# mem_master_flat

Figure 1. Clock wires, drivers and flops (mem_master_flat).
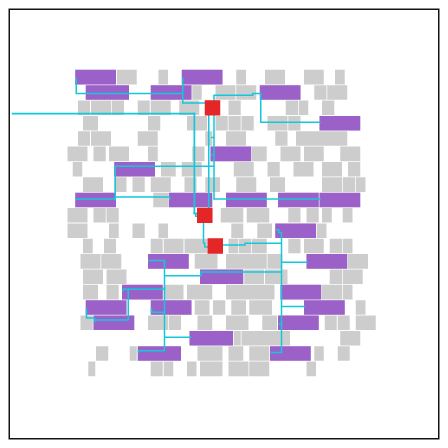

`config.mk`:
```
export PLATFORM = sky130hd
export DESIGN_NAME = mem_master_flat
export DESIGN_NICKNAME = d
export VERILOG_FILES = /design/src/rtl/mem_master_pkg.sv /design/src/rtl/mem_master_if.sv /design/src/rtl/mem_master.sv /design/src/flat_wrapper.sv
export SDC_FILE = /design/constraint.sdc
export NUM_CORES = 1
export LEC_CHECK = 0
export ABC_CLOCK_PERIOD_IN_PS = 1330
export CAP_MARGIN = 0
export CORE_MARGIN = 10
export CORE_UTILIZATION = 37
export CTS_CLUSTER_DIAMETER = 40
export CTS_CLUSTER_SIZE = 30
export DETAILED_ROUTE_END_ITERATION = 7
export HOLD_SLACK_MARGIN = 0.15
export PLACE_DENSITY_LB_ADDON = 0.15
export SYNTH_ARGS = -nofsm -noshare
export SYNTH_HDL_FRONTEND = slang
export SYNTH_SLANG_ARGS = --single-unit
```
`constraint.sdc`:
```
create_clock -name clk -period 1.33 [get_ports clk]
set_clock_uncertainty 0.15 [all_clocks]
set_input_delay 0.266 -clock clk [delete_from_list [all_inputs] [get_ports clk]]
set_output_delay 0.266 -clock clk [all_outputs]
set_load 0.02 [all_outputs]
```
`src/rtl/mem_master_pkg.sv`:
```
// mem_master_pkg: shared sizes and FSM state type for the data-memory initiator.
// Used by mem_master, its bus interface and the CPU top.
package mem_master_pkg;

    localparam int MEM_AW = 5;
    localparam int MEM_DW = 8;

    typedef enum logic [2:0] {
        IDLE,
        RD,
        RCAP,
        WR,
        VRD,
        VCAP
    } mm_state_t;

endpackage

```
`src/rtl/mem_master_if.sv`:
```
// mem_master_if: CPU request/response handshake plus data-memory strobes.
// master = mem_master side, slave = CPU/memory side.
interface mem_master_if
    import mem_master_pkg::*;
#(
    parameter int AW = MEM_AW,
    parameter int DW = MEM_DW
);

    logic          req_valid;
    logic          req_ready;
    logic          req_we;
    logic [AW-1:0] req_addr;
    logic [DW-1:0] req_wdata;
    logic          rsp_valid;
    logic [DW-1:0] rsp_rdata;
    logic          rsp_err;
    logic [AW-1:0] mem_addr;
    logic [DW-1:0] mem_wdata;
    logic          mem_rd;
    logic          mem_wr;
    logic [DW-1:0] mem_rdata;

    modport master (
        input  req_valid, req_we, req_addr, req_wdata, mem_rdata,
        output req_ready, rsp_valid, rsp_rdata, rsp_err,
        output mem_addr, mem_wdata, mem_rd, mem_wr
    );

    modport slave (
        output req_valid, req_we, req_addr, req_wdata, mem_rdata,
        input  req_ready, rsp_valid, rsp_rdata, rsp_err,
        input  mem_addr, mem_wdata, mem_rd, mem_wr
    );

endinterface

```
`src/rtl/mem_master.sv`:
```
// mem_master: single-request initiator for the 32x8 registered-read data memory.
// Define MEM_MASTER_WRITE_VERIFY_EN to add write readback verification.
module mem_master
    import mem_master_pkg::*;
#(
    parameter int AW = MEM_AW,
    parameter int DW = MEM_DW
) (
    input logic          clk,
    input logic          rst,
    mem_master_if.master bus
);

    mm_state_t     state;
    mm_state_t     state_nx;
    logic [AW-1:0] addr_q;
    logic [DW-1:0] wdata_q;
    logic [DW-1:0] rdata_q;
    logic          rd_q;
    logic          wr_q;
    logic          vld_q;
    logic          rsp_nx;
    logic          cap_nx;
    logic          accept;

    assign accept = (state == IDLE) && bus.req_valid;

`ifdef MEM_MASTER_WRITE_VERIFY_EN
    logic err_q;
    logic err_nx;
`endif

    always_comb begin
        state_nx = state;
        rsp_nx   = 1'b0;
        cap_nx   = 1'b0;
`ifdef MEM_MASTER_WRITE_VERIFY_EN
        err_nx   = 1'b0;
`endif
        unique case (state)
            IDLE: begin
                if (bus.req_valid)
                    state_nx = bus.req_we ? WR : RD;
            end
            RD: state_nx = RCAP;
            RCAP: begin
                state_nx = IDLE;
                rsp_nx   = 1'b1;
                cap_nx   = 1'b1;
            end
`ifdef MEM_MASTER_WRITE_VERIFY_EN
            WR: state_nx = VRD;
            VRD: state_nx = VCAP;
            VCAP: begin
                state_nx = IDLE;
                rsp_nx   = 1'b1;
                cap_nx   = 1'b1;
                err_nx   = (bus.mem_rdata != wdata_q);
            end
`else
            WR: begin
                state_nx = IDLE;
                rsp_nx   = 1'b1;
            end
`endif
            default: state_nx = IDLE;
        endcase
    end

    always_ff @(posedge clk) begin
        if (rst)
            state <= IDLE;
        else
            state <= state_nx;
    end

    // Strobes are registered from the next state so they align with RD/WR/VRD.
    always_ff @(posedge clk) begin
        if (rst) begin
            addr_q  <= '0;
            wdata_q <= '0;
            rdata_q <= '0;
            rd_q    <= 1'b0;
            wr_q    <= 1'b0;
            vld_q   <= 1'b0;
        end else begin
            if (accept) begin
                addr_q  <= bus.req_addr;
                wdata_q <= bus.req_wdata;
            end
            if (cap_nx)
                rdata_q <= bus.mem_rdata;
            rd_q  <= (state_nx == RD) || (state_nx == VRD);
            wr_q  <= (state_nx == WR);
            vld_q <= rsp_nx;
        end
    end

`ifdef MEM_MASTER_WRITE_VERIFY_EN
    always_ff @(posedge clk) begin
        if (rst)
            err_q <= 1'b0;
        else
            err_q <= err_nx;
    end

    assign bus.rsp_err = err_q;
`else
    assign bus.rsp_err = 1'b0;
`endif

    assign bus.req_ready = (state == IDLE);
    assign bus.rsp_valid = vld_q;
    assign bus.rsp_rdata = rdata_q;
    assign bus.mem_addr  = addr_q;
    assign bus.mem_wdata = wdata_q;
    assign bus.mem_rd    = rd_q;
    assign bus.mem_wr    = wr_q;

endmodule

```
`src/flat_wrapper.sv`:
```
// flat-port wrapper written by rule: the top's interface ports become plain ports
module mem_master_flat import mem_master_pkg::*;
#(
    parameter int AW = MEM_AW,
    parameter int DW = MEM_DW
)
  (clk, rst, bus_req_valid, bus_req_we, bus_req_addr, bus_req_wdata, bus_mem_rdata, bus_req_ready, bus_rsp_valid, bus_rsp_rdata, bus_rsp_err, bus_mem_addr, bus_mem_wdata, bus_mem_rd, bus_mem_wr);
  mem_master_if #(.AW(AW), .DW(DW)) bus_i ();
  input logic clk;
  input logic rst;
  input wire logic [$bits(bus_i.req_valid)-1:0] bus_req_valid;
  input wire logic [$bits(bus_i.req_we)-1:0] bus_req_we;
  input wire logic [$bits(bus_i.req_addr)-1:0] bus_req_addr;
  input wire logic [$bits(bus_i.req_wdata)-1:0] bus_req_wdata;
  input wire logic [$bits(bus_i.mem_rdata)-1:0] bus_mem_rdata;
  output wire logic [$bits(bus_i.req_ready)-1:0] bus_req_ready;
  output wire logic [$bits(bus_i.rsp_valid)-1:0] bus_rsp_valid;
  output wire logic [$bits(bus_i.rsp_rdata)-1:0] bus_rsp_rdata;
  output wire logic [$bits(bus_i.rsp_err)-1:0] bus_rsp_err;
  output wire logic [$bits(bus_i.mem_addr)-1:0] bus_mem_addr;
  output wire logic [$bits(bus_i.mem_wdata)-1:0] bus_mem_wdata;
  output wire logic [$bits(bus_i.mem_rd)-1:0] bus_mem_rd;
  output wire logic [$bits(bus_i.mem_wr)-1:0] bus_mem_wr;
  assign bus_i.req_valid = bus_req_valid;
  assign bus_i.req_we = bus_req_we;
  assign bus_i.req_addr = bus_req_addr;
  assign bus_i.req_wdata = bus_req_wdata;
  assign bus_i.mem_rdata = bus_mem_rdata;
  assign bus_req_ready = bus_i.req_ready;
  assign bus_rsp_valid = bus_i.rsp_valid;
  assign bus_rsp_rdata = bus_i.rsp_rdata;
  assign bus_rsp_err = bus_i.rsp_err;
  assign bus_mem_addr = bus_i.mem_addr;
  assign bus_mem_wdata = bus_i.mem_wdata;
  assign bus_mem_rd = bus_i.mem_rd;
  assign bus_mem_wr = bus_i.mem_wr;
  mem_master #(.AW(AW), .DW(DW)) u_core (.clk(clk), .rst(rst), .bus(bus_i));
endmodule
```
# pdm_demodulator

<file path="src/rtl/pdm_demodulator_pkg.sv">
`default_nettype none
// ============================================================================
// Module   : pdm_demodulator_pkg
// Brief    : Shared defaults and size helpers for the PDM demodulator.
// Revision : 1.0 - initial release
// ============================================================================
package pdm_demodulator_pkg;

    localparam int c_DEF_LOG2_WIN    = 5;
    localparam int c_DEF_OUT_W       = 5;
    localparam int c_DEF_SYNC_STAGES = 2;

    function automatic int win_size(input int log2_win);
        return 1 << log2_win;
    endfunction

    // One extra bit so a full window of ones (count == WIN) is representable.
    function automatic int cnt_width(input int log2_win);
        return log2_win + 1;
    endfunction

    function automatic int sat_max(input int out_w);
        return (1 << out_w) - 1;
    endfunction

endpackage
`default_nettype wire

</file>
<file path="src/rtl/pdm_sync_chain.sv">
`default_nettype none
// ============================================================================
// Module   : pdm_sync_chain
// Brief    : STAGES-deep single-bit synchroniser, async reset to 0.
// Revision : 1.0 - initial release
// ============================================================================
module pdm_sync_chain #(
    parameter int STAGES = 2
) (
    input  logic clk,
    input  logic reset,
    input  logic d,
    output logic q
);

    logic [STAGES-1:0] r_chain;

    always_ff @(posedge clk or posedge reset) begin
        if (reset) begin
            r_chain <= '0;
        end else begin
            r_chain <= {r_chain[STAGES-2:0], d};
        end
    end

    assign q = r_chain[STAGES-1];

endmodule
`default_nettype wire

</file>
<file path="src/rtl/pdm_demodulator.sv">
`default_nettype none
// ============================================================================
// Module   : pdm_demodulator
// Brief    : Integrate-and-dump decimator turning a 1-bit PDM stream into one
//            OUT_W-bit sample per 2**LOG2_WIN accepted bits.
// Revision : 1.0 - initial release
// ============================================================================
module pdm_demodulator
    import pdm_demodulator_pkg::*;
#(
    parameter int LOG2_WIN    = c_DEF_LOG2_WIN,
    parameter int OUT_W       = c_DEF_OUT_W,
    parameter int SYNC_STAGES = c_DEF_SYNC_STAGES
) (
    input  logic             clk,
    input  logic             reset,
    input  logic             pdm_in,
    input  logic             sample_en,
    input  logic             en,
    output logic [OUT_W-1:0] data_out,
    output logic             data_valid,
    output logic             sat
);

    localparam int c_WIN   = win_size(LOG2_WIN);
    localparam int c_CNT_W = cnt_width(LOG2_WIN);
    localparam int c_SAT   = sat_max(OUT_W);
    localparam int c_EXT_W = (c_CNT_W > OUT_W) ? c_CNT_W : OUT_W;

    localparam logic [c_EXT_W-1:0]  c_SAT_MAX = c_EXT_W'(c_SAT);
    localparam logic [LOG2_WIN-1:0] c_LAST    = LOG2_WIN'(c_WIN - 1);

    logic                w_pdm_s;
    logic                w_accept;
    logic                w_dump;
    logic                w_sat;
    logic [c_CNT_W-1:0]  w_total;
    logic [c_EXT_W-1:0]  w_total_ext;

    logic [c_CNT_W-1:0]  r_ones_cnt;
    logic [LOG2_WIN-1:0] r_samp_cnt;
    logic [OUT_W-1:0]    r_data_out;
    logic                r_data_valid;
    logic                r_sat;

    pdm_sync_chain #(
        .STAGES (SYNC_STAGES)
    ) u_sync (
        .clk   (clk),
        .reset (reset),
        .d     (pdm_in),
        .q     (w_pdm_s)
    );

    assign w_accept    = en && sample_en;
    assign w_dump      = w_accept && (r_samp_cnt == c_LAST);
    assign w_total     = r_ones_cnt + c_CNT_W'(w_pdm_s);
    // Compare in a width wide enough for both the count and the clip level.
    assign w_total_ext = c_EXT_W'(w_total);
    assign w_sat       = (w_total_ext > c_SAT_MAX);

    always_ff @(posedge clk or posedge reset) begin
        if (reset) begin
            r_ones_cnt   <= '0;
            r_samp_cnt   <= '0;
            r_data_out   <= '0;
            r_data_valid <= 1'b0;
            r_sat        <= 1'b0;
        end else begin
            r_data_valid <= 1'b0;
            if (!en) begin
                r_ones_cnt <= '0;
                r_samp_cnt <= '0;
            end else if (w_dump) begin
                r_data_out   <= w_sat ? OUT_W'(c_SAT_MAX) : OUT_W'(w_total_ext);
                r_sat        <= w_sat;
                r_data_valid <= 1'b1;
                r_ones_cnt   <= '0;
                r_samp_cnt   <= '0;
            end else if (w_accept) begin
                r_ones_cnt <= w_total;
                r_samp_cnt <= r_samp_cnt + 1'b1;
            end
        end
    end

    assign data_out   = r_data_out;
    assign data_valid = r_data_valid;
    assign sat        = r_sat;

endmodule
`default_nettype wire

</file>
<file path="config.mk">
export PLATFORM = sky130hd
export DESIGN_NAME = pdm_demodulator
export DESIGN_NICKNAME = d
export VERILOG_FILES = /design/src/rtl/pdm_demodulator_pkg.sv /design/src/rtl/pdm_sync_chain.sv /design/src/rtl/pdm_demodulator.sv
export SDC_FILE = /design/constraint.sdc
export NUM_CORES = 1
export LEC_CHECK = 0
export CELL_PAD_IN_SITES_DETAIL_PLACEMENT = 1
export CELL_PAD_IN_SITES_GLOBAL_PLACEMENT = 1
export CORE_ASPECT_RATIO = 0.9
export CORE_MARGIN = 4
export CORE_UTILIZATION = 37
export CTS_CLUSTER_SIZE = 14
export DETAILED_ROUTE_END_ITERATION = 16
export PLACE_DENSITY_LB_ADDON = 0.1
export SYNTH_ARGS = -nofsm -noshare
export SYNTH_HDL_FRONTEND = slang
export SYNTH_SLANG_ARGS = --single-unit
</file>
<file path="constraint.sdc">
create_clock -name clk -period 1.5 [get_ports clk]
set_input_delay 0.3 -clock clk [delete_from_list [all_inputs] [get_ports clk]]
set_output_delay 0.3 -clock clk [all_outputs]
set_load 0.05 [all_outputs]
</file>
# simon_datapath

<file path="src/rtl/simon_pkg.sv">
// Shared Simon game definitions used by both the control FSM and the datapath:
// default widths, LED mode codes and the common pattern/index types.
package simon_pkg;

  localparam int DEF_PAT_W  = 4;
  localparam int DEF_ADDR_W = 6;

  localparam logic [2:0] LED_MODE_INPUT    = 3'b001;
  localparam logic [2:0] LED_MODE_PLAYBACK = 3'b010;
  localparam logic [2:0] LED_MODE_REPEAT   = 3'b100;
  localparam logic [2:0] LED_MODE_DONE     = 3'b111;

  typedef logic [DEF_PAT_W-1:0]  pattern_t;
  typedef logic [DEF_ADDR_W-1:0] idx_t;

endpackage

</file>
<file path="src/rtl/simon_pattern_mem.sv">
// Pattern sequence store: 2**ADDR_W x PAT_W, synchronous write, asynchronous read.
// Contents are deliberately not reset; the game rewrites a slot before it reads it.
module simon_pattern_mem
  import simon_pkg::*;
#(
  parameter int PAT_W  = DEF_PAT_W,
  parameter int ADDR_W = DEF_ADDR_W
) (
  input  logic              clk,
  input  logic              we,
  input  logic [ADDR_W-1:0] waddr,
  input  logic [PAT_W-1:0]  wdata,
  input  logic [ADDR_W-1:0] raddr,
  output logic [PAT_W-1:0]  rdata
);

  logic [PAT_W-1:0] mem_q [2**ADDR_W];

  // Write port
  always_ff @(posedge clk) begin
    if (we) begin
      mem_q[waddr] <= wdata;
    end
  end

  assign rdata = mem_q[raddr];

endmodule

</file>
<file path="src/rtl/simon_datapath.sv">
// Simon game datapath: sequence index/length counters, pattern store and status flags.
// Optional SIMON_HIGH_SCORE_EN adds a best-round register that survives game restarts.
module simon_datapath
  import simon_pkg::*;
#(
  parameter int PAT_W  = DEF_PAT_W,
  parameter int ADDR_W = DEF_ADDR_W
) (
  input  logic              clk,
  input  logic              rst,
  input  logic              level,
  input  logic [PAT_W-1:0]  pattern,
  input  logic              m1,
  input  logic              m2,
  input  logic              m3,
  input  logic              m4,
  input  logic              count_i,
  input  logic              rst_i,
  input  logic              count_ns,
  input  logic              reset,
  output logic              legal,
  output logic              right_guess,
  output logic              i_eq_ns,
  output logic [PAT_W-1:0]  pattern_leds
`ifdef SIMON_HIGH_SCORE_EN
  ,
  output logic [ADDR_W-1:0] high_score
`endif
);

  localparam logic [ADDR_W-1:0] IDX_ZERO = {ADDR_W{1'b0}};
  localparam logic [ADDR_W-1:0] IDX_ONE  = {{(ADDR_W-1){1'b0}}, 1'b1};
  localparam logic [ADDR_W-1:0] IDX_MAX  = {ADDR_W{1'b1}};

  logic [ADDR_W-1:0] i_q, i_d;
  logic [ADDR_W-1:0] n_q, n_d;
  logic [ADDR_W-1:0] n_inc_s;
  logic              level_q, level_d;
  logic [PAT_W-1:0]  mem_rd_s;
  logic              legal_s;

  function automatic logic is_onehot(input logic [PAT_W-1:0] p);
    int unsigned cnt;
    cnt = 32'd0;
    for (int b = 0; b < PAT_W; b++) begin
      cnt = cnt + {31'd0, p[b]};
    end
    return (cnt == 32'd1);
  endfunction

  // Length increment holds at full depth so the last slot is simply rewritten
  assign n_inc_s = (n_q == IDX_MAX) ? IDX_MAX : (n_q + IDX_ONE);

  // Next-state for index, length and latched difficulty
  always_comb begin
    i_d     = i_q;
    n_d     = n_q;
    level_d = level_q;
    if (reset) begin
      i_d     = IDX_ZERO;
      n_d     = IDX_ZERO;
      level_d = level;
    end else begin
      if (rst_i) begin
        i_d = IDX_ZERO;
      end else if (count_i) begin
        i_d = i_q + IDX_ONE;
      end else begin
        i_d = i_q;
      end
      if (count_ns) begin
        n_d = n_inc_s;
      end else begin
        n_d = n_q;
      end
    end
  end

  // State registers
  always_ff @(posedge clk or posedge rst) begin
    if (rst) begin
      i_q     <= IDX_ZERO;
      n_q     <= IDX_ZERO;
      level_q <= 1'b0;
    end else begin
      i_q     <= i_d;
      n_q     <= n_d;
      level_q <= level_d;
    end
  end

  simon_pattern_mem #(
    .PAT_W  (PAT_W),
    .ADDR_W (ADDR_W)
  ) u_mem (
    .clk   (clk),
    .we    (m1 & legal_s),
    .waddr (n_q),
    .wdata (pattern),
    .raddr (i_q),
    .rdata (mem_rd_s)
  );

  assign legal_s     = level_q | is_onehot(pattern);
  assign legal       = legal_s;
  assign right_guess = (pattern == mem_rd_s);
  assign i_eq_ns     = (i_q == n_q);

  // LED source select; priority only matters if control breaks one-hot modes
  always_comb begin
    pattern_leds = {PAT_W{1'b0}};
    if (m1) begin
      pattern_leds = pattern;
    end else if (m2) begin
      pattern_leds = mem_rd_s;
    end else if (m3) begin
      pattern_leds = pattern;
    end else if (m4) begin
      pattern_leds = mem_rd_s;
    end else begin
      pattern_leds = {PAT_W{1'b0}};
    end
  end

`ifdef SIMON_HIGH_SCORE_EN
  logic [ADDR_W-1:0] high_score_q, high_score_d;

  // Best round only grows; a game restart leaves it alone
  always_comb begin
    if (count_ns && (n_inc_s > high_score_q)) begin
      high_score_d = n_inc_s;
    end else begin
      high_score_d = high_score_q;
    end
  end

  // High score register
  always_ff @(posedge clk or posedge rst) begin
    if (rst) begin
      high_score_q <= IDX_ZERO;
    end else begin
      high_score_q <= high_score_d;
    end
  end

  assign high_score = high_score_q;
`endif

endmodule

</file>
<file path="config.mk">
export PLATFORM = sky130hd
export DESIGN_NAME = simon_datapath
export DESIGN_NICKNAME = d
export VERILOG_FILES = /design/src/rtl/simon_pkg.sv /design/src/rtl/simon_pattern_mem.sv /design/src/rtl/simon_datapath.sv
export SDC_FILE = /design/constraint.sdc
export NUM_CORES = 1
export LEC_CHECK = 0
export CORE_MARGIN = 1.5
export CORE_UTILIZATION = 60
export CTS_CLUSTER_DIAMETER = 60
export DETAILED_ROUTE_END_ITERATION = 10
export HOLD_SLACK_MARGIN = 0.08
export PLACE_DENSITY_LB_ADDON = 0.25
export SETUP_SLACK_MARGIN = 0.5
export SLEW_MARGIN = 10
export SYNTH_ARGS = -nofsm -noshare
export SYNTH_HDL_FRONTEND = slang
export SYNTH_SLANG_ARGS = --single-unit
</file>
<file path="constraint.sdc">
create_clock -name clk -period 3.4 [get_ports clk]
set_input_delay 0.68 -clock clk [delete_from_list [all_inputs] [get_ports clk]]
set_output_delay 0.68 -clock clk [all_outputs]
set_load 0.02 [all_outputs]
</file>
Figure 2. Logic cells by family (mem_master_flat).
Bar = 20 um.
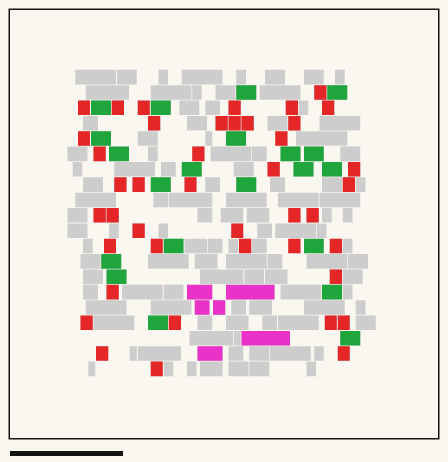
magenta -> NOR gates  # cells 6
red -> NAND gates  # cells 42, most used nand2b_1
green -> multiplexers  # cells 21, most used mux2i_1

Figure 3. Cell placement (mem_master_flat).
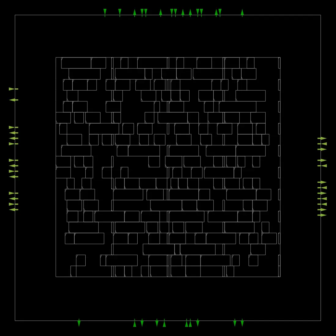
fraction of area in registers: 30.4%
Finished Layout Cells: 218
Fillers: 289
num rows: 20

## Picture notes: Figure 1
red -> clock drivers  # count 3
purple -> flip-flops  # count 27
cyan -> clock wires  # length 331 um
routed clock nets = 4

==> Changelog: implementation, mem_master_flat <==
### Implementation results

- Setup ws final: -0.310 ns
- Vias in the first global route: 1026
- Hold Vio Cnt, Final: 0
- Final clock period utilization by the worst path: 123%
- CP max FO: 2
- H-Tree Depth: 1
- Adder share: 0%
- DRT Pass-1 Iters: 4
- Failing checks: negative setup slack
- Max Cap Viol: 0
- RSZ-0062 raised after global routing: yes
- Setup crit start: u_core.state[2]$_SDFF_PP0_
- Avg WL per Cell: 14.3 um
- Pint: approximately 1.2 mW
- Cell Area, Placed: 1780 um^2
- Outcome: finished with violations
- Switching Fraction: between 20% and 30%
- Crit. End Element: primary output
- Setup violations, final: 23
- Clk sinks: 27
- Synth Seq Share: between 40% and 50%
-- mem_master_flat: cell type report --
class / count / area (um^2) / area share [%]
tap: 44 / 55.1 / 3.06
inverter: 1 / 3.75 / 0.209
clock buffer: 4 / 26.3 / 1.46
timing repair buffer: 68 / 574 / 31.9
multi-input combinational: 74 / 593 / 33.0
sequential: 27 / 547 / 30.4
-- mem_master_flat: cells in the final DEF, fill, tap and decap left out --
| master | count |
|---|---|
| clkdlybuf4s50_1 | 24 |
| buf_2 | 21 |
| clkbuf_4 | 3 |
| nor4_1 | 1 |
| nor3b_2 | 2 |
| and4b_1 | 1 |
| or3_4 | 1 |
| inv_2 | 1 |
| dfxtp_1 | 22 |
| dfxtp_2 | 5 |
| buf_6 | 7 |
| nand2b_1 | 42 |
| mux2i_1 | 21 |
| clkbuf_1 | 1 |
| buf_12 | 1 |
| conb_1 | 2 |
| buf_4 | 14 |
| nor3b_1 | 1 |
| nor4b_4 | 2 |
| clkbuf_16 | 1 |
| a21oi_1 | 1 |
-- mem_master_flat: cells by family (layout without fill, tap and decap cells) --
family          count (synthesis)  count (layout)
mux                            21              21
flops                          27              27
other cells                     1               2
simple gates                   50              50
buf+inv                         9              73
compound gates                  1               1
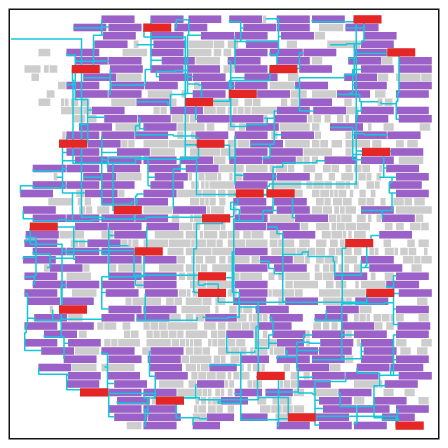
Figure 4: simon_datapath, clock wires, drivers and flops.
purple -> flip-flops  # count 269
cyan -> clock wires  # length 2880 um
red -> clock drivers  # count 26
routed clock nets = 27

==> Changelog: implementation, simon_datapath <==
### Implementation results

- Outcome: finished with violations
- Failing checks: negative setup slack
- Ys cells: 679
- Comb gates: around 360
- H-Tree Depth: 1
- Signal buffers share of area: 9.25%
- Buffers and inverters on the worst path: 3
- Fillers: 1022
- Flip-flops: about 270
- Setup ws final: -0.303 ns
- Crit path depth: 10
- Total track usage: 29.0%
- Fraction of area in registers: 57.8%
- CTS buffer count: 26
- Chip Area, Yosys: 11300 um^2
- CP delay by family, top: multiplexers
- FP Core Util: 61.0%
- Tool Warnings: 30
- Total power: between 6 and 7 mW
- Logic pwr share: between 5 and 6%
- Layout cell share with drive strength beyond 1: between 30 and 40%
- Synth Instances: 679
- I/O pin total: 22
- Hold_buf cts: 0
- P_comb: 0.390 mW
- Max Cap Viol: 0
- Clock buffer depth: 3
- Setup violations, final: 5
- Post-Route Setup TNS: -0.783 ns
- Xor+xnor area frac: 1.31%
- Chip width: roughly 140 um
- Placed cell count: approximately 1000
- Sequential fraction of design power: between 50 and 60%
- Die Ht: 140 um
- CP most frequent cell: buf_4
- Clock buffers: 31
- Met2 wire length: 13.5 mm
- Worst Path Required: 2.72 ns
- Global-route wire length before repair: 41.9 mm
- CTS tree: done
- Power drawn by the clock network: around 2.8 mW
- Comb area share: 24.6%
==> simon_datapath: cell families (layout without fill, tap and decap cells) <==
logic type / Yosys count / in the layout
XOR/XNOR: 17 / 17
AND-OR/OR-AND: 62 / 62
multiplexers: 93 / 93
adder cells (fa/ha/maj): 5 / 5
buffers and inverters: 54 / 186
AND/OR/NAND/NOR: 179 / 179
flip-flops: 269 / 269
==> simon_datapath: cells in the mapped netlist (all sizes together) (3+ instances only) <==
cell type	number	share of area, %
nor2b	5	0.28
mux4	46	9.4
nor2	91	3.0
a221oi	4	0.31
nand3	20	0.88
dfrtp	13	2.9
nand3b	6	0.40
xor2	5	0.39
nor3	6	0.31
nand4	8	0.44
buf	22	1.6
or3	3	0.17
edfxtp	256	68
mux2	4	0.40
a21oi	7	0.31
a211oi	5	0.33
nand2	28	0.93
inv	13	0.43
mux2i	43	3.8
a22oi	14	0.93
clkbuf	18	0.60
ha	4	0.44
o21ai	13	0.61
xnor2	12	0.93
a21o	4	0.27
==> simon_datapath: what timing repair did <==
item | CTS | global route
cloned | 5 | 0
buffers inserted | 5 | 11
setup endpoints to repair | 163 | 35
pin swaps | 13 | 14
resized | 64 | 34
hold endpoints to repair | 0 | 0
Figure 5. Clock wires, drivers and flops (pdm_demodulator).
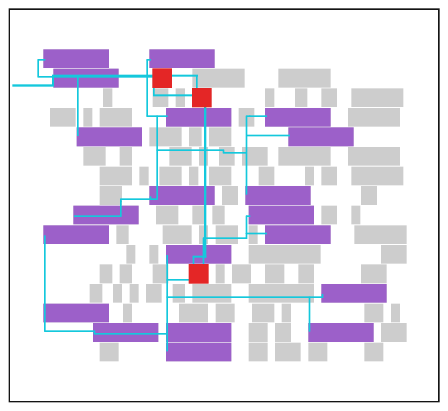
purple -> flip-flops  # count 20
cyan -> clock wires  # length 257 um
red -> clock drivers  # count 3
routed clock nets = 4

==> Changelog: implementation, pdm_demodulator <==
### Implementation results

- Vias in the first global route: approximately 730
- P_comb: 0.0885 mW
- Gr busiest metal: met2
- Via count: 712
- Synth Area in Compound Gates: 12.6%
- Bufs w/o clock: 21
- Port bufs: 11
- Most used logic cell in the final layout: dfrtp_1
- Comb area share: 33.0%
- Xor+xnor area frac: 4.82%
- Clock buffer depth: 2
- Largest net degree at the start of global routing: 21
- Placed cell count: 128
- Top Layer Used: met4
- Die Ht: 54.4 um
- Post-Syn Nets: 93
- Avg WL per Cell: 15.6 um
- Worst EP arrival: 1.84 ns
- Failing checks: negative setup slack
- Pwr dens: between 700 and 800 nW/um^2
- Comb area: 414 um^2
- Max reg flops: 6
- Clock power share: 28.2%
- Setup ws final: -0.106 ns
- Hold_buf cts: 0
- Post-CTS Setup Inserts: 1
- Slew margin rel.: 78.4%
- Latest clock arrival within the worst-skew pair: 0.30 ns
- Sequential fraction of design power: slightly above 60%
- Global-route wire length before repair: 3.54 mm
- Setup violations, final: 13
- Signal buffers share of area: 21.7%
- Setup crit start: r_samp_cnt[0]$_DFFE_PP0P_
- Post_cts resized: 16
- CP delay by family, top: simple AND/OR/NAND/NOR gates
- Met2 wire length: 960 um
- Synth Seq Share: 56.7%
- Max Freq: a little over 600 MHz
- Antenna violations before repair: 0
- Placed wire-length estimate: 1.54 mm
- Outcome: finished with violations
- Clock-pin slew on the worst setup and hold paths: about 0.10 ns
- Clock buffers: 3
- Post-Route Setup TNS: -0.371 ns
- Simple-gate share of the synthesized area: 15.0%
[pdm_demodulator: cell usage after synthesis, types with 2 or more instances]
cell type  number  area (um^2)
dfrtp_1        20          500
nor2_1          9         33.8
nand3_1         2         10.0
nand2_1         9         33.8
and3_1          3         18.8
nor2b_1         2         12.5
ha_1            5         62.6
xor2_1          2         17.5
a31oi_1         6         37.5
inv_1           3         11.3
o21ai_0        12         60.1
[pdm_demodulator: how the worst min path moves through the flow]
| stage | from | to | slack, ns | cells after the start |
|---|---|---|---|---|
| final | reset | r_samp_cnt[4]$_DFFE_PP0P_ | 0.32 | 3 |
| after global routing | reset | r_samp_cnt[4]$_DFFE_PP0P_ | 0.33 | 3 |
| after CTS | reset | data_out[4]$_DFFE_PP0P_ | 0.33 | 3 |
| after detailed placement | u_sync.r_chain[0]$_DFF_PP0_ | u_sync.r_chain[1]$_DFF_PP0_ | 0.35 | 0 |
| after global placement | u_sync.r_chain[0]$_DFF_PP0_ | u_sync.r_chain[1]$_DFF_PP0_ | 0.34 | 0 |
| after floorplan | reset | data_out[0]$_DFFE_PP0P_ | 0.26 | 1 |

==> layout pictures side by side <==
A small window of the routed layout.
shot_01.png
Bar = 10 um. Window x 17 to 42, y 4 to 29 um. Cells in grey, sequential cells in the stronger grey; small squares are vias.
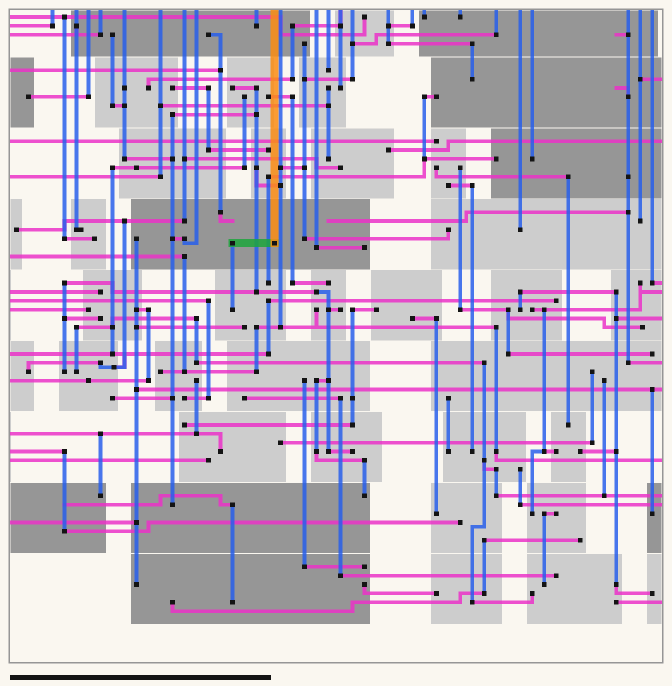
shot_02.png
Bar = 10 um. Window x 25 to 50, y 10 to 35 um. Cells in grey, sequential cells in the stronger grey; small squares are vias.
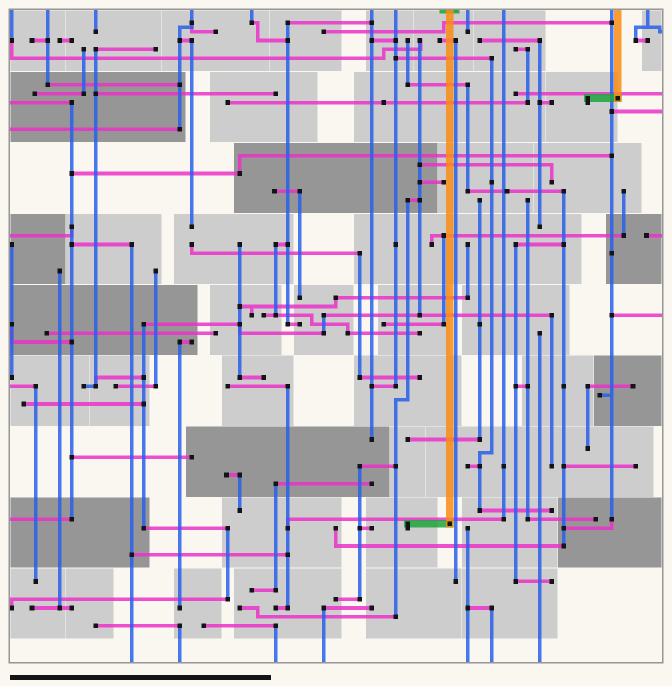
shot_03.png
Bar = 10 um. Window x 58 to 83, y 30 to 55 um. Cells in grey, sequential cells in the stronger grey; small squares are vias.
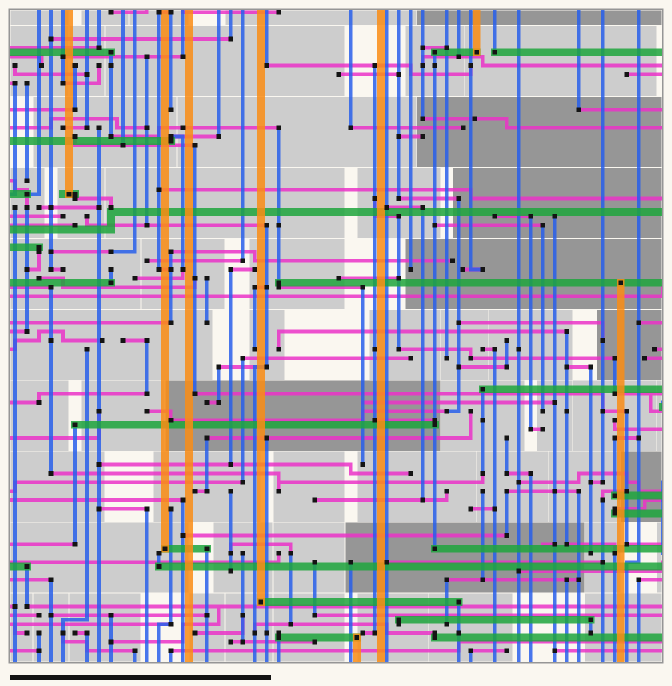
For pdm_demodulator, see shot_01.png.
For mem_master_flat, see shot_02.png.
For simon_datapath, see shot_03.png.


# dac_driver_sync

Figure 6. Clock wires, drivers and flops (dac_driver_sync).
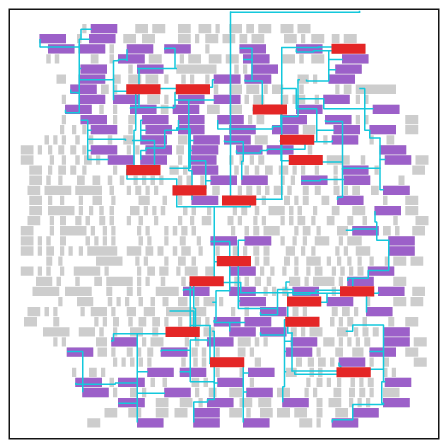

==> src/rtl/dac_driver_pkg.sv <==
// dac_driver_pkg: shared definitions for the dac_driver_sync slice.
//   - drv_state_e    : power sequencing FSM states
//   - PARK_*_BIT     : per-bit value of the parked data / complement drives
//   - count_to_therm : ones count -> thermometer code (ones from bit 0)
package dac_driver_pkg;

  typedef enum logic [1:0] {
    OFF    = 2'd0,
    WAKE   = 2'd1,
    ACTIVE = 2'd2,
    DRAIN  = 2'd3
  } drv_state_e;

  localparam logic PARK_DATA_BIT = 1'b0;
  localparam logic PARK_COMP_BIT = 1'b1;

  // Widest thermometer segment the helper can build; callers truncate.
  localparam int unsigned THERM_MAX = 64;

  function automatic logic [THERM_MAX-1:0] count_to_therm(input int unsigned cnt);
    logic [THERM_MAX-1:0] res;
    for (int unsigned i = 0; i < THERM_MAX; i++) begin
      res[i] = (i < cnt);
    end
    return res;
  endfunction

endpackage

==> src/rtl/dac_driver_sync_therm_repair.sv <==
// therm_repair: combinational thermometer bubble repair.
//   therm_in  : raw thermometer code (ones expected from bit 0 upward)
//   therm_out : repaired code, count ones from bit 0 (or from ptr, wrapping,
//               when DRIVER_DWA_EN is defined)
//   bubble    : therm_in differs from its repaired (unrotated) form
//   ptr/count : DRIVER_DWA_EN only - rotation start and ones count
module therm_repair #(
  parameter int unsigned NTHERM = 17,
`ifdef DRIVER_DWA_EN
  parameter int unsigned PTR_W  = $clog2(NTHERM),
`endif
  parameter int unsigned CNT_W  = $clog2(NTHERM + 1)
) (
  input  logic [NTHERM-1:0] therm_in,
`ifdef DRIVER_DWA_EN
  input  logic [PTR_W-1:0]  ptr,
  output logic [CNT_W-1:0]  count,
`endif
  output logic [NTHERM-1:0] therm_out,
  output logic              bubble
);
  import dac_driver_pkg::*;

  logic [CNT_W-1:0]  cnt;
  logic [NTHERM-1:0] direct;

  always_comb begin
    cnt = '0;
    for (int i = 0; i < NTHERM; i++) begin
      cnt = cnt + CNT_W'(therm_in[i]);
    end
  end

  assign direct = NTHERM'(count_to_therm(32'(cnt)));
  // Detection always compares against the unrotated code.
  assign bubble = (therm_in != direct);

`ifdef DRIVER_DWA_EN
  logic [2*NTHERM-1:0] dbl;

  assign count = cnt;
  // Rotate left by ptr modulo NTHERM: shift into a double-width word and
  // fold the overflow half back onto the low half.
  assign dbl       = {{NTHERM{1'b0}}, direct} << ptr;
  assign therm_out = dbl[NTHERM-1:0] | dbl[2*NTHERM-1:NTHERM];
`else
  assign therm_out = direct;
`endif

endmodule

==> src/rtl/dac_driver_sync.sv <==
// dac_driver_sync: clocked segmented DAC driver.
// Re-times binary and thermometer segment codes through PIPE_DEPTH register
// stages, generates registered complement drives, repairs thermometer
// bubbles and sequences power-up/down with an OFF/WAKE/ACTIVE/DRAIN FSM.
// Optional: define DRIVER_DWA_EN for data-weighted averaging on the
// thermometer segment (rotating start pointer).
// Ports:
//   clk, rst (sync, active-high)
//   datain / datatherm          : binary / thermometer segment inputs
//   pdb, supply_ok              : enable and supply-good
//   databinout(b)               : re-timed binary drive and complement
//   datathermout(b)             : re-timed repaired thermo drive and complement
//   ready                       : outputs carry live data
//   bubble_err, bubble_cnt      : repair pulse and saturating repair count
//
// state  | meaning
// OFF    | parked, waiting for pdb & supply_ok
// WAKE   | settle timer running, still parked
// ACTIVE | repaired input loaded into the pipeline every cycle
// DRAIN  | park code injected for PIPE_DEPTH cycles, then OFF
module dac_driver_sync #(
  parameter int unsigned NBIN        = 7,
  parameter int unsigned NTHERM      = 17,
  parameter int unsigned PIPE_DEPTH  = 2,
  parameter int unsigned WAKE_CYCLES = 8,
  parameter int unsigned ERRCNT_W    = 8
) (
  input  logic                clk,
  input  logic                rst,
  input  logic [NBIN-1:0]     datain,
  input  logic [NTHERM-1:0]   datatherm,
  input  logic                pdb,
  input  logic                supply_ok,
  output logic [NBIN-1:0]     databinout,
  output logic [NBIN-1:0]     databinoutb,
  output logic [NTHERM-1:0]   datathermout,
  output logic [NTHERM-1:0]   datathermoutb,
  output logic                ready,
  output logic                bubble_err,
  output logic [ERRCNT_W-1:0] bubble_cnt
);
  import dac_driver_pkg::*;

  localparam int unsigned LAST  = PIPE_DEPTH - 1;
  localparam int unsigned TMR_W = 8;

  drv_state_e       state_q, state_d;
  logic [TMR_W-1:0] tmr_q, tmr_d;
  logic             live;

  logic [NBIN-1:0]   bin_q    [PIPE_DEPTH];
  logic [NBIN-1:0]   bin_d    [PIPE_DEPTH];
  logic [NBIN-1:0]   binb_q   [PIPE_DEPTH];
  logic [NBIN-1:0]   binb_d   [PIPE_DEPTH];
  logic [NTHERM-1:0] therm_q  [PIPE_DEPTH];
  logic [NTHERM-1:0] therm_d  [PIPE_DEPTH];
  logic [NTHERM-1:0] thermb_q [PIPE_DEPTH];
  logic [NTHERM-1:0] thermb_d [PIPE_DEPTH];
  logic              err_q    [PIPE_DEPTH];
  logic              err_d    [PIPE_DEPTH];
  logic              vld_q    [PIPE_DEPTH];
  logic              vld_d    [PIPE_DEPTH];

  logic [ERRCNT_W-1:0] cnt_q, cnt_d;
  logic [NTHERM-1:0]   therm_fix;
  logic                bubble;

`ifdef DRIVER_DWA_EN
  localparam int unsigned PTR_W = $clog2(NTHERM);
  localparam int unsigned CNT_W = $clog2(NTHERM + 1);

  logic [PTR_W-1:0] ptr_q, ptr_d;
  logic [CNT_W-1:0] rep_count;
  logic [CNT_W-1:0] ptr_adv;
  logic [PTR_W:0]   ptr_sum;
`endif

  therm_repair #(
    .NTHERM (NTHERM)
  ) u_repair (
    .therm_in  (datatherm),
`ifdef DRIVER_DWA_EN
    .ptr       (ptr_q),
    .count     (rep_count),
`endif
    .therm_out (therm_fix),
    .bubble    (bubble)
  );

  // FSM: state register
  always_ff @(posedge clk) begin
    if (rst) begin
      state_q <= OFF;
      tmr_q   <= '0;
    end else begin
      state_q <= state_d;
      tmr_q   <= tmr_d;
    end
  end

  // FSM: next state. One down-counter serves both WAKE and DRAIN; it is
  // loaded with (length-1) on entry and the state exits at zero.
  always_comb begin
    state_d = state_q;
    tmr_d   = tmr_q;
    unique case (state_q)
      OFF: begin
        if (supply_ok && pdb) begin
          state_d = WAKE;
          tmr_d   = TMR_W'(WAKE_CYCLES - 1);
        end
      end
      WAKE: begin
        if (!supply_ok || !pdb) begin
          state_d = OFF;
        end else if (tmr_q == '0) begin
          state_d = ACTIVE;
        end else begin
          tmr_d = tmr_q - TMR_W'(1);
        end
      end
      ACTIVE: begin
        if (!supply_ok || !pdb) begin
          state_d = DRAIN;
          tmr_d   = TMR_W'(PIPE_DEPTH - 1);
        end
      end
      DRAIN: begin
        // pdb is deliberately ignored here; only a supply drop cuts it short.
        if (!supply_ok || tmr_q == '0) begin
          state_d = OFF;
        end else begin
          tmr_d = tmr_q - TMR_W'(1);
        end
      end
      default: state_d = OFF;
    endcase
  end

  // FSM: outputs
  always_comb begin
    live = (state_q == ACTIVE);
  end

  // Pipeline: stage 0 takes the repaired input in ACTIVE, park code
  // otherwise. ready travels with the data so it marks exactly the live
  // samples at the outputs.
  always_comb begin
    bin_d[0]    = live ? datain : {NBIN{PARK_DATA_BIT}};
    therm_d[0]  = live ? therm_fix : {NTHERM{PARK_DATA_BIT}};
    binb_d[0]   = ~bin_d[0];
    thermb_d[0] = ~therm_d[0];
    err_d[0]    = live && bubble;
    vld_d[0]    = live;
    for (int i = 1; i < PIPE_DEPTH; i++) begin
      bin_d[i]    = bin_q[i-1];
      binb_d[i]   = binb_q[i-1];
      therm_d[i]  = therm_q[i-1];
      thermb_d[i] = thermb_q[i-1];
      err_d[i]    = err_q[i-1];
      vld_d[i]    = vld_q[i-1];
    end
  end

  // Count updates on the same edge the error flag reaches the outputs.
  always_comb begin
    cnt_d = cnt_q;
    if (err_d[LAST] && (cnt_q != '1)) begin
      cnt_d = cnt_q + ERRCNT_W'(1);
    end
  end

  always_ff @(posedge clk) begin
    if (rst) begin
      for (int i = 0; i < PIPE_DEPTH; i++) begin
        bin_q[i]    <= {NBIN{PARK_DATA_BIT}};
        binb_q[i]   <= {NBIN{PARK_COMP_BIT}};
        therm_q[i]  <= {NTHERM{PARK_DATA_BIT}};
        thermb_q[i] <= {NTHERM{PARK_COMP_BIT}};
        err_q[i]    <= 1'b0;
        vld_q[i]    <= 1'b0;
      end
      cnt_q <= '0;
    end else begin
      for (int i = 0; i < PIPE_DEPTH; i++) begin
        bin_q[i]    <= bin_d[i];
        binb_q[i]   <= binb_d[i];
        therm_q[i]  <= therm_d[i];
        thermb_q[i] <= thermb_d[i];
        err_q[i]    <= err_d[i];
        vld_q[i]    <= vld_d[i];
      end
      cnt_q <= cnt_d;
    end
  end

`ifdef DRIVER_DWA_EN
  // A full-scale count (NTHERM ones) advances the pointer by zero.
  always_comb begin
    ptr_adv = (rep_count == CNT_W'(NTHERM)) ? '0 : rep_count;
    ptr_sum = (PTR_W+1)'(ptr_q) + (PTR_W+1)'(ptr_adv);
    if (ptr_sum >= (PTR_W+1)'(NTHERM)) begin
      ptr_sum = ptr_sum - (PTR_W+1)'(NTHERM);
    end
    ptr_d = ptr_q;
    if (state_q == OFF) begin
      ptr_d = '0;
    end else if (live) begin
      ptr_d = ptr_sum[PTR_W-1:0];
    end
  end

  always_ff @(posedge clk) begin
    if (rst) begin
      ptr_q <= '0;
    end else begin
      ptr_q <= ptr_d;
    end
  end
`endif

  assign databinout    = bin_q[LAST];
  assign databinoutb   = binb_q[LAST];
  assign datathermout  = therm_q[LAST];
  assign datathermoutb = thermb_q[LAST];
  assign ready         = vld_q[LAST];
  assign bubble_err    = err_q[LAST];
  assign bubble_cnt    = cnt_q;

endmodule

==> config.mk <==
export PLATFORM = sky130hd
export DESIGN_NAME = dac_driver_sync
export DESIGN_NICKNAME = d
export VERILOG_FILES = /design/src/rtl/dac_driver_pkg.sv /design/src/rtl/dac_driver_sync_therm_repair.sv /design/src/rtl/dac_driver_sync.sv
export SDC_FILE = /design/constraint.sdc
export NUM_CORES = 1
export LEC_CHECK = 0
export ABC_AREA = 1
export CELL_PAD_IN_SITES_DETAIL_PLACEMENT = 1
export CELL_PAD_IN_SITES_GLOBAL_PLACEMENT = 1
export CORE_MARGIN = 2
export CORE_UTILIZATION = 38
export DETAILED_ROUTE_END_ITERATION = 12
export PLACE_DENSITY = 0.84
export SLEW_MARGIN = 10
export SYNTH_ARGS = -nofsm -noshare
export SYNTH_HDL_FRONTEND = slang
export SYNTH_HIERARCHICAL = 1
export SYNTH_SLANG_ARGS = --single-unit
==> constraint.sdc <==
create_clock -name clk -period 5.9 [get_ports clk]
set_input_delay 1.18 -clock clk [delete_from_list [all_inputs] [get_ports clk]]
set_output_delay 1.18 -clock clk [all_outputs]
set_load 0.02 [all_outputs]
# chime_sequencer

<file path="src/rtl/chime_pkg.sv">
// Shared types and constants for the doorbell chime sequencer.
// Optional feature macro used by the sequencer: CHIME_RETRIGGER_EN.
package chime_pkg;

  typedef enum logic [1:0] {
    IDLE   = 2'd0,
    TONE_A = 2'd1,
    TONE_B = 2'd2,
    DONE   = 2'd3
  } chime_state_t;

  localparam logic SEL_A = 1'b0;
  localparam logic SEL_B = 1'b1;

  function automatic int max2(input int a, input int b);
    return (a > b) ? a : b;
  endfunction

endpackage

</file>
<file path="src/rtl/chime_edge_detect.sv">
// Rising-edge detector for the debounced doorbell button.
// The history register resets to RESET_VAL so a held button is not seen as a press.
module chime_edge_detect #(
  parameter logic RESET_VAL = 1'b1
) (
  input  logic i_clk,
  input  logic i_rst,
  input  logic i_button,
  output logic o_press
);

  logic r_button_q;

  // Button history for edge detection
  always_ff @(posedge i_clk) begin
    if (i_rst) begin
      r_button_q <= RESET_VAL;
    end else begin
      r_button_q <= i_button;
    end
  end

  assign o_press = i_button & ~r_button_q;

endmodule

</file>
<file path="src/rtl/chime_sequencer.sv">
// Doorbell chime sequencer: plays A then B phases REPEATS times, then pulses done.
// Define CHIME_RETRIGGER_EN to let a press while busy restart the chime.
module chime_sequencer
  import chime_pkg::*;
#(
  parameter int HOLD_A  = 5,
  parameter int HOLD_B  = 5,
  parameter int REPEATS = 2
) (
  input  logic clk,
  input  logic rst,
  input  logic button,
  output logic sel,
  output logic busy,
  output logic done
);

  localparam int PW = $clog2(max2(HOLD_A, HOLD_B) + 1);
  localparam int RW = $clog2(REPEATS + 1);
  localparam logic [PW-1:0] A_LAST = PW'(HOLD_A - 1);
  localparam logic [PW-1:0] B_LAST = PW'(HOLD_B - 1);
  localparam logic [RW-1:0] R_LAST = RW'(REPEATS - 1);

  chime_state_t  r_state;
  logic [PW-1:0] r_phase_cnt;
  logic [RW-1:0] r_rep_cnt;
  logic          r_sel;
  logic          r_busy;
  logic          r_done;
  logic          w_press;
  logic          w_restart;

  chime_edge_detect #(
    .RESET_VAL (1'b1)
  ) u_edge (
    .i_clk    (clk),
    .i_rst    (rst),
    .i_button (button),
    .o_press  (w_press)
  );

`ifdef CHIME_RETRIGGER_EN
  assign w_restart = w_press & ((r_state == TONE_A) | (r_state == TONE_B));
`else
  assign w_restart = 1'b0;
`endif

  // Chime FSM; outputs are registered alongside the state they decode
  always_ff @(posedge clk) begin
    if (rst) begin
      r_state     <= IDLE;
      r_phase_cnt <= '0;
      r_rep_cnt   <= '0;
      r_sel       <= SEL_A;
      r_busy      <= 1'b0;
      r_done      <= 1'b0;
    end else if (w_restart) begin
      r_state     <= TONE_A;
      r_phase_cnt <= '0;
      r_rep_cnt   <= '0;
      r_sel       <= SEL_A;
      r_busy      <= 1'b1;
      r_done      <= 1'b0;
    end else begin
      case (r_state)
        IDLE: begin
          r_phase_cnt <= '0;
          r_rep_cnt   <= '0;
          r_done      <= 1'b0;
          r_sel       <= SEL_A;
          if (w_press) begin
            r_state <= TONE_A;
            r_busy  <= 1'b1;
          end else begin
            r_state <= IDLE;
            r_busy  <= 1'b0;
          end
        end
        TONE_A: begin
          r_busy <= 1'b1;
          r_done <= 1'b0;
          if (r_phase_cnt == A_LAST) begin
            r_state     <= TONE_B;
            r_phase_cnt <= '0;
            r_sel       <= SEL_B;
          end else begin
            r_state     <= TONE_A;
            r_phase_cnt <= r_phase_cnt + PW'(1);
            r_sel       <= SEL_A;
          end
        end
        TONE_B: begin
          if (r_phase_cnt == B_LAST) begin
            r_phase_cnt <= '0;
            r_sel       <= SEL_A;
            if (r_rep_cnt == R_LAST) begin
              r_state <= DONE;
              r_busy  <= 1'b0;
              r_done  <= 1'b1;
            end else begin
              r_state   <= TONE_A;
              r_rep_cnt <= r_rep_cnt + RW'(1);
              r_busy    <= 1'b1;
              r_done    <= 1'b0;
            end
          end else begin
            r_state     <= TONE_B;
            r_phase_cnt <= r_phase_cnt + PW'(1);
            r_sel       <= SEL_B;
            r_busy      <= 1'b1;
            r_done      <= 1'b0;
          end
        end
        DONE: begin
          // Presses landing here are deliberately dropped
          r_state     <= IDLE;
          r_phase_cnt <= '0;
          r_rep_cnt   <= '0;
          r_sel       <= SEL_A;
          r_busy      <= 1'b0;
          r_done      <= 1'b0;
        end
        default: begin
          r_state     <= IDLE;
          r_phase_cnt <= '0;
          r_rep_cnt   <= '0;
          r_sel       <= SEL_A;
          r_busy      <= 1'b0;
          r_done      <= 1'b0;
        end
      endcase
    end
  end

  assign sel  = r_sel;
  assign busy = r_busy;
  assign done = r_done;

endmodule

</file>
<file path="config.mk">
export PLATFORM = sky130hd
export DESIGN_NAME = chime_sequencer
export DESIGN_NICKNAME = d
export VERILOG_FILES = /design/src/rtl/chime_pkg.sv /design/src/rtl/chime_edge_detect.sv /design/src/rtl/chime_sequencer.sv
export SDC_FILE = /design/constraint.sdc
export NUM_CORES = 1
export LEC_CHECK = 0
export ABC_AREA = 1
export CAP_MARGIN = 0
export CORE_MARGIN = 2
export CORE_UTILIZATION = 40
export DETAILED_ROUTE_END_ITERATION = 6
export SYNTH_ARGS = -nofsm -noshare
export SYNTH_HDL_FRONTEND = slang
export SYNTH_SLANG_ARGS = --single-unit
export TNS_END_PERCENT = 10
</file>
<file path="constraint.sdc">
create_clock -name clk -period 1.1 [get_ports clk]
set_input_delay 0.22 -clock clk [delete_from_list [all_inputs] [get_ports clk]]
set_output_delay 0.22 -clock clk [all_outputs]
set_load 0.02 [all_outputs]
</file>
Figure 7. Logic cells by family (chime_sequencer).
Bar = 10 um.
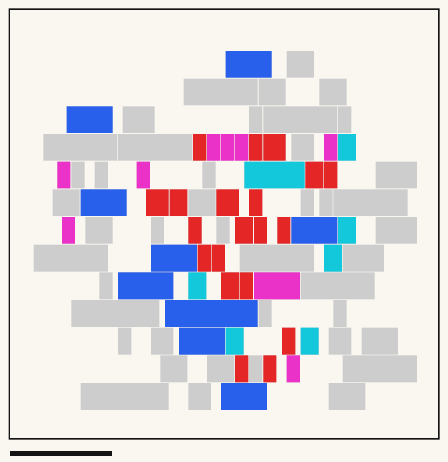
blue -> adder and majority cells  # cells 9, most used ha_1
cyan -> inverting AOI/OAI gates  # cells 7, most used a21oi_1
magenta -> NOR gates  # cells 9, most used nor2_1
red -> NAND gates  # cells 20, most used nand2_1

==> Changelog: implementation, chime_sequencer <==
### Implementation results

- Outcome: finished with violations
- Failing checks: negative setup slack
- Layout Cell Area excl Fill: 751 um^2
- Hold Vio Cnt, Final: 0
- FF-to-FF setup slack: -0.05 ns
- Worst EP arrival: 1.37 ns
- DRT Pass-1 Iters: 4
- Logic pwr share: ~11%
- Sequential Power: between 0.4 and 0.5 mW
- GRT overflow: 0
- Mux share: 0%
- Cell Area, Placed: around 700 um^2
- P_comb: just under 0.09 mW
- Worst reg2reg path depth: 7
- WL final: around 1.0 mm
- Pwr dens: 1040 nW/um^2
- Post-Syn Nets: between 80 and 90
- CP max stage delay: 0.37 ns
- Setup violations, final: 3
- DRC Markers: 0
- Worst Path Required: roughly 1.3 ns
- Main logic family: simple AND/OR/NAND/NOR gates
- Chip Area, Yosys: 579 um^2
- Final min period: 1.15 ns
- Worst slew pin tran: 0.198 ns
- Crit. End Element: register
- Buffers and inverters on the worst path: 2
- Antenna violations before repair: 0
- FP Core Util: 43.4%
- Synthesized flop and latch total: 11
- H-Tree Depth: 1
- Sequential fraction of design power: 53.0%
- Setup ws final: -0.0544 ns
- Max Freq: 866 MHz
- Power drawn by the clock network: 0.278 mW
- CP delay by family, top: simple AND/OR/NAND/NOR gates
- Placed wire-length estimate: 763 um
- Top cells by area: dfxtp_1 38%, ha_1 19%, inv_1 9.7%
- Latest clock arrival within the worst-skew pair: 0.27 ns
- Yosys top cell by area: dfxtp_1
- Synth Seq Share: 38.0%
==> chime_sequencer: cell usage after synthesis <==
library cell / count
a21oi_1: 4
a21oi_2: 1
dfxtp_1: 11
ha_1: 9
inv_1: 15
nand2_1: 13
nand2_2: 3
nand3_1: 4
nor2_1: 8
nor4_2: 1
o21ai_0: 2
or2_0: 1
or2_2: 1
xnor2_1: 1
==> chime_sequencer: layer usage <==
metal,GRT usage (%),vias up,routed length (um),share of wire [%]
li1,-,252,-,-
met1,14.0,202,476,47
met2,21.6,9,483,48
met3,7.76,0,54,5.3
met4,3.75,0,0,0
met5,0,-,0,0
==> chime_sequencer: layout make-up <==
| class | count | area share (%) |
|---|---|---|
| Sequential cell | 11 | 30.3 |
| Clock buffer | 4 | 3.50 |
| Multi-Input combinational cell | 48 | 43.3 |
| Tap cell | 15 | 2.50 |
| Inverter | 15 | 8.17 |
| Timing Repair Buffer | 10 | 12.2 |
==> chime_sequencer: registers in the layout (all words and copies together) (netlist names) <==
signal / cells
u_edge.r_button_q: 1
sel: 1
done: 1
r_rep_cnt: 2
busy: 1
r_state: 2
r_phase_cnt: 3
Figure 8. Cell placement (dac_driver_sync).
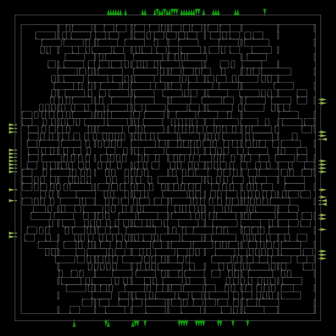
Finished Layout Cells: 863
flip-flops: 118
post-layout util: 52.9%
number of tapcells: 168
fraction of area in registers: 37.0%

Figure 9. A small window of the routed layout (dac_driver_sync).
Bar = 10 um. Window x 45 to 70, y 22 to 47 um. Cells in grey, sequential cells in the stronger grey; small squares are vias.
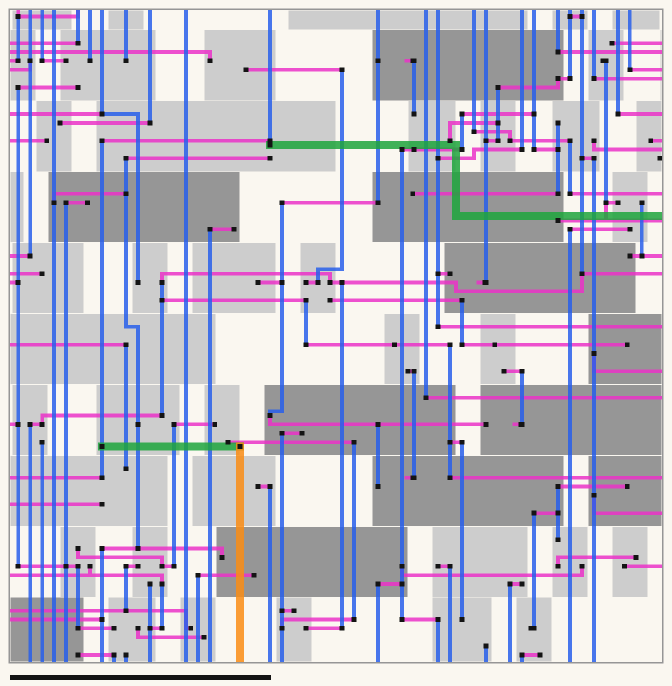
orange -> metal 4
blue -> metal 2
green -> metal 3
magenta -> metal 1
netlist names of flops here include = `therm_q` (4), `tmr_q` (2)
cells with their middle in the window = 41
sequential cells in the window = 8
most frequent = inv_1 (9), nand2_1 (8), dfxtp_1 (8)

About Figure 6:
red -> clock drivers  # count 17
cyan -> clock wires  # length 1480 um
purple -> flip-flops  # count 118
flops lie = widely spread
routed clock nets = 18

==> Changelog: implementation, dac_driver_sync <==
### Implementation results

- Hold Vio Cnt, Final: 0
- CP max FO: 6
- Synthesized flop and latch total: 118
- Non-clock inverter count: 117
- Root buf cell: clkbuf_16
- Avg WL per Cell: 14.4 um
- Outcome: complete, no violations
- Gpl congestion: between 0.8 and 0.9
- Xor+xnor area frac: 0.560%
- Worst reg2reg path depth: 7
- Chip width: 115 um
- Worst Path Required: approximately 6.2 ns
- Chip Area, Yosys: about 4700 um^2
- Synth Instances: 579
- Post-CTS Setup Inserts: 0
-- dac_driver_sync: metal layers --
layer / GRT usage [%] / up-vias / wire, um
li1: - / 1937 / -
met1: 20.6 / 1931 / 4960
met2: 38.2 / 73 / 6890
met3: 4.27 / 20 / 332
met4: 8.59 / 0 / 265
met5: 0 / - / 0
-- dac_driver_sync: power by group through the flow --
stage | combinational [mW] | clock (mW) | sequential, mW
4_1_cts | 0.953 | 1.09 | 0.815
5_1_grt | 1.09 | 1.13 | 0.816
2_1_floorplan | 0.643 | 0 | 0.832
3_5_place_dp | 0.941 | 0 | 0.832
6_report | 0.973 | 1.07 | 0.815
3_3_place_gp | 0.908 | 0 | 0.832
-- dac_driver_sync: state kept, by name, indices dropped and copies added, names as in the netlist, named ones only --
signal and count:
therm_q 34, thermb_q 34, bin_q 14, binb_q 14, bubble_cnt 8, tmr_q 8, err_q 2, vld_q 2
state_q 1
-- dac_driver_sync: cells by family after synthesis --
logic type                 after synthesis
adders and majority gates               18
and+or+nand+nor                        279
buffers and inverters                  129
AOI/OAI and AO/OA                       32
xor gates and xnor gates                 3
DFF                                    118

# alu_uart_ctrl

Figure 10. Clock wires, drivers and flops (alu_uart_ctrl).
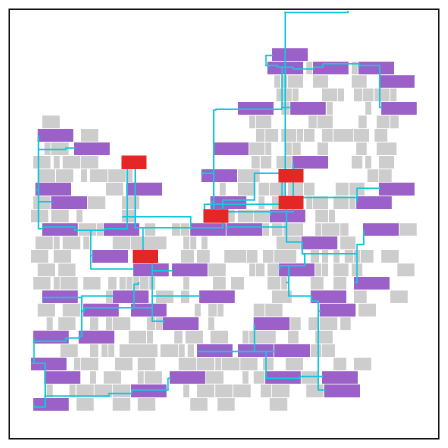

<file path="src/rtl/alu_pkg.sv">
// Shared ALU definitions: opcode encodings, sequencer state encoding and
// the opcode legality check used when the opcode byte arrives.
package alu_pkg;

  localparam int OPW = 6;

  localparam logic [OPW-1:0] OP_ADD = 6'b100000;
  localparam logic [OPW-1:0] OP_SUB = 6'b100010;
  localparam logic [OPW-1:0] OP_AND = 6'b100100;
  localparam logic [OPW-1:0] OP_OR  = 6'b100101;
  localparam logic [OPW-1:0] OP_XOR = 6'b100110;
  localparam logic [OPW-1:0] OP_SRA = 6'b000011;
  localparam logic [OPW-1:0] OP_SRL = 6'b000010;
  localparam logic [OPW-1:0] OP_NOR = 6'b100111;

  typedef enum logic [2:0] {
    WAIT_A  = 3'd0,
    WAIT_B  = 3'd1,
    WAIT_OP = 3'd2,
    EXEC    = 3'd3,
    WAIT_TX = 3'd4
  } state_e;

  function automatic logic is_valid_op(input logic [OPW-1:0] op);
    case (op)
      OP_ADD, OP_SUB, OP_AND, OP_OR,
      OP_XOR, OP_SRA, OP_SRL, OP_NOR: return 1'b1;
      default:                        return 1'b0;
    endcase
  endfunction

endpackage

</file>
<file path="src/rtl/alu_uart_ctrl_gap_timer.sv">
// Inter-byte gap timer: counts idle cycles while enabled and raises a
// single-cycle expire when the count would reach TIMEOUT_CYCLES.
// A TIMEOUT_CYCLES of 0 never expires. Clear wins over expiry so a byte
// arriving on the expiry cycle suppresses the timeout.
module gap_timer #(
  parameter int TIMEOUT_CYCLES = 100000
) (
  input  logic clk,
  input  logic reset,
  input  logic clear_i,
  input  logic enable_i,
  output logic expire_o
);

  localparam int CW = (TIMEOUT_CYCLES > 0) ? $clog2(TIMEOUT_CYCLES + 1) : 1;
  localparam logic [CW-1:0] LAST = CW'((TIMEOUT_CYCLES > 0) ? TIMEOUT_CYCLES - 1 : 0);

  logic [CW-1:0] cnt_q, cnt_d;

  assign expire_o = (TIMEOUT_CYCLES > 0) && enable_i && !clear_i && (cnt_q == LAST);

  // Next count: clear or expiry restarts, otherwise count while enabled
  always_comb begin
    cnt_d = cnt_q;
    if (clear_i || expire_o) begin
      cnt_d = '0;
    end else if (enable_i) begin
      cnt_d = cnt_q + CW'(1);
    end
  end

  // Counter register
  always_ff @(posedge clk) begin
    if (reset) begin
      cnt_q <= '0;
    end else begin
      cnt_q <= cnt_d;
    end
  end

endmodule

</file>
<file path="src/rtl/alu_uart_ctrl.sv">
// Byte-serial ALU sequencer: collects operand A, operand B and opcode from
// the UART receiver, drives registered operands to the external ALU, then
// hands the ALU result to the transmitter with a start/done handshake.
module alu_uart_ctrl
  import alu_pkg::*;
#(
  parameter int N_BITS         = 8,
  parameter int N_OPS          = 6,
  parameter int TIMEOUT_CYCLES = 100000
) (
  input  logic              clk,
  input  logic              reset,
  input  logic              Rx_Done,
  input  logic [N_BITS-1:0] Rx_Data,
  input  logic              Tx_Done,
  output logic              Tx_Start,
  output logic [N_BITS-1:0] Tx_Data,
  output logic [N_BITS-1:0] Alu_A,
  output logic [N_BITS-1:0] Alu_B,
  output logic [N_OPS-1:0]  Alu_Op,
  input  logic [N_BITS-1:0] Alu_Result,
  output logic              Busy,
  output logic              Err_Op,
  output logic              Err_Timeout
);

  state_e              state_q, state_d;
  logic [N_BITS-1:0]   a_q, a_d;
  logic [N_BITS-1:0]   b_q, b_d;
  logic [N_OPS-1:0]    op_q, op_d;
  logic [N_BITS-1:0]   txd_q, txd_d;
  logic                txs_q, txs_d;
  logic                eop_q, eop_d;
  logic                eto_q, eto_d;

  logic                gap_clear;
  logic                gap_enable;
  logic                gap_expire;
  logic                op_byte_ok;

  // The opcode byte is legal only with its upper bits clear and a known code
  assign op_byte_ok = ((Rx_Data >> N_OPS) == '0) && is_valid_op(Rx_Data[N_OPS-1:0]);

  // Gap timing only runs between bytes of a partially received frame
  assign gap_enable = (state_q == WAIT_B) || (state_q == WAIT_OP);
  assign gap_clear  = Rx_Done || !gap_enable;

  gap_timer #(
    .TIMEOUT_CYCLES(TIMEOUT_CYCLES)
  ) u_gap_timer (
    .clk      (clk),
    .reset    (reset),
    .clear_i  (gap_clear),
    .enable_i (gap_enable),
    .expire_o (gap_expire)
  );

  // Next-state and datapath decode; pulses default low every cycle
  always_comb begin
    state_d = state_q;
    a_d     = a_q;
    b_d     = b_q;
    op_d    = op_q;
    txd_d   = txd_q;
    txs_d   = 1'b0;
    eop_d   = 1'b0;
    eto_d   = 1'b0;
    case (state_q)
      WAIT_A: begin
        if (Rx_Done) begin
          a_d     = Rx_Data;
          state_d = WAIT_B;
        end
      end
      WAIT_B: begin
        if (Rx_Done) begin
          b_d     = Rx_Data;
          state_d = WAIT_OP;
        end else if (gap_expire) begin
          eto_d   = 1'b1;
          state_d = WAIT_A;
        end
      end
      WAIT_OP: begin
        if (Rx_Done) begin
          if (op_byte_ok) begin
            op_d    = Rx_Data[N_OPS-1:0];
            state_d = EXEC;
          end else begin
            eop_d   = 1'b1;
            state_d = WAIT_A;
          end
        end else if (gap_expire) begin
          eto_d   = 1'b1;
          state_d = WAIT_A;
        end
      end
      EXEC: begin
        txd_d   = Alu_Result;
        txs_d   = 1'b1;
        state_d = WAIT_TX;
      end
      WAIT_TX: begin
        // A done that coincides with our own start belongs to an older byte
        if (Tx_Done && !txs_q) begin
          state_d = WAIT_A;
        end
      end
      default: begin
        state_d = WAIT_A;
      end
    endcase
  end

  // State, operand and handshake registers
  always_ff @(posedge clk) begin
    if (reset) begin
      state_q <= WAIT_A;
      a_q     <= '0;
      b_q     <= '0;
      op_q    <= '0;
      txd_q   <= '0;
      txs_q   <= 1'b0;
      eop_q   <= 1'b0;
      eto_q   <= 1'b0;
    end else begin
      state_q <= state_d;
      a_q     <= a_d;
      b_q     <= b_d;
      op_q    <= op_d;
      txd_q   <= txd_d;
      txs_q   <= txs_d;
      eop_q   <= eop_d;
      eto_q   <= eto_d;
    end
  end

  assign Alu_A       = a_q;
  assign Alu_B       = b_q;
  assign Alu_Op      = op_q;
  assign Tx_Data     = txd_q;
  assign Tx_Start    = txs_q;
  assign Err_Op      = eop_q;
  assign Err_Timeout = eto_q;
  assign Busy        = (state_q == EXEC) || (state_q == WAIT_TX);

endmodule

</file>
<file path="config.mk">
export PLATFORM = sky130hd
export DESIGN_NAME = alu_uart_ctrl
export DESIGN_NICKNAME = d
export VERILOG_FILES = /design/src/rtl/alu_pkg.sv /design/src/rtl/alu_uart_ctrl_gap_timer.sv /design/src/rtl/alu_uart_ctrl.sv
export SDC_FILE = /design/constraint.sdc
export NUM_CORES = 1
export LEC_CHECK = 0
export CAP_MARGIN = 5
export CELL_PAD_IN_SITES_DETAIL_PLACEMENT = 0
export CELL_PAD_IN_SITES_GLOBAL_PLACEMENT = 1
export CORE_MARGIN = 4
export CORE_UTILIZATION = 37
export DETAILED_ROUTE_END_ITERATION = 12
export PLACE_DENSITY = 0.9
export SLEW_MARGIN = 10
export SYNTH_ARGS = -nofsm -noshare
export SYNTH_HDL_FRONTEND = slang
export SYNTH_HIERARCHICAL = 1
export SYNTH_SLANG_ARGS = --single-unit
export TNS_END_PERCENT = 5
</file>
<file path="constraint.sdc">
create_clock -name clk -period 2.39 [get_ports clk]
set_clock_uncertainty 0.05 [all_clocks]
set_input_delay 0.717 -clock clk [delete_from_list [all_inputs] [get_ports clk]]
set_output_delay 0.717 -clock clk [all_outputs]
set_load 0.05 [all_outputs]
</file>
# controle_microondas

File: src/rtl/controle_microondas_pkg.sv
// Shared state encodings and defaults for the microwave cooking-cycle controller.
package controle_microondas_pkg;

   typedef enum logic [2:0] {
      ST_IDLE  = 3'd0,
      ST_LOAD  = 3'd1,
      ST_COOK  = 3'd2,
      ST_PAUSE = 3'd3,
      ST_DONE  = 3'd4
   } state_e;

   localparam int unsigned BEEP_CYCLES_DEF = 8;
   localparam int unsigned BEEP_W_DEF      = 8;

endpackage

File: src/rtl/controle_microondas_temporizador_bip.sv
// End-of-cycle beep duration counter: synchronous clear, count enable, terminal-count flag.
module temporizador_bip #(
   parameter int unsigned TERM = 8,
   parameter int unsigned W    = 8
) (
   input  logic clk_i,
   input  logic rst_i,
   input  logic clear_i,
   input  logic count_i,
   output logic tc_o
);

   logic [W-1:0] cnt_q, cnt_d;

   always_comb begin
      cnt_d = cnt_q;
      if (clear_i) begin
         cnt_d = '0;
      end else if (count_i) begin
         cnt_d = cnt_q + W'(1);
      end
   end

   always_ff @(posedge clk_i or posedge rst_i) begin
      if (rst_i) begin
         cnt_q <= '0;
      end else begin
         cnt_q <= cnt_d;
      end
   end

   assign tc_o = (cnt_q == W'(TERM - 1));

endmodule

File: src/rtl/controle_microondas.sv
// Cooking-cycle control FSM driving the countdown timer and magnetron.
// Optional beep stretching in DONE is enabled with `define CONTROLE_BEEP_EN.
module controle_microondas
   import controle_microondas_pkg::*;
#(
   parameter int unsigned BEEP_CYCLES = BEEP_CYCLES_DEF,
   parameter int unsigned BEEP_W      = BEEP_W_DEF
) (
   input  logic clk,
   input  logic reset,
   input  logic start,
   input  logic stop_clear,
   input  logic door_closed,
   input  logic zero,
   output logic load,
   output logic enable,
   output logic mag_on,
   output logic done,
   output logic beep
);

   state_e state_q, state_d;
   logic   beep_tc;

`ifdef CONTROLE_BEEP_EN
   temporizador_bip #(
      .TERM (BEEP_CYCLES),
      .W    (BEEP_W)
   ) u_temporizador_bip (
      .clk_i   (clk),
      .rst_i   (reset),
      .clear_i (state_d != ST_DONE),
      .count_i (state_q == ST_DONE),
      .tc_o    (beep_tc)
   );
`else
   // Without the beep, DONE always lasts a single cycle.
   assign beep_tc = 1'b1;
   logic unused_cfg;
   assign unused_cfg = ^{BEEP_CYCLES, BEEP_W};
`endif

   always_comb begin
      state_d = state_q;
      unique case (state_q)
         ST_IDLE:  if (start && door_closed) state_d = ST_LOAD;
         ST_LOAD:  state_d = ST_COOK;
         ST_COOK: begin
            if (!door_closed || stop_clear) state_d = ST_PAUSE;
            else if (zero)                  state_d = ST_DONE;
         end
         ST_PAUSE: begin
            if (stop_clear)                  state_d = ST_IDLE;
            else if (start && door_closed)   state_d = ST_COOK;
         end
         ST_DONE: begin
            if (stop_clear || !door_closed || beep_tc) state_d = ST_IDLE;
         end
         default:  state_d = ST_IDLE;
      endcase
   end

   always_ff @(posedge clk or posedge reset) begin
      if (reset) begin
         state_q <= ST_IDLE;
      end else begin
         state_q <= state_d;
      end
   end

   // Moore outputs decoded straight from the state register.
   always_comb begin
      load   = 1'b0;
      enable = 1'b0;
      mag_on = 1'b0;
      done   = 1'b0;
      beep   = 1'b0;
      unique case (state_q)
         ST_LOAD: load = 1'b1;
         ST_COOK: begin
            enable = 1'b1;
            mag_on = 1'b1;
         end
         ST_DONE: begin
            done = 1'b1;
`ifdef CONTROLE_BEEP_EN
            beep = 1'b1;
`endif
         end
         default: ;
      endcase
   end

endmodule
File: config.mk
export PLATFORM = sky130hd
export DESIGN_NAME = controle_microondas
export DESIGN_NICKNAME = d
export VERILOG_FILES = /design/src/rtl/controle_microondas_pkg.sv /design/src/rtl/controle_microondas_temporizador_bip.sv /design/src/rtl/controle_microondas.sv
export SDC_FILE = /design/constraint.sdc
export NUM_CORES = 1
export LEC_CHECK = 0
export ABC_CLOCK_PERIOD_IN_PS = 1100
export CORE_AREA = 4 4 41 43
export DETAILED_ROUTE_END_ITERATION = 12
export DIE_AREA = 0 0 45 47
export PLACE_DENSITY = 0.47
export SYNTH_ARGS = -nofsm -noshare
export SYNTH_HDL_FRONTEND = slang
export SYNTH_SLANG_ARGS = --single-unit
File: constraint.sdc
create_clock -name clk -period 1.1 [get_ports clk]
set_input_delay 0.33 -clock clk [delete_from_list [all_inputs] [get_ports clk]]
set_output_delay 0.33 -clock clk [all_outputs]
set_load 0.1 [all_outputs]
# slave_out_port_flat

[src/rtl/serial_bus_pkg.sv]
// Shared types and constants for the serial bus ports.
// Slave out port FSM states plus bus-wide defaults.
package serial_bus_pkg;

  typedef enum logic [1:0] {
    IDLE    = 2'd0,
    LOAD    = 2'd1,
    WAIT_HS = 2'd2,
    SEND    = 2'd3
  } state_e;

  localparam logic [1:0] INSTR_READ = 2'b11;
  localparam int DEF_WORD_SIZE  = 8;
  localparam int DEF_BURST_SIZE = 12;

endpackage

[src/rtl/slave_out_port_if.sv]
// Core and bus signals of the slave read-data port.
// slave modport is the port itself, master is its environment.
interface slave_out_port_if
  import serial_bus_pkg::*;
#(
  parameter int WORD_SIZE  = DEF_WORD_SIZE,
  parameter int BURST_SIZE = DEF_BURST_SIZE
);

  logic                  start;
  logic [BURST_SIZE-1:0] burst_num;
  logic [WORD_SIZE-1:0]  word_in;
  logic                  word_valid;
  logic                  word_req;
  logic                  master_ready;
  logic                  slave_valid;
  logic                  tx_data;
  logic                  word_sent;
  logic                  tx_done;
  logic                  busy;

  modport slave (
    input  start, burst_num, word_in,
    input  word_valid, master_ready,
    output word_req, slave_valid, tx_data,
    output word_sent, tx_done, busy
  );

  modport master (
    output start, burst_num, word_in,
    output word_valid, master_ready,
    input  word_req, slave_valid, tx_data,
    input  word_sent, tx_done, busy
  );

endinterface

[src/rtl/piso_shift.sv]
// Parallel-load, serial-out shift register, LSB first.
// Holds the bits above bit 0; sout is the next bit to drive.
module piso_shift #(
  parameter int WIDTH = 7
) (
  input  logic             clk,
  input  logic             reset,
  input  logic             load,
  input  logic             shift,
  input  logic [WIDTH-1:0] d,
  output logic             sout
);

  logic [WIDTH-1:0] q;

  always_ff @(posedge clk or posedge reset) begin
    if (reset) begin
      q <= '0;
    end else if (load) begin
      q <= d;
    end else if (shift) begin
      q <= q >> 1;
    end
  end

  assign sout = q[0];

endmodule

[src/rtl/slave_out_port.sv]
// Slave-side read data serializer: word handshake then
// LSB-first shift-out, with single and burst transfers.
module slave_out_port
  import serial_bus_pkg::*;
#(
  parameter int WORD_SIZE  = DEF_WORD_SIZE,
  parameter int BURST_SIZE = DEF_BURST_SIZE
) (
  input logic             clk,
  input logic             reset,
  slave_out_port_if.slave bus
);

  localparam int CW = $clog2(WORD_SIZE);
  localparam logic [CW-1:0] LAST = CW'(WORD_SIZE - 1);

  state_e                state, state_d;
  logic [CW-1:0]         bit_cnt, bit_cnt_d;
  logic [BURST_SIZE-1:0] burst_cnt, burst_cnt_d;
  logic [BURST_SIZE-1:0] burst_lim, burst_lim_d;
  logic word_req, word_req_d;
  logic slave_valid, slave_valid_d;
  logic tx_data, tx_data_d;
  logic word_sent, word_sent_d;
  logic tx_done, tx_done_d;
  logic busy, busy_d;
  logic load, shift, nxt_bit;

  // bit 0 goes straight to tx_data on load; the rest queue here
  piso_shift #(.WIDTH(WORD_SIZE - 1)) u_piso (
    .clk   (clk),
    .reset (reset),
    .load  (load),
    .shift (shift),
    .d     (bus.word_in[WORD_SIZE-1:1]),
    .sout  (nxt_bit)
  );

  always_comb begin
    state_d       = state;
    bit_cnt_d     = bit_cnt;
    burst_cnt_d   = burst_cnt;
    burst_lim_d   = burst_lim;
    word_req_d    = word_req;
    slave_valid_d = slave_valid;
    tx_data_d     = tx_data;
    word_sent_d   = 1'b0;
    tx_done_d     = 1'b0;
    busy_d        = busy;
    load          = 1'b0;
    shift         = 1'b0;
    unique case (state)
      IDLE: begin
        if (bus.start) begin
          burst_lim_d = bus.burst_num;
          burst_cnt_d = '0;
          word_req_d  = 1'b1;
          busy_d      = 1'b1;
          state_d     = LOAD;
        end
      end
      LOAD: begin
        if (bus.word_valid) begin
          load          = 1'b1;
          tx_data_d     = bus.word_in[0];
          slave_valid_d = 1'b1;
          word_req_d    = 1'b0;
          bit_cnt_d     = '0;
          state_d       = WAIT_HS;
        end
      end
      WAIT_HS: begin
        if (bus.master_ready) begin
          shift         = 1'b1;
          tx_data_d     = nxt_bit;
          bit_cnt_d     = CW'(1);
          slave_valid_d = 1'b0;
          state_d       = SEND;
        end
      end
      SEND: begin
        if (bit_cnt == LAST) begin
          word_sent_d = 1'b1;
          bit_cnt_d   = '0;
          tx_data_d   = 1'b0;
          // compare before increment so a full-scale burst never wraps
          if (burst_cnt == burst_lim) begin
            tx_done_d = 1'b1;
            busy_d    = 1'b0;
            state_d   = IDLE;
          end else begin
            burst_cnt_d = burst_cnt + 1'b1;
            word_req_d  = 1'b1;
            state_d     = LOAD;
          end
        end else begin
          shift     = 1'b1;
          bit_cnt_d = bit_cnt + 1'b1;
          tx_data_d = nxt_bit;
        end
      end
      default: begin
        state_d       = IDLE;
        bit_cnt_d     = '0;
        burst_cnt_d   = '0;
        word_req_d    = 1'b0;
        slave_valid_d = 1'b0;
        tx_data_d     = 1'b0;
        busy_d        = 1'b0;
      end
    endcase
  end

  always_ff @(posedge clk or posedge reset) begin
    if (reset) begin
      state       <= IDLE;
      bit_cnt     <= '0;
      burst_cnt   <= '0;
      burst_lim   <= '0;
      word_req    <= 1'b0;
      slave_valid <= 1'b0;
      tx_data     <= 1'b0;
      word_sent   <= 1'b0;
      tx_done     <= 1'b0;
      busy        <= 1'b0;
    end else begin
      state       <= state_d;
      bit_cnt     <= bit_cnt_d;
      burst_cnt   <= burst_cnt_d;
      burst_lim   <= burst_lim_d;
      word_req    <= word_req_d;
      slave_valid <= slave_valid_d;
      tx_data     <= tx_data_d;
      word_sent   <= word_sent_d;
      tx_done     <= tx_done_d;
      busy        <= busy_d;
    end
  end

  assign bus.word_req    = word_req;
  assign bus.slave_valid = slave_valid;
  assign bus.tx_data     = tx_data;
  assign bus.word_sent   = word_sent;
  assign bus.tx_done     = tx_done;
  assign bus.busy        = busy;

endmodule

[src/flat_wrapper.sv]
// flat-port wrapper written by rule: the top's interface ports become plain ports
module slave_out_port_flat import serial_bus_pkg::*;
#(
  parameter int WORD_SIZE  = DEF_WORD_SIZE,
  parameter int BURST_SIZE = DEF_BURST_SIZE
)
  (clk, reset, bus_start, bus_burst_num, bus_word_in, bus_word_valid, bus_master_ready, bus_word_req, bus_slave_valid, bus_tx_data, bus_word_sent, bus_tx_done, bus_busy);
  slave_out_port_if #(.WORD_SIZE(WORD_SIZE), .BURST_SIZE(BURST_SIZE)) bus_i ();
  input logic clk;
  input logic reset;
  input wire logic [$bits(bus_i.start)-1:0] bus_start;
  input wire logic [$bits(bus_i.burst_num)-1:0] bus_burst_num;
  input wire logic [$bits(bus_i.word_in)-1:0] bus_word_in;
  input wire logic [$bits(bus_i.word_valid)-1:0] bus_word_valid;
  input wire logic [$bits(bus_i.master_ready)-1:0] bus_master_ready;
  output wire logic [$bits(bus_i.word_req)-1:0] bus_word_req;
  output wire logic [$bits(bus_i.slave_valid)-1:0] bus_slave_valid;
  output wire logic [$bits(bus_i.tx_data)-1:0] bus_tx_data;
  output wire logic [$bits(bus_i.word_sent)-1:0] bus_word_sent;
  output wire logic [$bits(bus_i.tx_done)-1:0] bus_tx_done;
  output wire logic [$bits(bus_i.busy)-1:0] bus_busy;
  assign bus_i.start = bus_start;
  assign bus_i.burst_num = bus_burst_num;
  assign bus_i.word_in = bus_word_in;
  assign bus_i.word_valid = bus_word_valid;
  assign bus_i.master_ready = bus_master_ready;
  assign bus_word_req = bus_i.word_req;
  assign bus_slave_valid = bus_i.slave_valid;
  assign bus_tx_data = bus_i.tx_data;
  assign bus_word_sent = bus_i.word_sent;
  assign bus_tx_done = bus_i.tx_done;
  assign bus_busy = bus_i.busy;
  slave_out_port #(.WORD_SIZE(WORD_SIZE), .BURST_SIZE(BURST_SIZE)) u_core (.clk(clk), .reset(reset), .bus(bus_i));
endmodule
[config.mk]
export PLATFORM = sky130hd
export DESIGN_NAME = slave_out_port_flat
export DESIGN_NICKNAME = d
export VERILOG_FILES = /design/src/rtl/serial_bus_pkg.sv /design/src/rtl/slave_out_port_if.sv /design/src/rtl/piso_shift.sv /design/src/rtl/slave_out_port.sv /design/src/flat_wrapper.sv
export SDC_FILE = /design/constraint.sdc
export NUM_CORES = 1
export LEC_CHECK = 0
export ABC_AREA = 0
export ABC_CLOCK_PERIOD_IN_PS = 2200
export CAP_MARGIN = 15
export CORE_UTILIZATION = 38
export CTS_CLUSTER_SIZE = 16
export DETAILED_ROUTE_END_ITERATION = 8
export GPL_TIMING_DRIVEN = 0
export SETUP_SLACK_MARGIN = 0.1
export SLEW_MARGIN = 0
export SYNTH_ARGS = -nofsm -noshare
export SYNTH_HDL_FRONTEND = slang
export SYNTH_SLANG_ARGS = --single-unit
[constraint.sdc]
create_clock -name clk -period 2.2 [get_ports clk]
set_input_delay 0.66 -clock clk [delete_from_list [all_inputs] [get_ports clk]]
set_output_delay 0.66 -clock clk [all_outputs]
set_load 0.02 [all_outputs]
# jtpang_objdma_flat

### src/rtl/jtpang_objdma_pkg.sv
// Shared definitions for the object-RAM DMA: state encoding and default transfer length.
package jtpang_objdma_pkg;

    localparam int unsigned DMA_LEN_DEF = 512;

    typedef enum logic [2:0] {
        ST_IDLE,
        ST_REQ,
        ST_XFER,
        ST_LAST,
        ST_REL
    } dma_state_t;

endpackage

### src/rtl/jtpang_objdma_if.sv
// CPU bus handshake, VRAM read port and object-buffer write port seen by the DMA engine.
interface jtpang_objdma_if;

    logic       busrq_n;
    logic       busak_n;
    logic [8:0] dma_addr;
    logic [7:0] vram_dout;
    logic [8:0] obj_addr;
    logic [7:0] obj_din;
    logic       obj_we;

    modport master (
        output busrq_n, dma_addr, obj_addr, obj_din, obj_we,
        input  busak_n, vram_dout
    );

    modport slave (
        input  busrq_n, dma_addr, obj_addr, obj_din, obj_we,
        output busak_n, vram_dout
    );

endinterface

### src/rtl/jtpang_objdma.sv
// Object DMA: grabs the CPU bus and copies DMA_LEN bytes of VRAM object area into the object buffer.
module jtpang_objdma
    import jtpang_objdma_pkg::*;
#(
    parameter int unsigned DMA_LEN = DMA_LEN_DEF
) (
    input  logic             clk,
    input  logic             rst,
    input  logic             cen,
    input  logic             dma_go,
    output logic             busy,
    jtpang_objdma_if.master  bus
);

    localparam logic [8:0] LAST_ADDR = 9'(DMA_LEN - 1);

    dma_state_t state, state_nx;
    logic [8:0] addr, addr_nx, oaddr_nx;
    logic       we_nx;
    logic       step;

    // A step needs both the clock enable and a live bus grant
    assign step = cen & ~bus.busak_n;

    always_ff @(posedge clk or posedge rst) begin
        if (rst) begin
            state        <= ST_IDLE;
            addr         <= '0;
            bus.obj_addr <= '0;
            bus.obj_we   <= 1'b0;
        end else begin
            state        <= state_nx;
            addr         <= addr_nx;
            bus.obj_addr <= oaddr_nx;
            bus.obj_we   <= we_nx;
        end
    end

    always_comb begin
        state_nx = state;
        addr_nx  = addr;
        oaddr_nx = bus.obj_addr;
        we_nx    = 1'b0;
        case (state)
            ST_IDLE: if (dma_go) state_nx = ST_REQ;
            ST_REQ: begin
                if (!bus.busak_n) begin
                    state_nx = ST_XFER;
                    addr_nx  = '0;
                end
            end
            ST_XFER: begin
                if (step) begin
                    addr_nx  = addr + 9'd1;
                    oaddr_nx = addr;
                    we_nx    = 1'b1;
                    if (addr == LAST_ADDR - 9'd1) state_nx = ST_LAST;
                end
            end
            ST_LAST: begin
                if (step) begin
                    oaddr_nx = addr;
                    we_nx    = 1'b1;
                    addr_nx  = '0;
                    state_nx = ST_REL;
                end
            end
            ST_REL: if (bus.busak_n) state_nx = ST_IDLE;
            default: state_nx = ST_IDLE;
        endcase
    end

    assign busy         = (state != ST_IDLE);
    assign bus.busrq_n  = ~((state == ST_REQ) || (state == ST_XFER) || (state == ST_LAST));
    assign bus.dma_addr = addr;
    // VRAM data for the byte being written arrives in the same clk as the obj_we pulse,
    // so it is passed straight through rather than registered again
    assign bus.obj_din  = bus.obj_we ? bus.vram_dout : '0;

endmodule

### src/flat_wrapper.sv
// flat-port wrapper written by rule: the top's interface ports become plain ports
module jtpang_objdma_flat import jtpang_objdma_pkg::*;
#(
    parameter int unsigned DMA_LEN = DMA_LEN_DEF
)
  (clk, rst, cen, dma_go, busy, bus_busrq_n, bus_dma_addr, bus_obj_addr, bus_obj_din, bus_obj_we, bus_busak_n, bus_vram_dout);
  jtpang_objdma_if bus_i ();
  input  logic clk;
  input  logic rst;
  input  logic cen;
  input  logic dma_go;
  output logic busy;
  output wire logic [$bits(bus_i.busrq_n)-1:0] bus_busrq_n;
  output wire logic [$bits(bus_i.dma_addr)-1:0] bus_dma_addr;
  output wire logic [$bits(bus_i.obj_addr)-1:0] bus_obj_addr;
  output wire logic [$bits(bus_i.obj_din)-1:0] bus_obj_din;
  output wire logic [$bits(bus_i.obj_we)-1:0] bus_obj_we;
  input wire logic [$bits(bus_i.busak_n)-1:0] bus_busak_n;
  input wire logic [$bits(bus_i.vram_dout)-1:0] bus_vram_dout;
  assign bus_busrq_n = bus_i.busrq_n;
  assign bus_dma_addr = bus_i.dma_addr;
  assign bus_obj_addr = bus_i.obj_addr;
  assign bus_obj_din = bus_i.obj_din;
  assign bus_obj_we = bus_i.obj_we;
  assign bus_i.busak_n = bus_busak_n;
  assign bus_i.vram_dout = bus_vram_dout;
  jtpang_objdma #(.DMA_LEN(DMA_LEN)) u_core (.clk(clk), .rst(rst), .cen(cen), .dma_go(dma_go), .busy(busy), .bus(bus_i));
endmodule
### config.mk
export PLATFORM = sky130hd
export DESIGN_NAME = jtpang_objdma_flat
export DESIGN_NICKNAME = d
export VERILOG_FILES = /design/src/rtl/jtpang_objdma_pkg.sv /design/src/rtl/jtpang_objdma_if.sv /design/src/rtl/jtpang_objdma.sv /design/src/flat_wrapper.sv
export SDC_FILE = /design/constraint.sdc
export NUM_CORES = 1
export LEC_CHECK = 0
export CAP_MARGIN = 10
export CORE_ASPECT_RATIO = 0.9
export CORE_MARGIN = 2
export CORE_UTILIZATION = 47
export DETAILED_ROUTE_END_ITERATION = 16
export HOLD_SLACK_MARGIN = 0.02
export PLACE_DENSITY = 0.89
export SLEW_MARGIN = 20
export SYNTH_ARGS = -nofsm -noshare
export SYNTH_HDL_FRONTEND = slang
export SYNTH_SLANG_ARGS = --single-unit
### constraint.sdc
create_clock -name clk -period 4.5 [get_ports clk]
set_input_delay 0.675 -clock clk [delete_from_list [all_inputs] [get_ports clk]]
set_output_delay 0.675 -clock clk [all_outputs]
set_load 0.01 [all_outputs]

==> gallery <==
Cell placement.
panel A
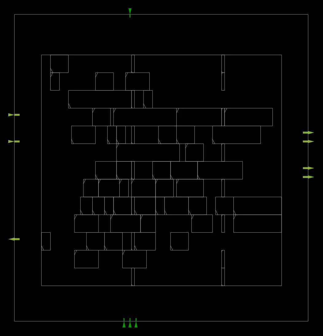
panel B
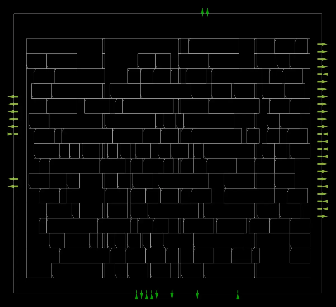
panel C
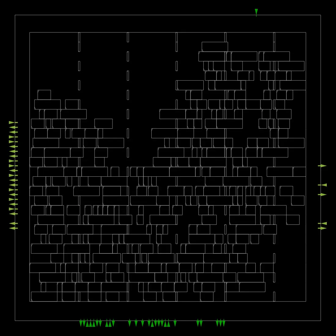
panel D
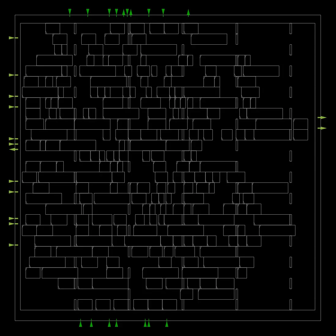
| from | picture |
|---|---|
| slave_out_port_flat | panel D |
| jtpang_objdma_flat | panel B |
| controle_microondas | panel A |
| alu_uart_ctrl | panel C |
- lowest utilization: panel A
- fewest cells: panel A

Figure 11. Logic cells by family (alu_uart_ctrl).
Bar = 20 um.
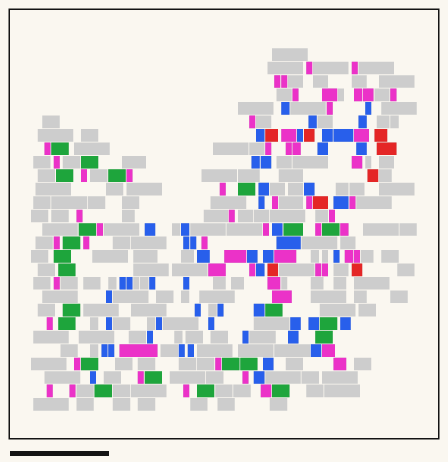
magenta -> NOR gates  # cells 58, most used nor2_1, where widely spread
blue -> NAND gates  # cells 52, most used nand2_1
green -> multiplexers  # cells 23, most used mux2i_1
red -> AND and OR gates  # cells 8, most used and3_1

Figure 12. Wire density map (alu_uart_ctrl).
The die is cut into 17 by 17 equal tiles; black is low, pale yellow is high, scaled to the fullest tile. Values are wire area over tile area, all layers added.
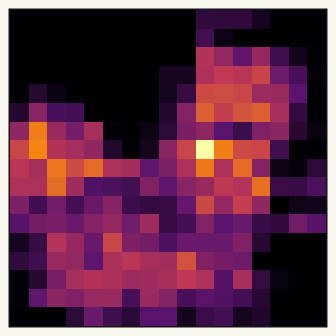
mean over tiles = 0.10
nearly empty tiles = 30%
fullest tile = 0.45
tiles over half the peak = 10%

## Picture notes: Figure 10
red -> clock drivers  # count 5
purple -> flip-flops  # count 53
cyan -> clock wires  # length 635 um
routed clock nets = 6

==> Changelog: implementation, alu_uart_ctrl <==
### Implementation results

- Outcome: complete, no violations
- Slew margin rel.: 50.3%
- Via count: between 1500 and 2000
- Post_cts resized: 0
- Tool Warnings: 26
- Dominant logic cell types in the final layout: 53 x dfxtp_1, 52 x clkdlybuf4s50_1, 40 x nor2_1, 23 x nand2_1, 22 x mux2i_1
- Top reg by flops: u_gap_timer/cnt_q
- Num rows: 28
- Final min period: 2.22 ns
- Most used logic cell in the final layout: dfxtp_1
- Met2 Use GR: 20.7%
- Synth Seq Share: a little under half
- Leak pwr: 1.05 nW
- Gr busiest metal: met2
- # nets final: between 300 and 400
- Sequential Power: between 0.9 and 1 mW
- Chip width: between 80 and 90 um
- Setup crit start: Alu_A[2]$_SDFFE_PP0P_
- Worst r2r src: state_q[1]$_SDFFE_PP0P_
- Share of the synthesized area in the top cell type: between 40% and 50%
- Simple-gate share of the synthesized area: 28.1%
- Synth Area in Compound Gates: about 4.8%
- Total track usage: 13.7%
- Flop area: 1060 um^2
- Global-route wire length before repair: 8.29 mm
- Final clock period utilization by the worst path: 93.1%
- Pwr dens: 548 nW/um^2
- Comb area: 1130 um^2
- Clk sinks: approximately 53
- Clock buffer depth: 2
- Switching power of the nets: approximately 0.43 mW
- Layout cell share with drive strength beyond 1: 9.70%
- H-Tree Depth: 2
- Hold_buf cts: 0
- Buffers and inverters on the worst path: 1
- RSZ-0062 raised after global routing: no
- DR vias/cell: 4.88
alu_uart_ctrl: worst register-to-register path: stages, from the launching register on:
cell and delay [ns]:
dfxtp_1 0.49, xnor2_1 0.15, nor2_1 0.13, and4_1 0.22, nand4b_1 0.15, o21ai_2 0.62, nor2_1 0.12
alu_uart_ctrl: worst paths after layout:
path,endpoint,slack [ns],depth (start not counted)
hold / removal,Alu_A[7]$_SDFFE_PP0P_,0.41,2
hold reg to reg,Alu_A[7]$_SDFFE_PP0P_,0.41,2
setup / recovery,Alu_A[2],0.17,1
setup reg to reg,u_gap_timer/cnt_q[5]$_SDFFE_PP0P_,0.34,6
alu_uart_ctrl: cell type report:
type | count | area share [%]
flip-flops and latches | 53 | 35.6
repair buffers | 61 | 20.2
inverters | 3 | 0.378
clock buffers | 7 | 2.56
multi-input cells | 174 | 37.8
well taps | 75 | 3.15
clock inverters | 1 | 0.252
alu_uart_ctrl: routing by layer:
layer	wire length (um)	vias to the layer above
met5	0	-
met4	51	0
met3	364	4
met2	2080	40
met1	2220	849
li1	-	932
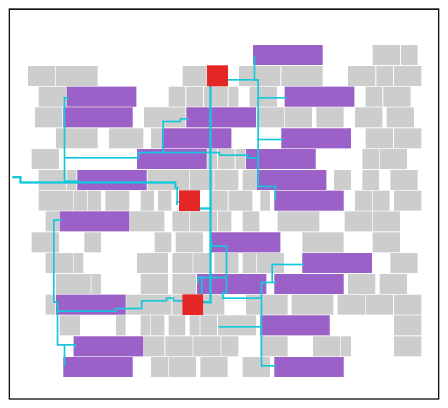
Figure 13: jtpang_objdma_flat, clock wires, drivers and flops.
purple -> flip-flops  # count 22
red -> clock drivers  # count 3
cyan -> clock wires  # length 235 um
routed clock nets = 4

==> Changelog: implementation, jtpang_objdma_flat <==
### Implementation results

- Final slew viol count: 0
- Setup ws final: roughly 2 ns
- Fin Hold WS: ~0.53 ns
- Synth-to-Final Area Change: 41.6%
- Via count: between 900 and 1000
- Mux share: ~14%
- Top FF cell, synth: dfrtp_1
- Outcome: complete, no violations
- CP max FO: 1
- Chip Area, Yosys: 1140 um^2
- Setup violations, final: 0
- HP Start: u_core.bus.obj_addr[4]$_DFFE_PP0P_
- Post-CTS Setup Inserts: 0
- Largest net degree at the start of global routing: 23
- Final min period: 2.50 ns
- CP max stage delay: roughly 0.52 ns
- Worst Path Required: 3.83 ns
- H-Tree Depth: 1
- Top cells by area: dfrtp_1 48%, mux2_4 13%, and2_1 5.5%
- Port bufs: 41
- Adder share: 2.19%
- Main logic family: simple AND/OR/NAND/NOR gates
- Final clock period utilization by the worst path: 55.5%
- Vias in the first global route: 925
- Hold path depth: 1
- Layout clock area frac: 2.24%
- Sequential Power: 0.273 mW
## jtpang_objdma_flat: how the worst max path moves through the flow
stage | endpoint | startpoint | cells after the start
after global placement | bus_obj_din[1] | bus_vram_dout[1] | 3
after detailed placement | bus_obj_din[1] | bus_vram_dout[1] | 3
after floorplan | u_core.bus.obj_addr[0]$_DFFE_PP0P_ | cen | 3
after global routing | bus_obj_din[1] | bus_vram_dout[1] | 3
final | bus_obj_din[4] | bus_vram_dout[4] | 3
after CTS | bus_obj_din[1] | bus_vram_dout[1] | 3
## jtpang_objdma_flat: cells in the final DEF, fill, tap and decap left out, drive strengths merged, types with 3 or more instances in the layout
master / synthesis / routed
a21oi: 4 / 4
and2: 10 / 10
clkbuf: 0 / 4
clkdlybuf4s50: 0 / 41
dfrtp: 22 / 22
mux2: 10 / 10
nand2: 6 / 6
nand4: 3 / 3
nor2: 8 / 8
o21ai: 4 / 4
o31ai: 3 / 3
xor2: 4 / 4
## jtpang_objdma_flat: flip-flops by register name, summed over array words and instances (netlist names)
name / count
u_core.bus.dma_addr: 9
u_core.bus.obj_addr: 9
u_core.bus.obj_we: 1
u_core.state: 3
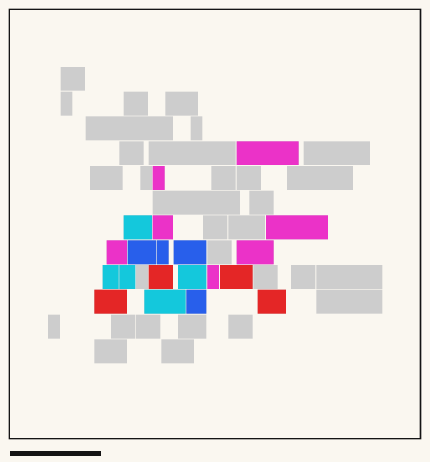
Figure 14: controle_microondas, logic cells by family.
Bar = 10 um.
red -> AND and OR gates  # cells 4
cyan -> inverting AOI/OAI gates  # cells 5
blue -> NAND gates  # cells 4, where middle
magenta -> NOR gates  # cells 7, where middle

==> Changelog: implementation, controle_microondas <==
### Implementation results

- Post-Place Worst Slack: -0.430 ns
- Most used logic cell in the final layout: buf_4
- Regs by FF count: state_q x3
- Setup violations, final: 6
- Setup ws final: -0.373 ns
- Clock-pin slew on the worst setup and hold paths: ~0.040 ns
- Clock power share: 11.6%
- Root buf cell: clkbuf_4
- Share of the synthesized area in the top cell type: 31.1%
- P_comb: 1.25 mW
- Worst EP arrival: about 1.1 ns
- Final min period: 1.47 ns
- Failing checks: negative setup slack
- Switching power of the nets: 0.806 mW
- Num rows: 13
- Simple-gate share of the synthesized area: 39.9%
- Tool Warnings: 29
- Gpl congestion: slightly above 0.9
- Logic pwr share: around three quarters
- Avg WL per Cell: just under 10 um
- Hold Vio Cnt, Final: 0
- Worst Path Required: 0.77 ns
- Hold_buf cts: 0
- Via count: 270
- Iter 0 DRT Violations: 4
- Comb area: 178 um^2
- Mux share: 0%
- Chip Area, Yosys: roughly 240 um^2
- Global-route wire length before repair: ~1.1 mm
- WL final: 654 um
- DRC Markers: 0
- Pint: slightly below 0.9 mW
- Outcome: finished with violations
- Reg2reg end: state_q[1]$_DFFE_PP0P_
- Final slew viol count: 0
- Die Ht: between 40 and 50 um
- Sequential fraction of design power: roughly 14%
- Placed wire-length estimate: 516 um
controle_microondas: critical path, cell delays in order, from the launching register on:
cell and delay, ns:
dfrtp_2 0.44, nor2_4 0.12, and2_4 0.18, buf_12 0.17
controle_microondas: per-layer routing:
metal / wire, um / GRT usage [%] / share of wire (%)
met3: 54 / 4.98 / 8.3
met4: 0 / 1.75 / 0
met2: 326 / 13.0 / 50
met5: 0 / 0 / 0
met1: 272 / 7.55 / 42
controle_microondas: synthesized netlist by cell type:
cell and count:
nand2b_1 1, and2b_4 1, a211oi_2 1, a32oi_1 1
nor2b_1 2, inv_1 3, and4b_1 1, o221ai_1 1
nor2_1 3, o21ai_0 1, conb_1 1, and2b_1 1
nor3b_1 2, nand2_1 1, nand4b_1 1, a21oi_1 1
dfrtp_1 3, and2_1 1, nand3_1 1, buf_4 2
controle_microondas: cells by family after synthesis:
group	count (synthesis)
AOI/OAI and AO/OA	5
buffers and inverters	5
DFF	3
other	1
and+or+nand+nor	15
controle_microondas: final cells by class:
class / count / area share (%)
repair buffers: 20 / 40.8
multi-input cells: 21 / 33.6
flip-flops and latches: 3 / 14.9
clock buffers: 4 / 4.98
well taps: 15 / 3.55
inverters: 3 / 2.13
Figure 15. Logic cells by family (slave_out_port_flat).
Bar = 20 um.
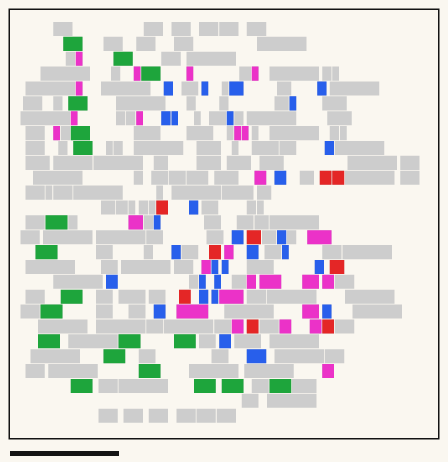
green -> multiplexers  # cells 19, most used mux2_2
red -> AND and OR gates  # cells 9, most used and2_1
magenta -> NOR gates  # cells 26, most used nor2_1
blue -> NAND gates  # cells 29, most used nand2_1

Figure 16. Wire density map (slave_out_port_flat).
The die is cut into 16 by 16 equal tiles; black is low, pale yellow is high, scaled to the fullest tile. Values are wire area over tile area, all layers added.
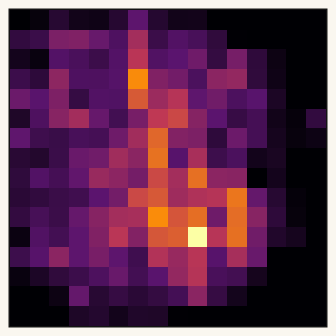
fullest tile = 0.53
emptiest ninth of the die = top right
tiles over half the peak = 7.4%
mean over tiles = 0.11

==> Changelog: implementation, slave_out_port_flat <==
### Implementation results

- Outcome: complete, no violations
- DRC Markers: 0
- Hold Crit Class: reg -> reg
- Switching power of the nets: approximately 1.3 mW
- Avg Inst Size Synth: 10.6 um^2
- Final clock period utilization by the worst path: 88.9%
- Post-Syn Nets: around 240
- Die ar.: 6130 um^2
- Setup ws final: between 0.2 and 0.25 ns
- Clock power share: between 10% and 20%
- Top FF cell, synth: dfrtp_1
- Most used logic cell in the final layout: dfrtp_1
- Clock-pin slew on the worst setup and hold paths: 0.08 ns
- Placed cell count: 311
- Final slew viol count: 0
- Top cell category: multi-input combinational cells
- Flip-flops: 42
- Antenna violations before repair: 0
- Logic pwr share: ~45%
- Placed wire-length estimate: 3.28 mm
- Met3 Track Usage GR: 3.95%
- Comb area: around 1100 um^2
- Latest clock arrival within the worst-skew pair: about 0.30 ns
- Fin Hold WS: 0.506 ns
- Tool Warnings: 30
- Yosys Warn Count: 0
- Setup crit start: u_core.bus.slave_valid$_DFFE_PP0P_
- Slew margin rel.: 64.9%
- Crit. End Element: primary output
- Met1 usage: between 20% and 30%
- Pwr dens: 1170 nW/um^2
- Switching Fraction: between 30% and 40%
- P_comb: about 1.5 mW
- Clk sinks: 42
==> slave_out_port_flat: cell usage after synthesis (2+ instances only) <==
master / instances / area share (%)
a221o_1: 6 / 2.7
or3_1: 2 / 0.57
o311ai_0: 3 / 1.2
mux2i_1: 6 / 2.7
and2_1: 4 / 1.1
a21o_1: 2 / 0.68
nor2b_1: 3 / 0.85
o211ai_1: 2 / 0.68
nor2_1: 11 / 1.9
nand2_1: 12 / 2.0
nand2b_1: 2 / 0.57
clkbuf_1: 4 / 0.68
nand4_1: 3 / 0.85
o21ai_0: 7 / 1.6
xnor2_1: 12 / 4.8
ha_1: 8 / 4.5
mux2_2: 13 / 6.6
inv_1: 11 / 1.9
dfrtp_1: 42 / 48
nor3_1: 3 / 0.68
nor4b_1: 2 / 0.79
buf_2: 2 / 0.45
a21oi_1: 10 / 2.3
a22o_1: 2 / 0.79
nor4_1: 4 / 1.1
a21boi_0: 2 / 0.68
nand3_1: 10 / 2.3
==> slave_out_port_flat: what timing repair did <==
action / CTS / global route
hold buffers: 0 / 0
endpoints found under the setup margin: 9 / 27
gates resized: 5 / 13
pin swaps: 0 / 1
setup buffers: 0 / 2

# alu_seq

Figure 17. Clock wires, drivers and flops (alu_seq).
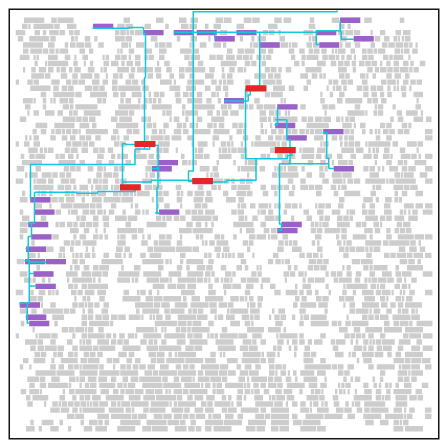
**config.mk**
```make
export PLATFORM = sky130hd
export DESIGN_NAME = alu_seq
export DESIGN_NICKNAME = d
export VERILOG_FILES = /design/src/rtl/alu_pkg.sv /design/src/rtl/alu_seq_muldiv.sv /design/src/rtl/alu_seq.sv
export SDC_FILE = /design/constraint.sdc
export NUM_CORES = 1
export LEC_CHECK = 0
export ABC_AREA = 0
export CELL_PAD_IN_SITES_DETAIL_PLACEMENT = 0
export CELL_PAD_IN_SITES_GLOBAL_PLACEMENT = 2
export CORE_MARGIN = 2
export CORE_UTILIZATION = 31
export DETAILED_ROUTE_END_ITERATION = 8
export PLACE_DENSITY_LB_ADDON = 0.1
export SYNTH_ARGS = -nofsm -noshare
export SYNTH_HDL_FRONTEND = slang
export SYNTH_HIERARCHICAL = 1
export SYNTH_SLANG_ARGS = --single-unit
```
**constraint.sdc**
```tcl
create_clock -name clk -period 1.8 [get_ports clk]
set_input_delay 0.36 -clock clk [delete_from_list [all_inputs] [get_ports clk]]
set_output_delay 0.36 -clock clk [all_outputs]
set_load 0.01 [all_outputs]
```
**src/rtl/alu_pkg.sv**
```systemverilog
// Shared definitions for the KLP32 sequential ALU: op codes, FSM states,
// and the legality check for base (non-M) operations.
package alu_pkg;

  localparam logic [3:0] OP_ADD  = 4'b0000;
  localparam logic [3:0] OP_SUB  = 4'b1000;
  localparam logic [3:0] OP_SLL  = 4'b0001;
  localparam logic [3:0] OP_SLT  = 4'b0010;
  localparam logic [3:0] OP_SLTU = 4'b0011;
  localparam logic [3:0] OP_XOR  = 4'b0100;
  localparam logic [3:0] OP_SRL  = 4'b0101;
  localparam logic [3:0] OP_SRA  = 4'b1101;
  localparam logic [3:0] OP_OR   = 4'b0110;
  localparam logic [3:0] OP_AND  = 4'b0111;
  localparam logic [3:0] OP_PASS = 4'b1111;

  localparam logic [2:0] MD_MUL    = 3'b000;
  localparam logic [2:0] MD_MULH   = 3'b001;
  localparam logic [2:0] MD_MULHSU = 3'b010;
  localparam logic [2:0] MD_MULHU  = 3'b011;
  localparam logic [2:0] MD_DIV    = 3'b100;
  localparam logic [2:0] MD_DIVU   = 3'b101;
  localparam logic [2:0] MD_REM    = 3'b110;
  localparam logic [2:0] MD_REMU   = 3'b111;

  typedef enum logic [1:0] {ST_IDLE, ST_BUSY, ST_DONE} state_e;

  // True only for the eleven defined base op codes with the M group bit clear.
  function automatic logic is_base_legal(input logic [4:0] sel);
    logic ok;
    ok = 1'b0;
    if (!sel[4]) begin
      case (sel[3:0])
        OP_ADD, OP_SUB, OP_SLL, OP_SLT, OP_SLTU, OP_XOR,
        OP_SRL, OP_SRA, OP_OR, OP_AND, OP_PASS: ok = 1'b1;
        default: ok = 1'b0;
      endcase
    end
    return ok;
  endfunction

endpackage

```
**src/rtl/alu_seq_muldiv.sv**
```systemverilog
// Iterative radix-2 multiply/divide for alu_seq (only built with ALU_MULDIV_EN).
// Operands are reduced to magnitudes on start; a single 2*XLEN accumulator is
// used as {hi, multiplier} for shift-add multiply and {rem, quotient} for
// restoring divide. Signs are reapplied on the last iteration, so result_o is
// valid combinationally in the cycle done_o is high.
module muldiv_iter
  import alu_pkg::*;
#(
  parameter int XLEN = 32
) (
  input  logic            clk,
  input  logic            rst_n,
  input  logic            start_i,
  input  logic [2:0]      op_i,
  input  logic [XLEN-1:0] x_i,
  input  logic [XLEN-1:0] y_i,
  output logic            busy_o,
  output logic            done_o,
  output logic [XLEN-1:0] result_o
);

  localparam int CNT_W = $clog2(XLEN);
  localparam logic [CNT_W-1:0] CNT_LAST = CNT_W'(XLEN - 1);

  logic              busy_q, busy_d;
  logic [CNT_W-1:0]  cnt_q, cnt_d;
  logic [2:0]        op_q, op_d;
  logic              negp_q, negp_d;   // negate product / quotient
  logic              negr_q, negr_d;   // negate remainder (dividend sign)
  logic              dz_q, dz_d;       // divide by zero
  logic [XLEN-1:0]   b_q, b_d;         // multiplicand or divisor magnitude
  logic [2*XLEN-1:0] acc_q, acc_d;

  logic              x_s, y_s, xs, ys;
  logic [XLEN-1:0]   x_mag, y_mag;
  logic [XLEN:0]     sum, trial;
  logic [2*XLEN-1:0] step_acc, prod;
  logic [XLEN-1:0]   quo, rem;

  // Operand sign handling on start and one accumulator iteration per cycle.
  always_comb begin
    x_s   = (op_i == MD_MULH) | (op_i == MD_MULHSU) | (op_i == MD_DIV) | (op_i == MD_REM);
    y_s   = (op_i == MD_MULH) | (op_i == MD_DIV) | (op_i == MD_REM);
    xs    = x_s & x_i[XLEN-1];
    ys    = y_s & y_i[XLEN-1];
    x_mag = xs ? -x_i : x_i;
    y_mag = ys ? -y_i : y_i;

    sum   = {1'b0, acc_q[2*XLEN-1:XLEN]} + {1'b0, b_q};
    // Shifted remainder is < 2*divisor, so a clear top bit means "fits".
    trial = acc_q[2*XLEN-1:XLEN-1] - {1'b0, b_q};
    if (!op_q[2]) begin
      step_acc = acc_q[0] ? {sum, acc_q[XLEN-1:1]} : {1'b0, acc_q[2*XLEN-1:1]};
    end else begin
      step_acc = trial[XLEN] ? {acc_q[2*XLEN-2:0], 1'b0}
                             : {trial[XLEN-1:0], acc_q[XLEN-2:0], 1'b1};
    end

    busy_d = busy_q;
    cnt_d  = cnt_q;
    op_d   = op_q;
    negp_d = negp_q;
    negr_d = negr_q;
    dz_d   = dz_q;
    b_d    = b_q;
    acc_d  = acc_q;
    if (start_i) begin
      busy_d = 1'b1;
      cnt_d  = '0;
      op_d   = op_i;
      negp_d = xs ^ ys;
      negr_d = xs;
      dz_d   = (y_i == '0);
      if (op_i[2]) begin
        b_d   = y_mag;
        acc_d = {{XLEN{1'b0}}, x_mag};
      end else begin
        b_d   = x_mag;
        acc_d = {{XLEN{1'b0}}, y_mag};
      end
    end else if (busy_q) begin
      acc_d = step_acc;
      cnt_d = cnt_q + 1'b1;
      if (cnt_q == CNT_LAST) begin
        busy_d = 1'b0;
        cnt_d  = '0;
      end
    end
  end

  // Final sign fix-up from the last iteration's accumulator.
  always_comb begin
    prod = negp_q ? -step_acc : step_acc;
    quo  = step_acc[XLEN-1:0];
    rem  = step_acc[2*XLEN-1:XLEN];
    case (op_q)
      MD_MUL:                       result_o = prod[XLEN-1:0];
      MD_MULH, MD_MULHSU, MD_MULHU: result_o = prod[2*XLEN-1:XLEN];
      // Signed /0 must give all-ones regardless of the dividend sign.
      MD_DIV:                       result_o = dz_q ? '1 : (negp_q ? -quo : quo);
      MD_DIVU:                      result_o = quo;
      MD_REM:                       result_o = negr_q ? -rem : rem;
      default:                      result_o = rem;
    endcase
  end

  assign busy_o = busy_q;
  assign done_o = busy_q & (cnt_q == CNT_LAST);

  // Iteration state; reset discards any operation in flight.
  always_ff @(posedge clk or negedge rst_n) begin
    if (!rst_n) begin
      busy_q <= 1'b0;
      cnt_q  <= '0;
      op_q   <= '0;
      negp_q <= 1'b0;
      negr_q <= 1'b0;
      dz_q   <= 1'b0;
      b_q    <= '0;
      acc_q  <= '0;
    end else begin
      busy_q <= busy_d;
      cnt_q  <= cnt_d;
      op_q   <= op_d;
      negp_q <= negp_d;
      negr_q <= negr_d;
      dz_q   <= dz_d;
      b_q    <= b_d;
      acc_q  <= acc_d;
    end
  end

endmodule

```
**src/rtl/alu_seq.sv**
```systemverilog
// Handshaked, registered ALU for the KLP32 execute stage.
// Base ops complete in one edge; with ALU_MULDIV_EN defined, sel[4]=1 starts
// the iterative M-extension unit (XLEN cycles in BUSY). Without the macro any
// sel[4]=1 op completes in one edge as illegal with a zero result.
module alu_seq
  import alu_pkg::*;
#(
  parameter int XLEN = 32
) (
  input  logic            clk,
  input  logic            rst_n,
  input  logic            in_valid,
  output logic            in_ready,
  input  logic [XLEN-1:0] in_x,
  input  logic [XLEN-1:0] in_y,
  input  logic [4:0]      in_sel,
  output logic            out_valid,
  input  logic            out_ready,
  output logic [XLEN-1:0] out_result,
  output logic            out_illegal
);

  localparam int SHAMT_W = $clog2(XLEN);

  state_e          state_q, state_d;
  logic [XLEN-1:0] res_q, res_d;
  logic            ill_q, ill_d;
  logic            accept, is_md, base_ok;
  logic [XLEN-1:0] base_res;
  logic [SHAMT_W-1:0] shamt;

  assign in_ready    = (state_q == ST_IDLE) | ((state_q == ST_DONE) & out_ready);
  assign accept      = in_valid & in_ready;
  assign out_valid   = (state_q == ST_DONE);
  assign out_result  = res_q;
  assign out_illegal = ill_q;
  assign shamt       = in_y[SHAMT_W-1:0];
  assign base_ok     = is_base_legal(in_sel);

`ifdef ALU_MULDIV_EN
  logic            md_busy, md_done;
  logic [XLEN-1:0] md_result;

  assign is_md = in_sel[4];

  muldiv_iter #(.XLEN(XLEN)) u_muldiv (
    .clk      (clk),
    .rst_n    (rst_n),
    .start_i  (accept & is_md),
    .op_i     (in_sel[2:0]),
    .x_i      (in_x),
    .y_i      (in_y),
    .busy_o   (md_busy),
    .done_o   (md_done),
    .result_o (md_result)
  );
`else
  assign is_md = 1'b0;
`endif

  // Single-cycle base datapath, evaluated on the operands being accepted.
  always_comb begin
    base_res = '0;
    case (in_sel[3:0])
      OP_ADD:  base_res = in_x + in_y;
      OP_SUB:  base_res = in_x - in_y;
      OP_SLL:  base_res = in_x << shamt;
      OP_SLT:  base_res[0] = ($signed(in_x) < $signed(in_y));
      OP_SLTU: base_res[0] = (in_x < in_y);
      OP_XOR:  base_res = in_x ^ in_y;
      OP_SRL:  base_res = in_x >> shamt;
      OP_SRA:  base_res = $unsigned($signed(in_x) >>> shamt);
      OP_OR:   base_res = in_x | in_y;
      OP_AND:  base_res = in_x & in_y;
      OP_PASS: base_res = in_y;
      default: base_res = '0;
    endcase
  end

  // Handshake FSM and result register; the result only changes on a
  // new accept or an M-unit completion, so it is stable under backpressure.
  always_comb begin
    state_d = state_q;
    res_d   = res_q;
    ill_d   = ill_q;
    if (accept) begin
      if (is_md) begin
        state_d = ST_BUSY;
      end else begin
        state_d = ST_DONE;
        res_d   = base_ok ? base_res : '0;
        ill_d   = ~base_ok;
      end
    end else if ((state_q == ST_DONE) && out_ready) begin
      state_d = ST_IDLE;
    end
`ifdef ALU_MULDIV_EN
    if ((state_q == ST_BUSY) && md_busy && md_done) begin
      state_d = ST_DONE;
      res_d   = md_result;
      ill_d   = 1'b0;
    end
`endif
  end

  // State and output registers.
  always_ff @(posedge clk or negedge rst_n) begin
    if (!rst_n) begin
      state_q <= ST_IDLE;
      res_q   <= '0;
      ill_q   <= 1'b0;
    end else begin
      state_q <= state_d;
      res_q   <= res_d;
      ill_q   <= ill_d;
    end
  end

endmodule

```
==> Changelog: implementation <==
### Implementation results

- Top cells by area: ha_1 12%, mux4_2 8.8%, dfrtp_1 8.1%
- Failing checks: negative setup slack
- Setup violations, final: 32
- Synth Instances: about 1400
- GRT overflow: 0
- Worst EP arrival: slightly above 3 ns
- Setup ws final: -1.06 ns
- Ys cells: approximately 1400
- Max Cap Viol: 0
- Layout cell share with drive strength beyond 1: between 50% and 60%
- Die Ht: 188 um
- DR vias/cell: 5.88
- Switching Fraction: 45.0%
- Most used logic cell in the final layout: buf_4
- Iter 0 DRT Violations: around 1400
- Outcome: finished with violations
- Finished Layout Cells: approximately 2600
- Sequential Power: between 0.8 and 0.9 mW
- Pint: 4.58 mW
- Avg WL per Cell: 26.9 um
- Global-route wire length before repair: between 90 and 100 mm
- Cell Area, Placed: 16300 um^2
- Placed cell count: 2461
- Synth Seq Share: 8.10%
- Reg2reg end: out_result[24]$_DFFE_PN0P_
- Antenna violation net count after detailed routing: 0
- Synth async-reset ratio: 100%
- Top-count cell post-synth: nor2_1
- Antenna violations before repair: 1
- Worst reg2reg path depth: 9
- Avg Inst Size Synth: about 7.4 um^2
- Final min period: about 2.9 ns
- Yosys Warn Count: 6
## Picture notes: Figure 17
purple -> flip-flops  # count 34
cyan -> clock wires  # length 879 um
red -> clock drivers  # count 5
routed clock nets = 6

-- layer usage --
layer / share of wire [%] / global-route usage [%]
met2: 45 / 60.2
met5: 0.014 / 0
met1: 40 / 47.7
met3: 6.9 / 5.30
met4: 7.7 / 25.0
-- final cells by class --
class / instances / area, um^2
Multi-Input combinational cell: 1183 / 11100
Fill cell: 3101 / 13500
Timing Repair Buffer: 807 / 6900
Clock inverter: 2 / 37.5
Inverter: 100 / 399
Clock buffer: 6 / 129
Tap cell: 448 / 561
Sequential cell: 34 / 851
-- critical path: cells and delay by family --
kind,cells,cell delay [ns]
buffers and inverters,2,0.22
adders and majority gates,2,0.54
muxes,1,0.24
AOI/OAI and AO/OA,8,1.68
-- kinds of logic after synthesis --
group           Yosys count  share of synthesized area (%)
compound gates          529                           34.3
simple gates            424                           18.6
buf+inv                 211                           8.54
mux                     105                           16.4
fa+ha+maj                99                           11.9
flops                    34                           8.10
xor+xnor                 26                           2.17
-- timing repair --
action / 4_1_cts / 5_1_grt
gates resized: 438 / 339
pin swaps: 109 / 148
cloned: 4 / 0
hold buffers: 0 / 0
setup buffers: 57 / 66
setup endpoints to repair: 34 / 33


==> layout pictures side by side <==
Wire density map.
picture 1
The die is cut into 9 by 9 equal tiles; black is low, pale yellow is high, scaled to the fullest tile. Values are wire area over tile area, all layers added.
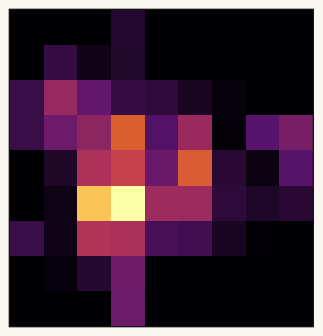
picture 2
The die is cut into 23 by 23 equal tiles; black is low, pale yellow is high, scaled to the fullest tile. Values are wire area over tile area, all layers added.
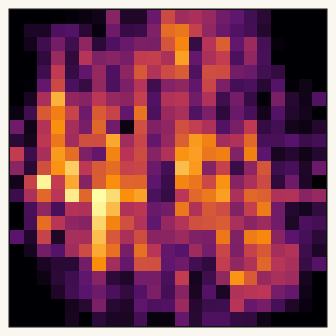
picture 3
The die is cut into 11 by 10 equal tiles; black is low, pale yellow is high, scaled to the fullest tile. Values are wire area over tile area, all layers added.
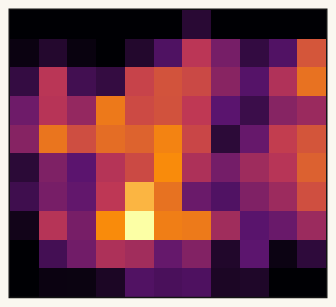
picture 4
The die is cut into 15 by 15 equal tiles; black is low, pale yellow is high, scaled to the fullest tile. Values are wire area over tile area, all layers added.
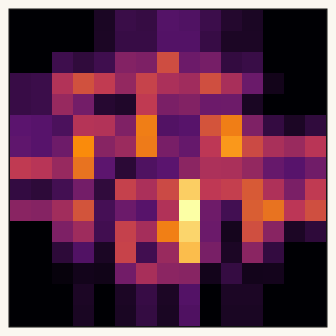
picture 5
The die is cut into 12 by 11 equal tiles; black is low, pale yellow is high, scaled to the fullest tile. Values are wire area over tile area, all layers added.
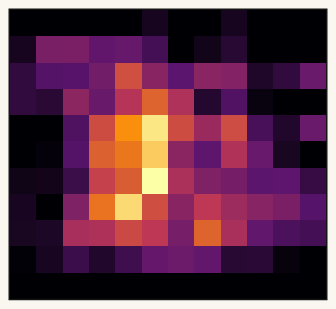
picture 6
The die is cut into 28 by 28 equal tiles; black is low, pale yellow is high, scaled to the fullest tile. Values are wire area over tile area, all layers added.
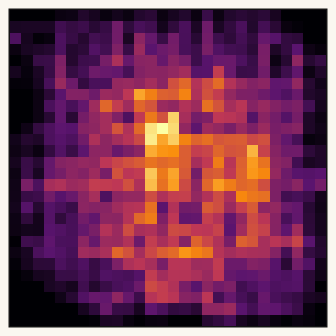
Picture 2 is dac_driver_sync.
Picture 4 is mem_master_flat.
Picture 6 is simon_datapath.
Picture 5 is pdm_demodulator.
Picture 1 is controle_microondas.
Picture 3 is jtpang_objdma_flat.

Key to picture 4:
mean over tiles = 0.088
nearly empty tiles = 23%
tiles over half the peak = 15%


==> gallery <==
A small window of the routed layout.
Plate I
Bar = 10 um. Window x 9 to 34, y 0 to 25 um. Cells in grey, sequential cells in the stronger grey; small squares are vias.
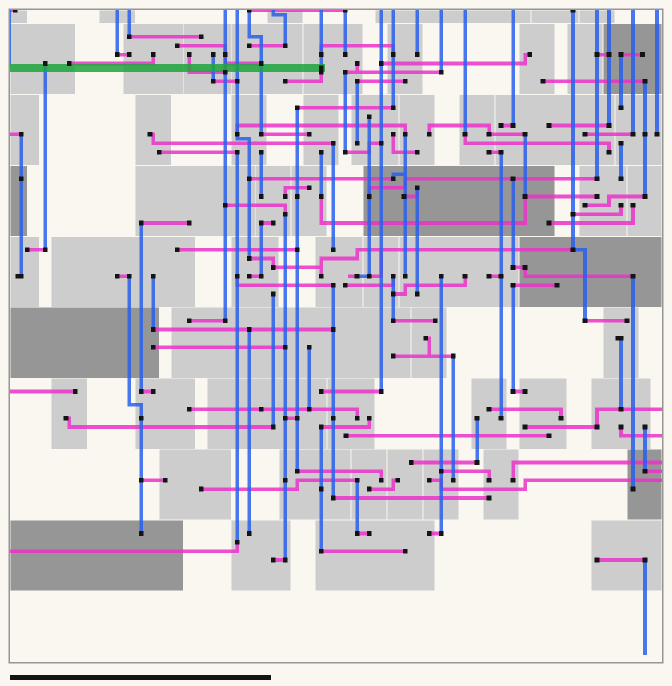
Plate II
Bar = 10 um. Window x 82 to 107, y 44 to 69 um. Cells in grey, sequential cells in the stronger grey; small squares are vias.
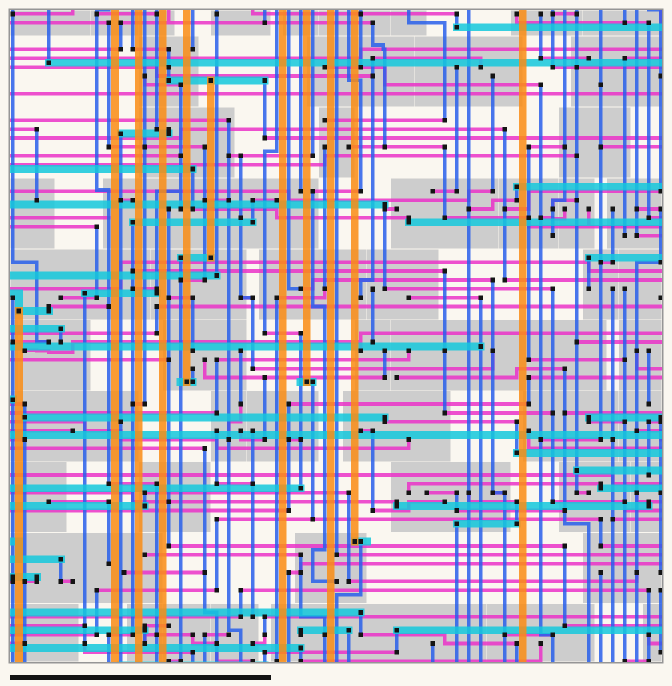
Plate III
Bar = 10 um. Window x 27 to 52, y 11 to 36 um. Cells in grey, sequential cells in the stronger grey; small squares are vias.
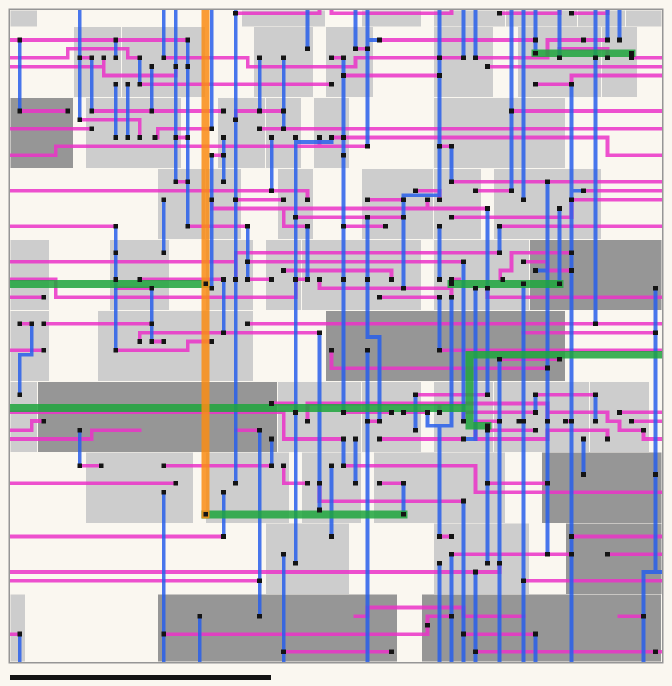
Plate IV
Bar = 10 um. Window x 31 to 56, y 13 to 38 um. Cells in grey, sequential cells in the stronger grey; small squares are vias.
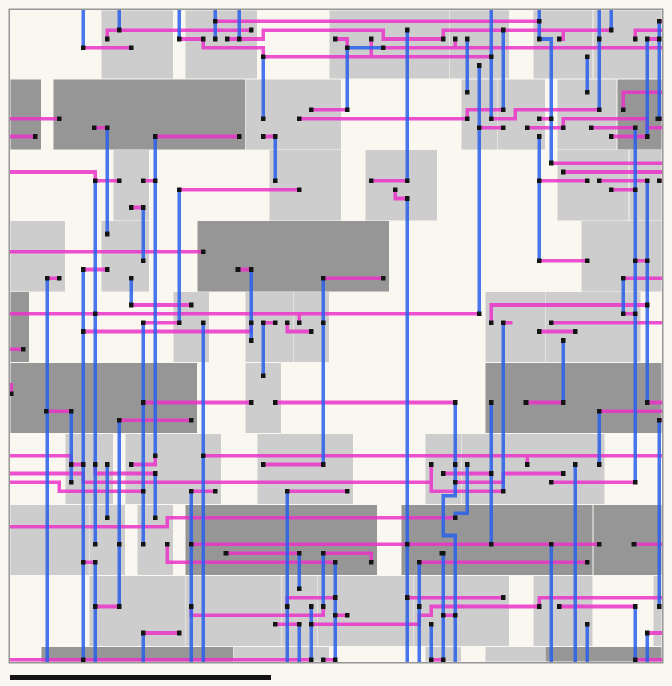
Plate V
Bar = 10 um. Window x 10 to 35, y 2 to 27 um. Cells in grey, sequential cells in the stronger grey; small squares are vias.
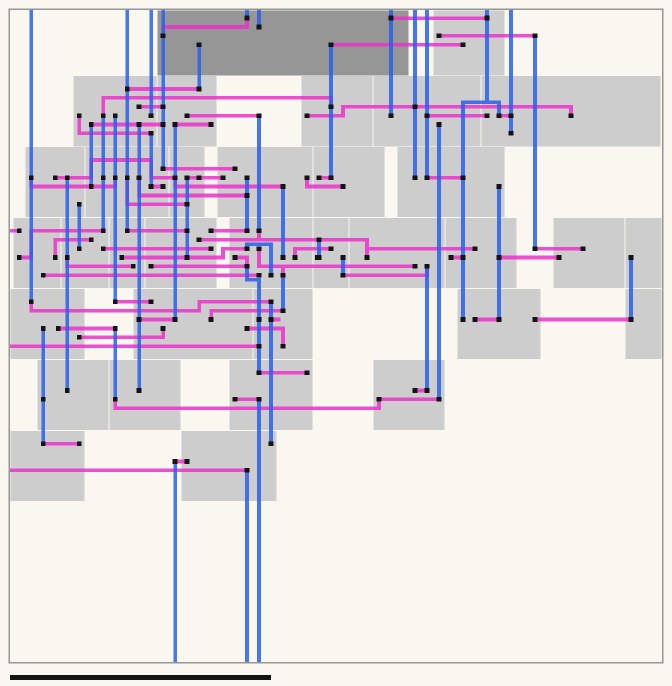
Plate VI
Bar = 10 um. Window x 15 to 40, y 3 to 28 um. Cells in grey, sequential cells in the stronger grey; small squares are vias.
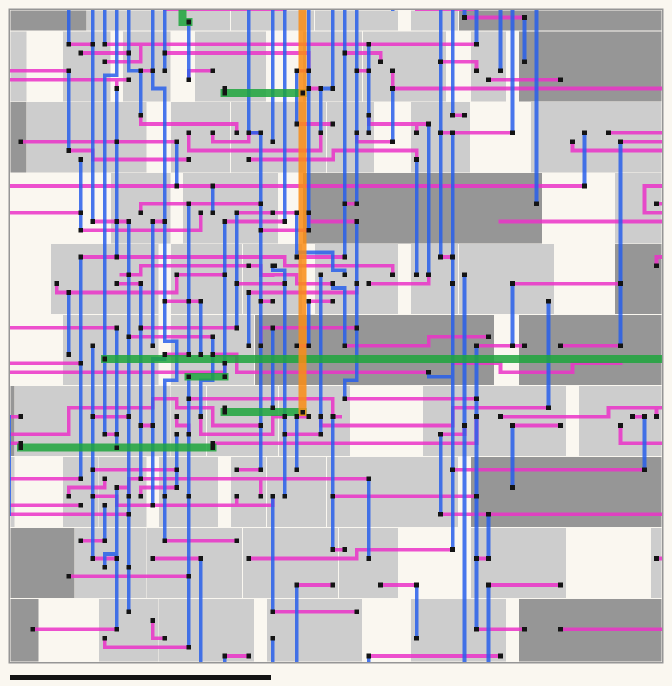
Plate III -> slave_out_port_flat
Plate VI -> jtpang_objdma_flat
Plate IV -> alu_uart_ctrl
Plate I -> chime_sequencer
Plate II -> alu_seq
Plate V -> controle_microondas
The one with the smallest die is Plate I.
The one with the largest die is Plate II.

Key to Plate IV:
blue -> metal 2
magenta -> metal 1
netlist names of flops here include = `Alu_A` (3), `Alu_B` (2)
most frequent = nand2_1 (7), dfxtp_1 (6), clkdlybuf4s50_1 (6)
sequential cells in the window = 6
cells with their middle in the window = 44

No activity file was given, so power comes from the tool's default toggle rates.
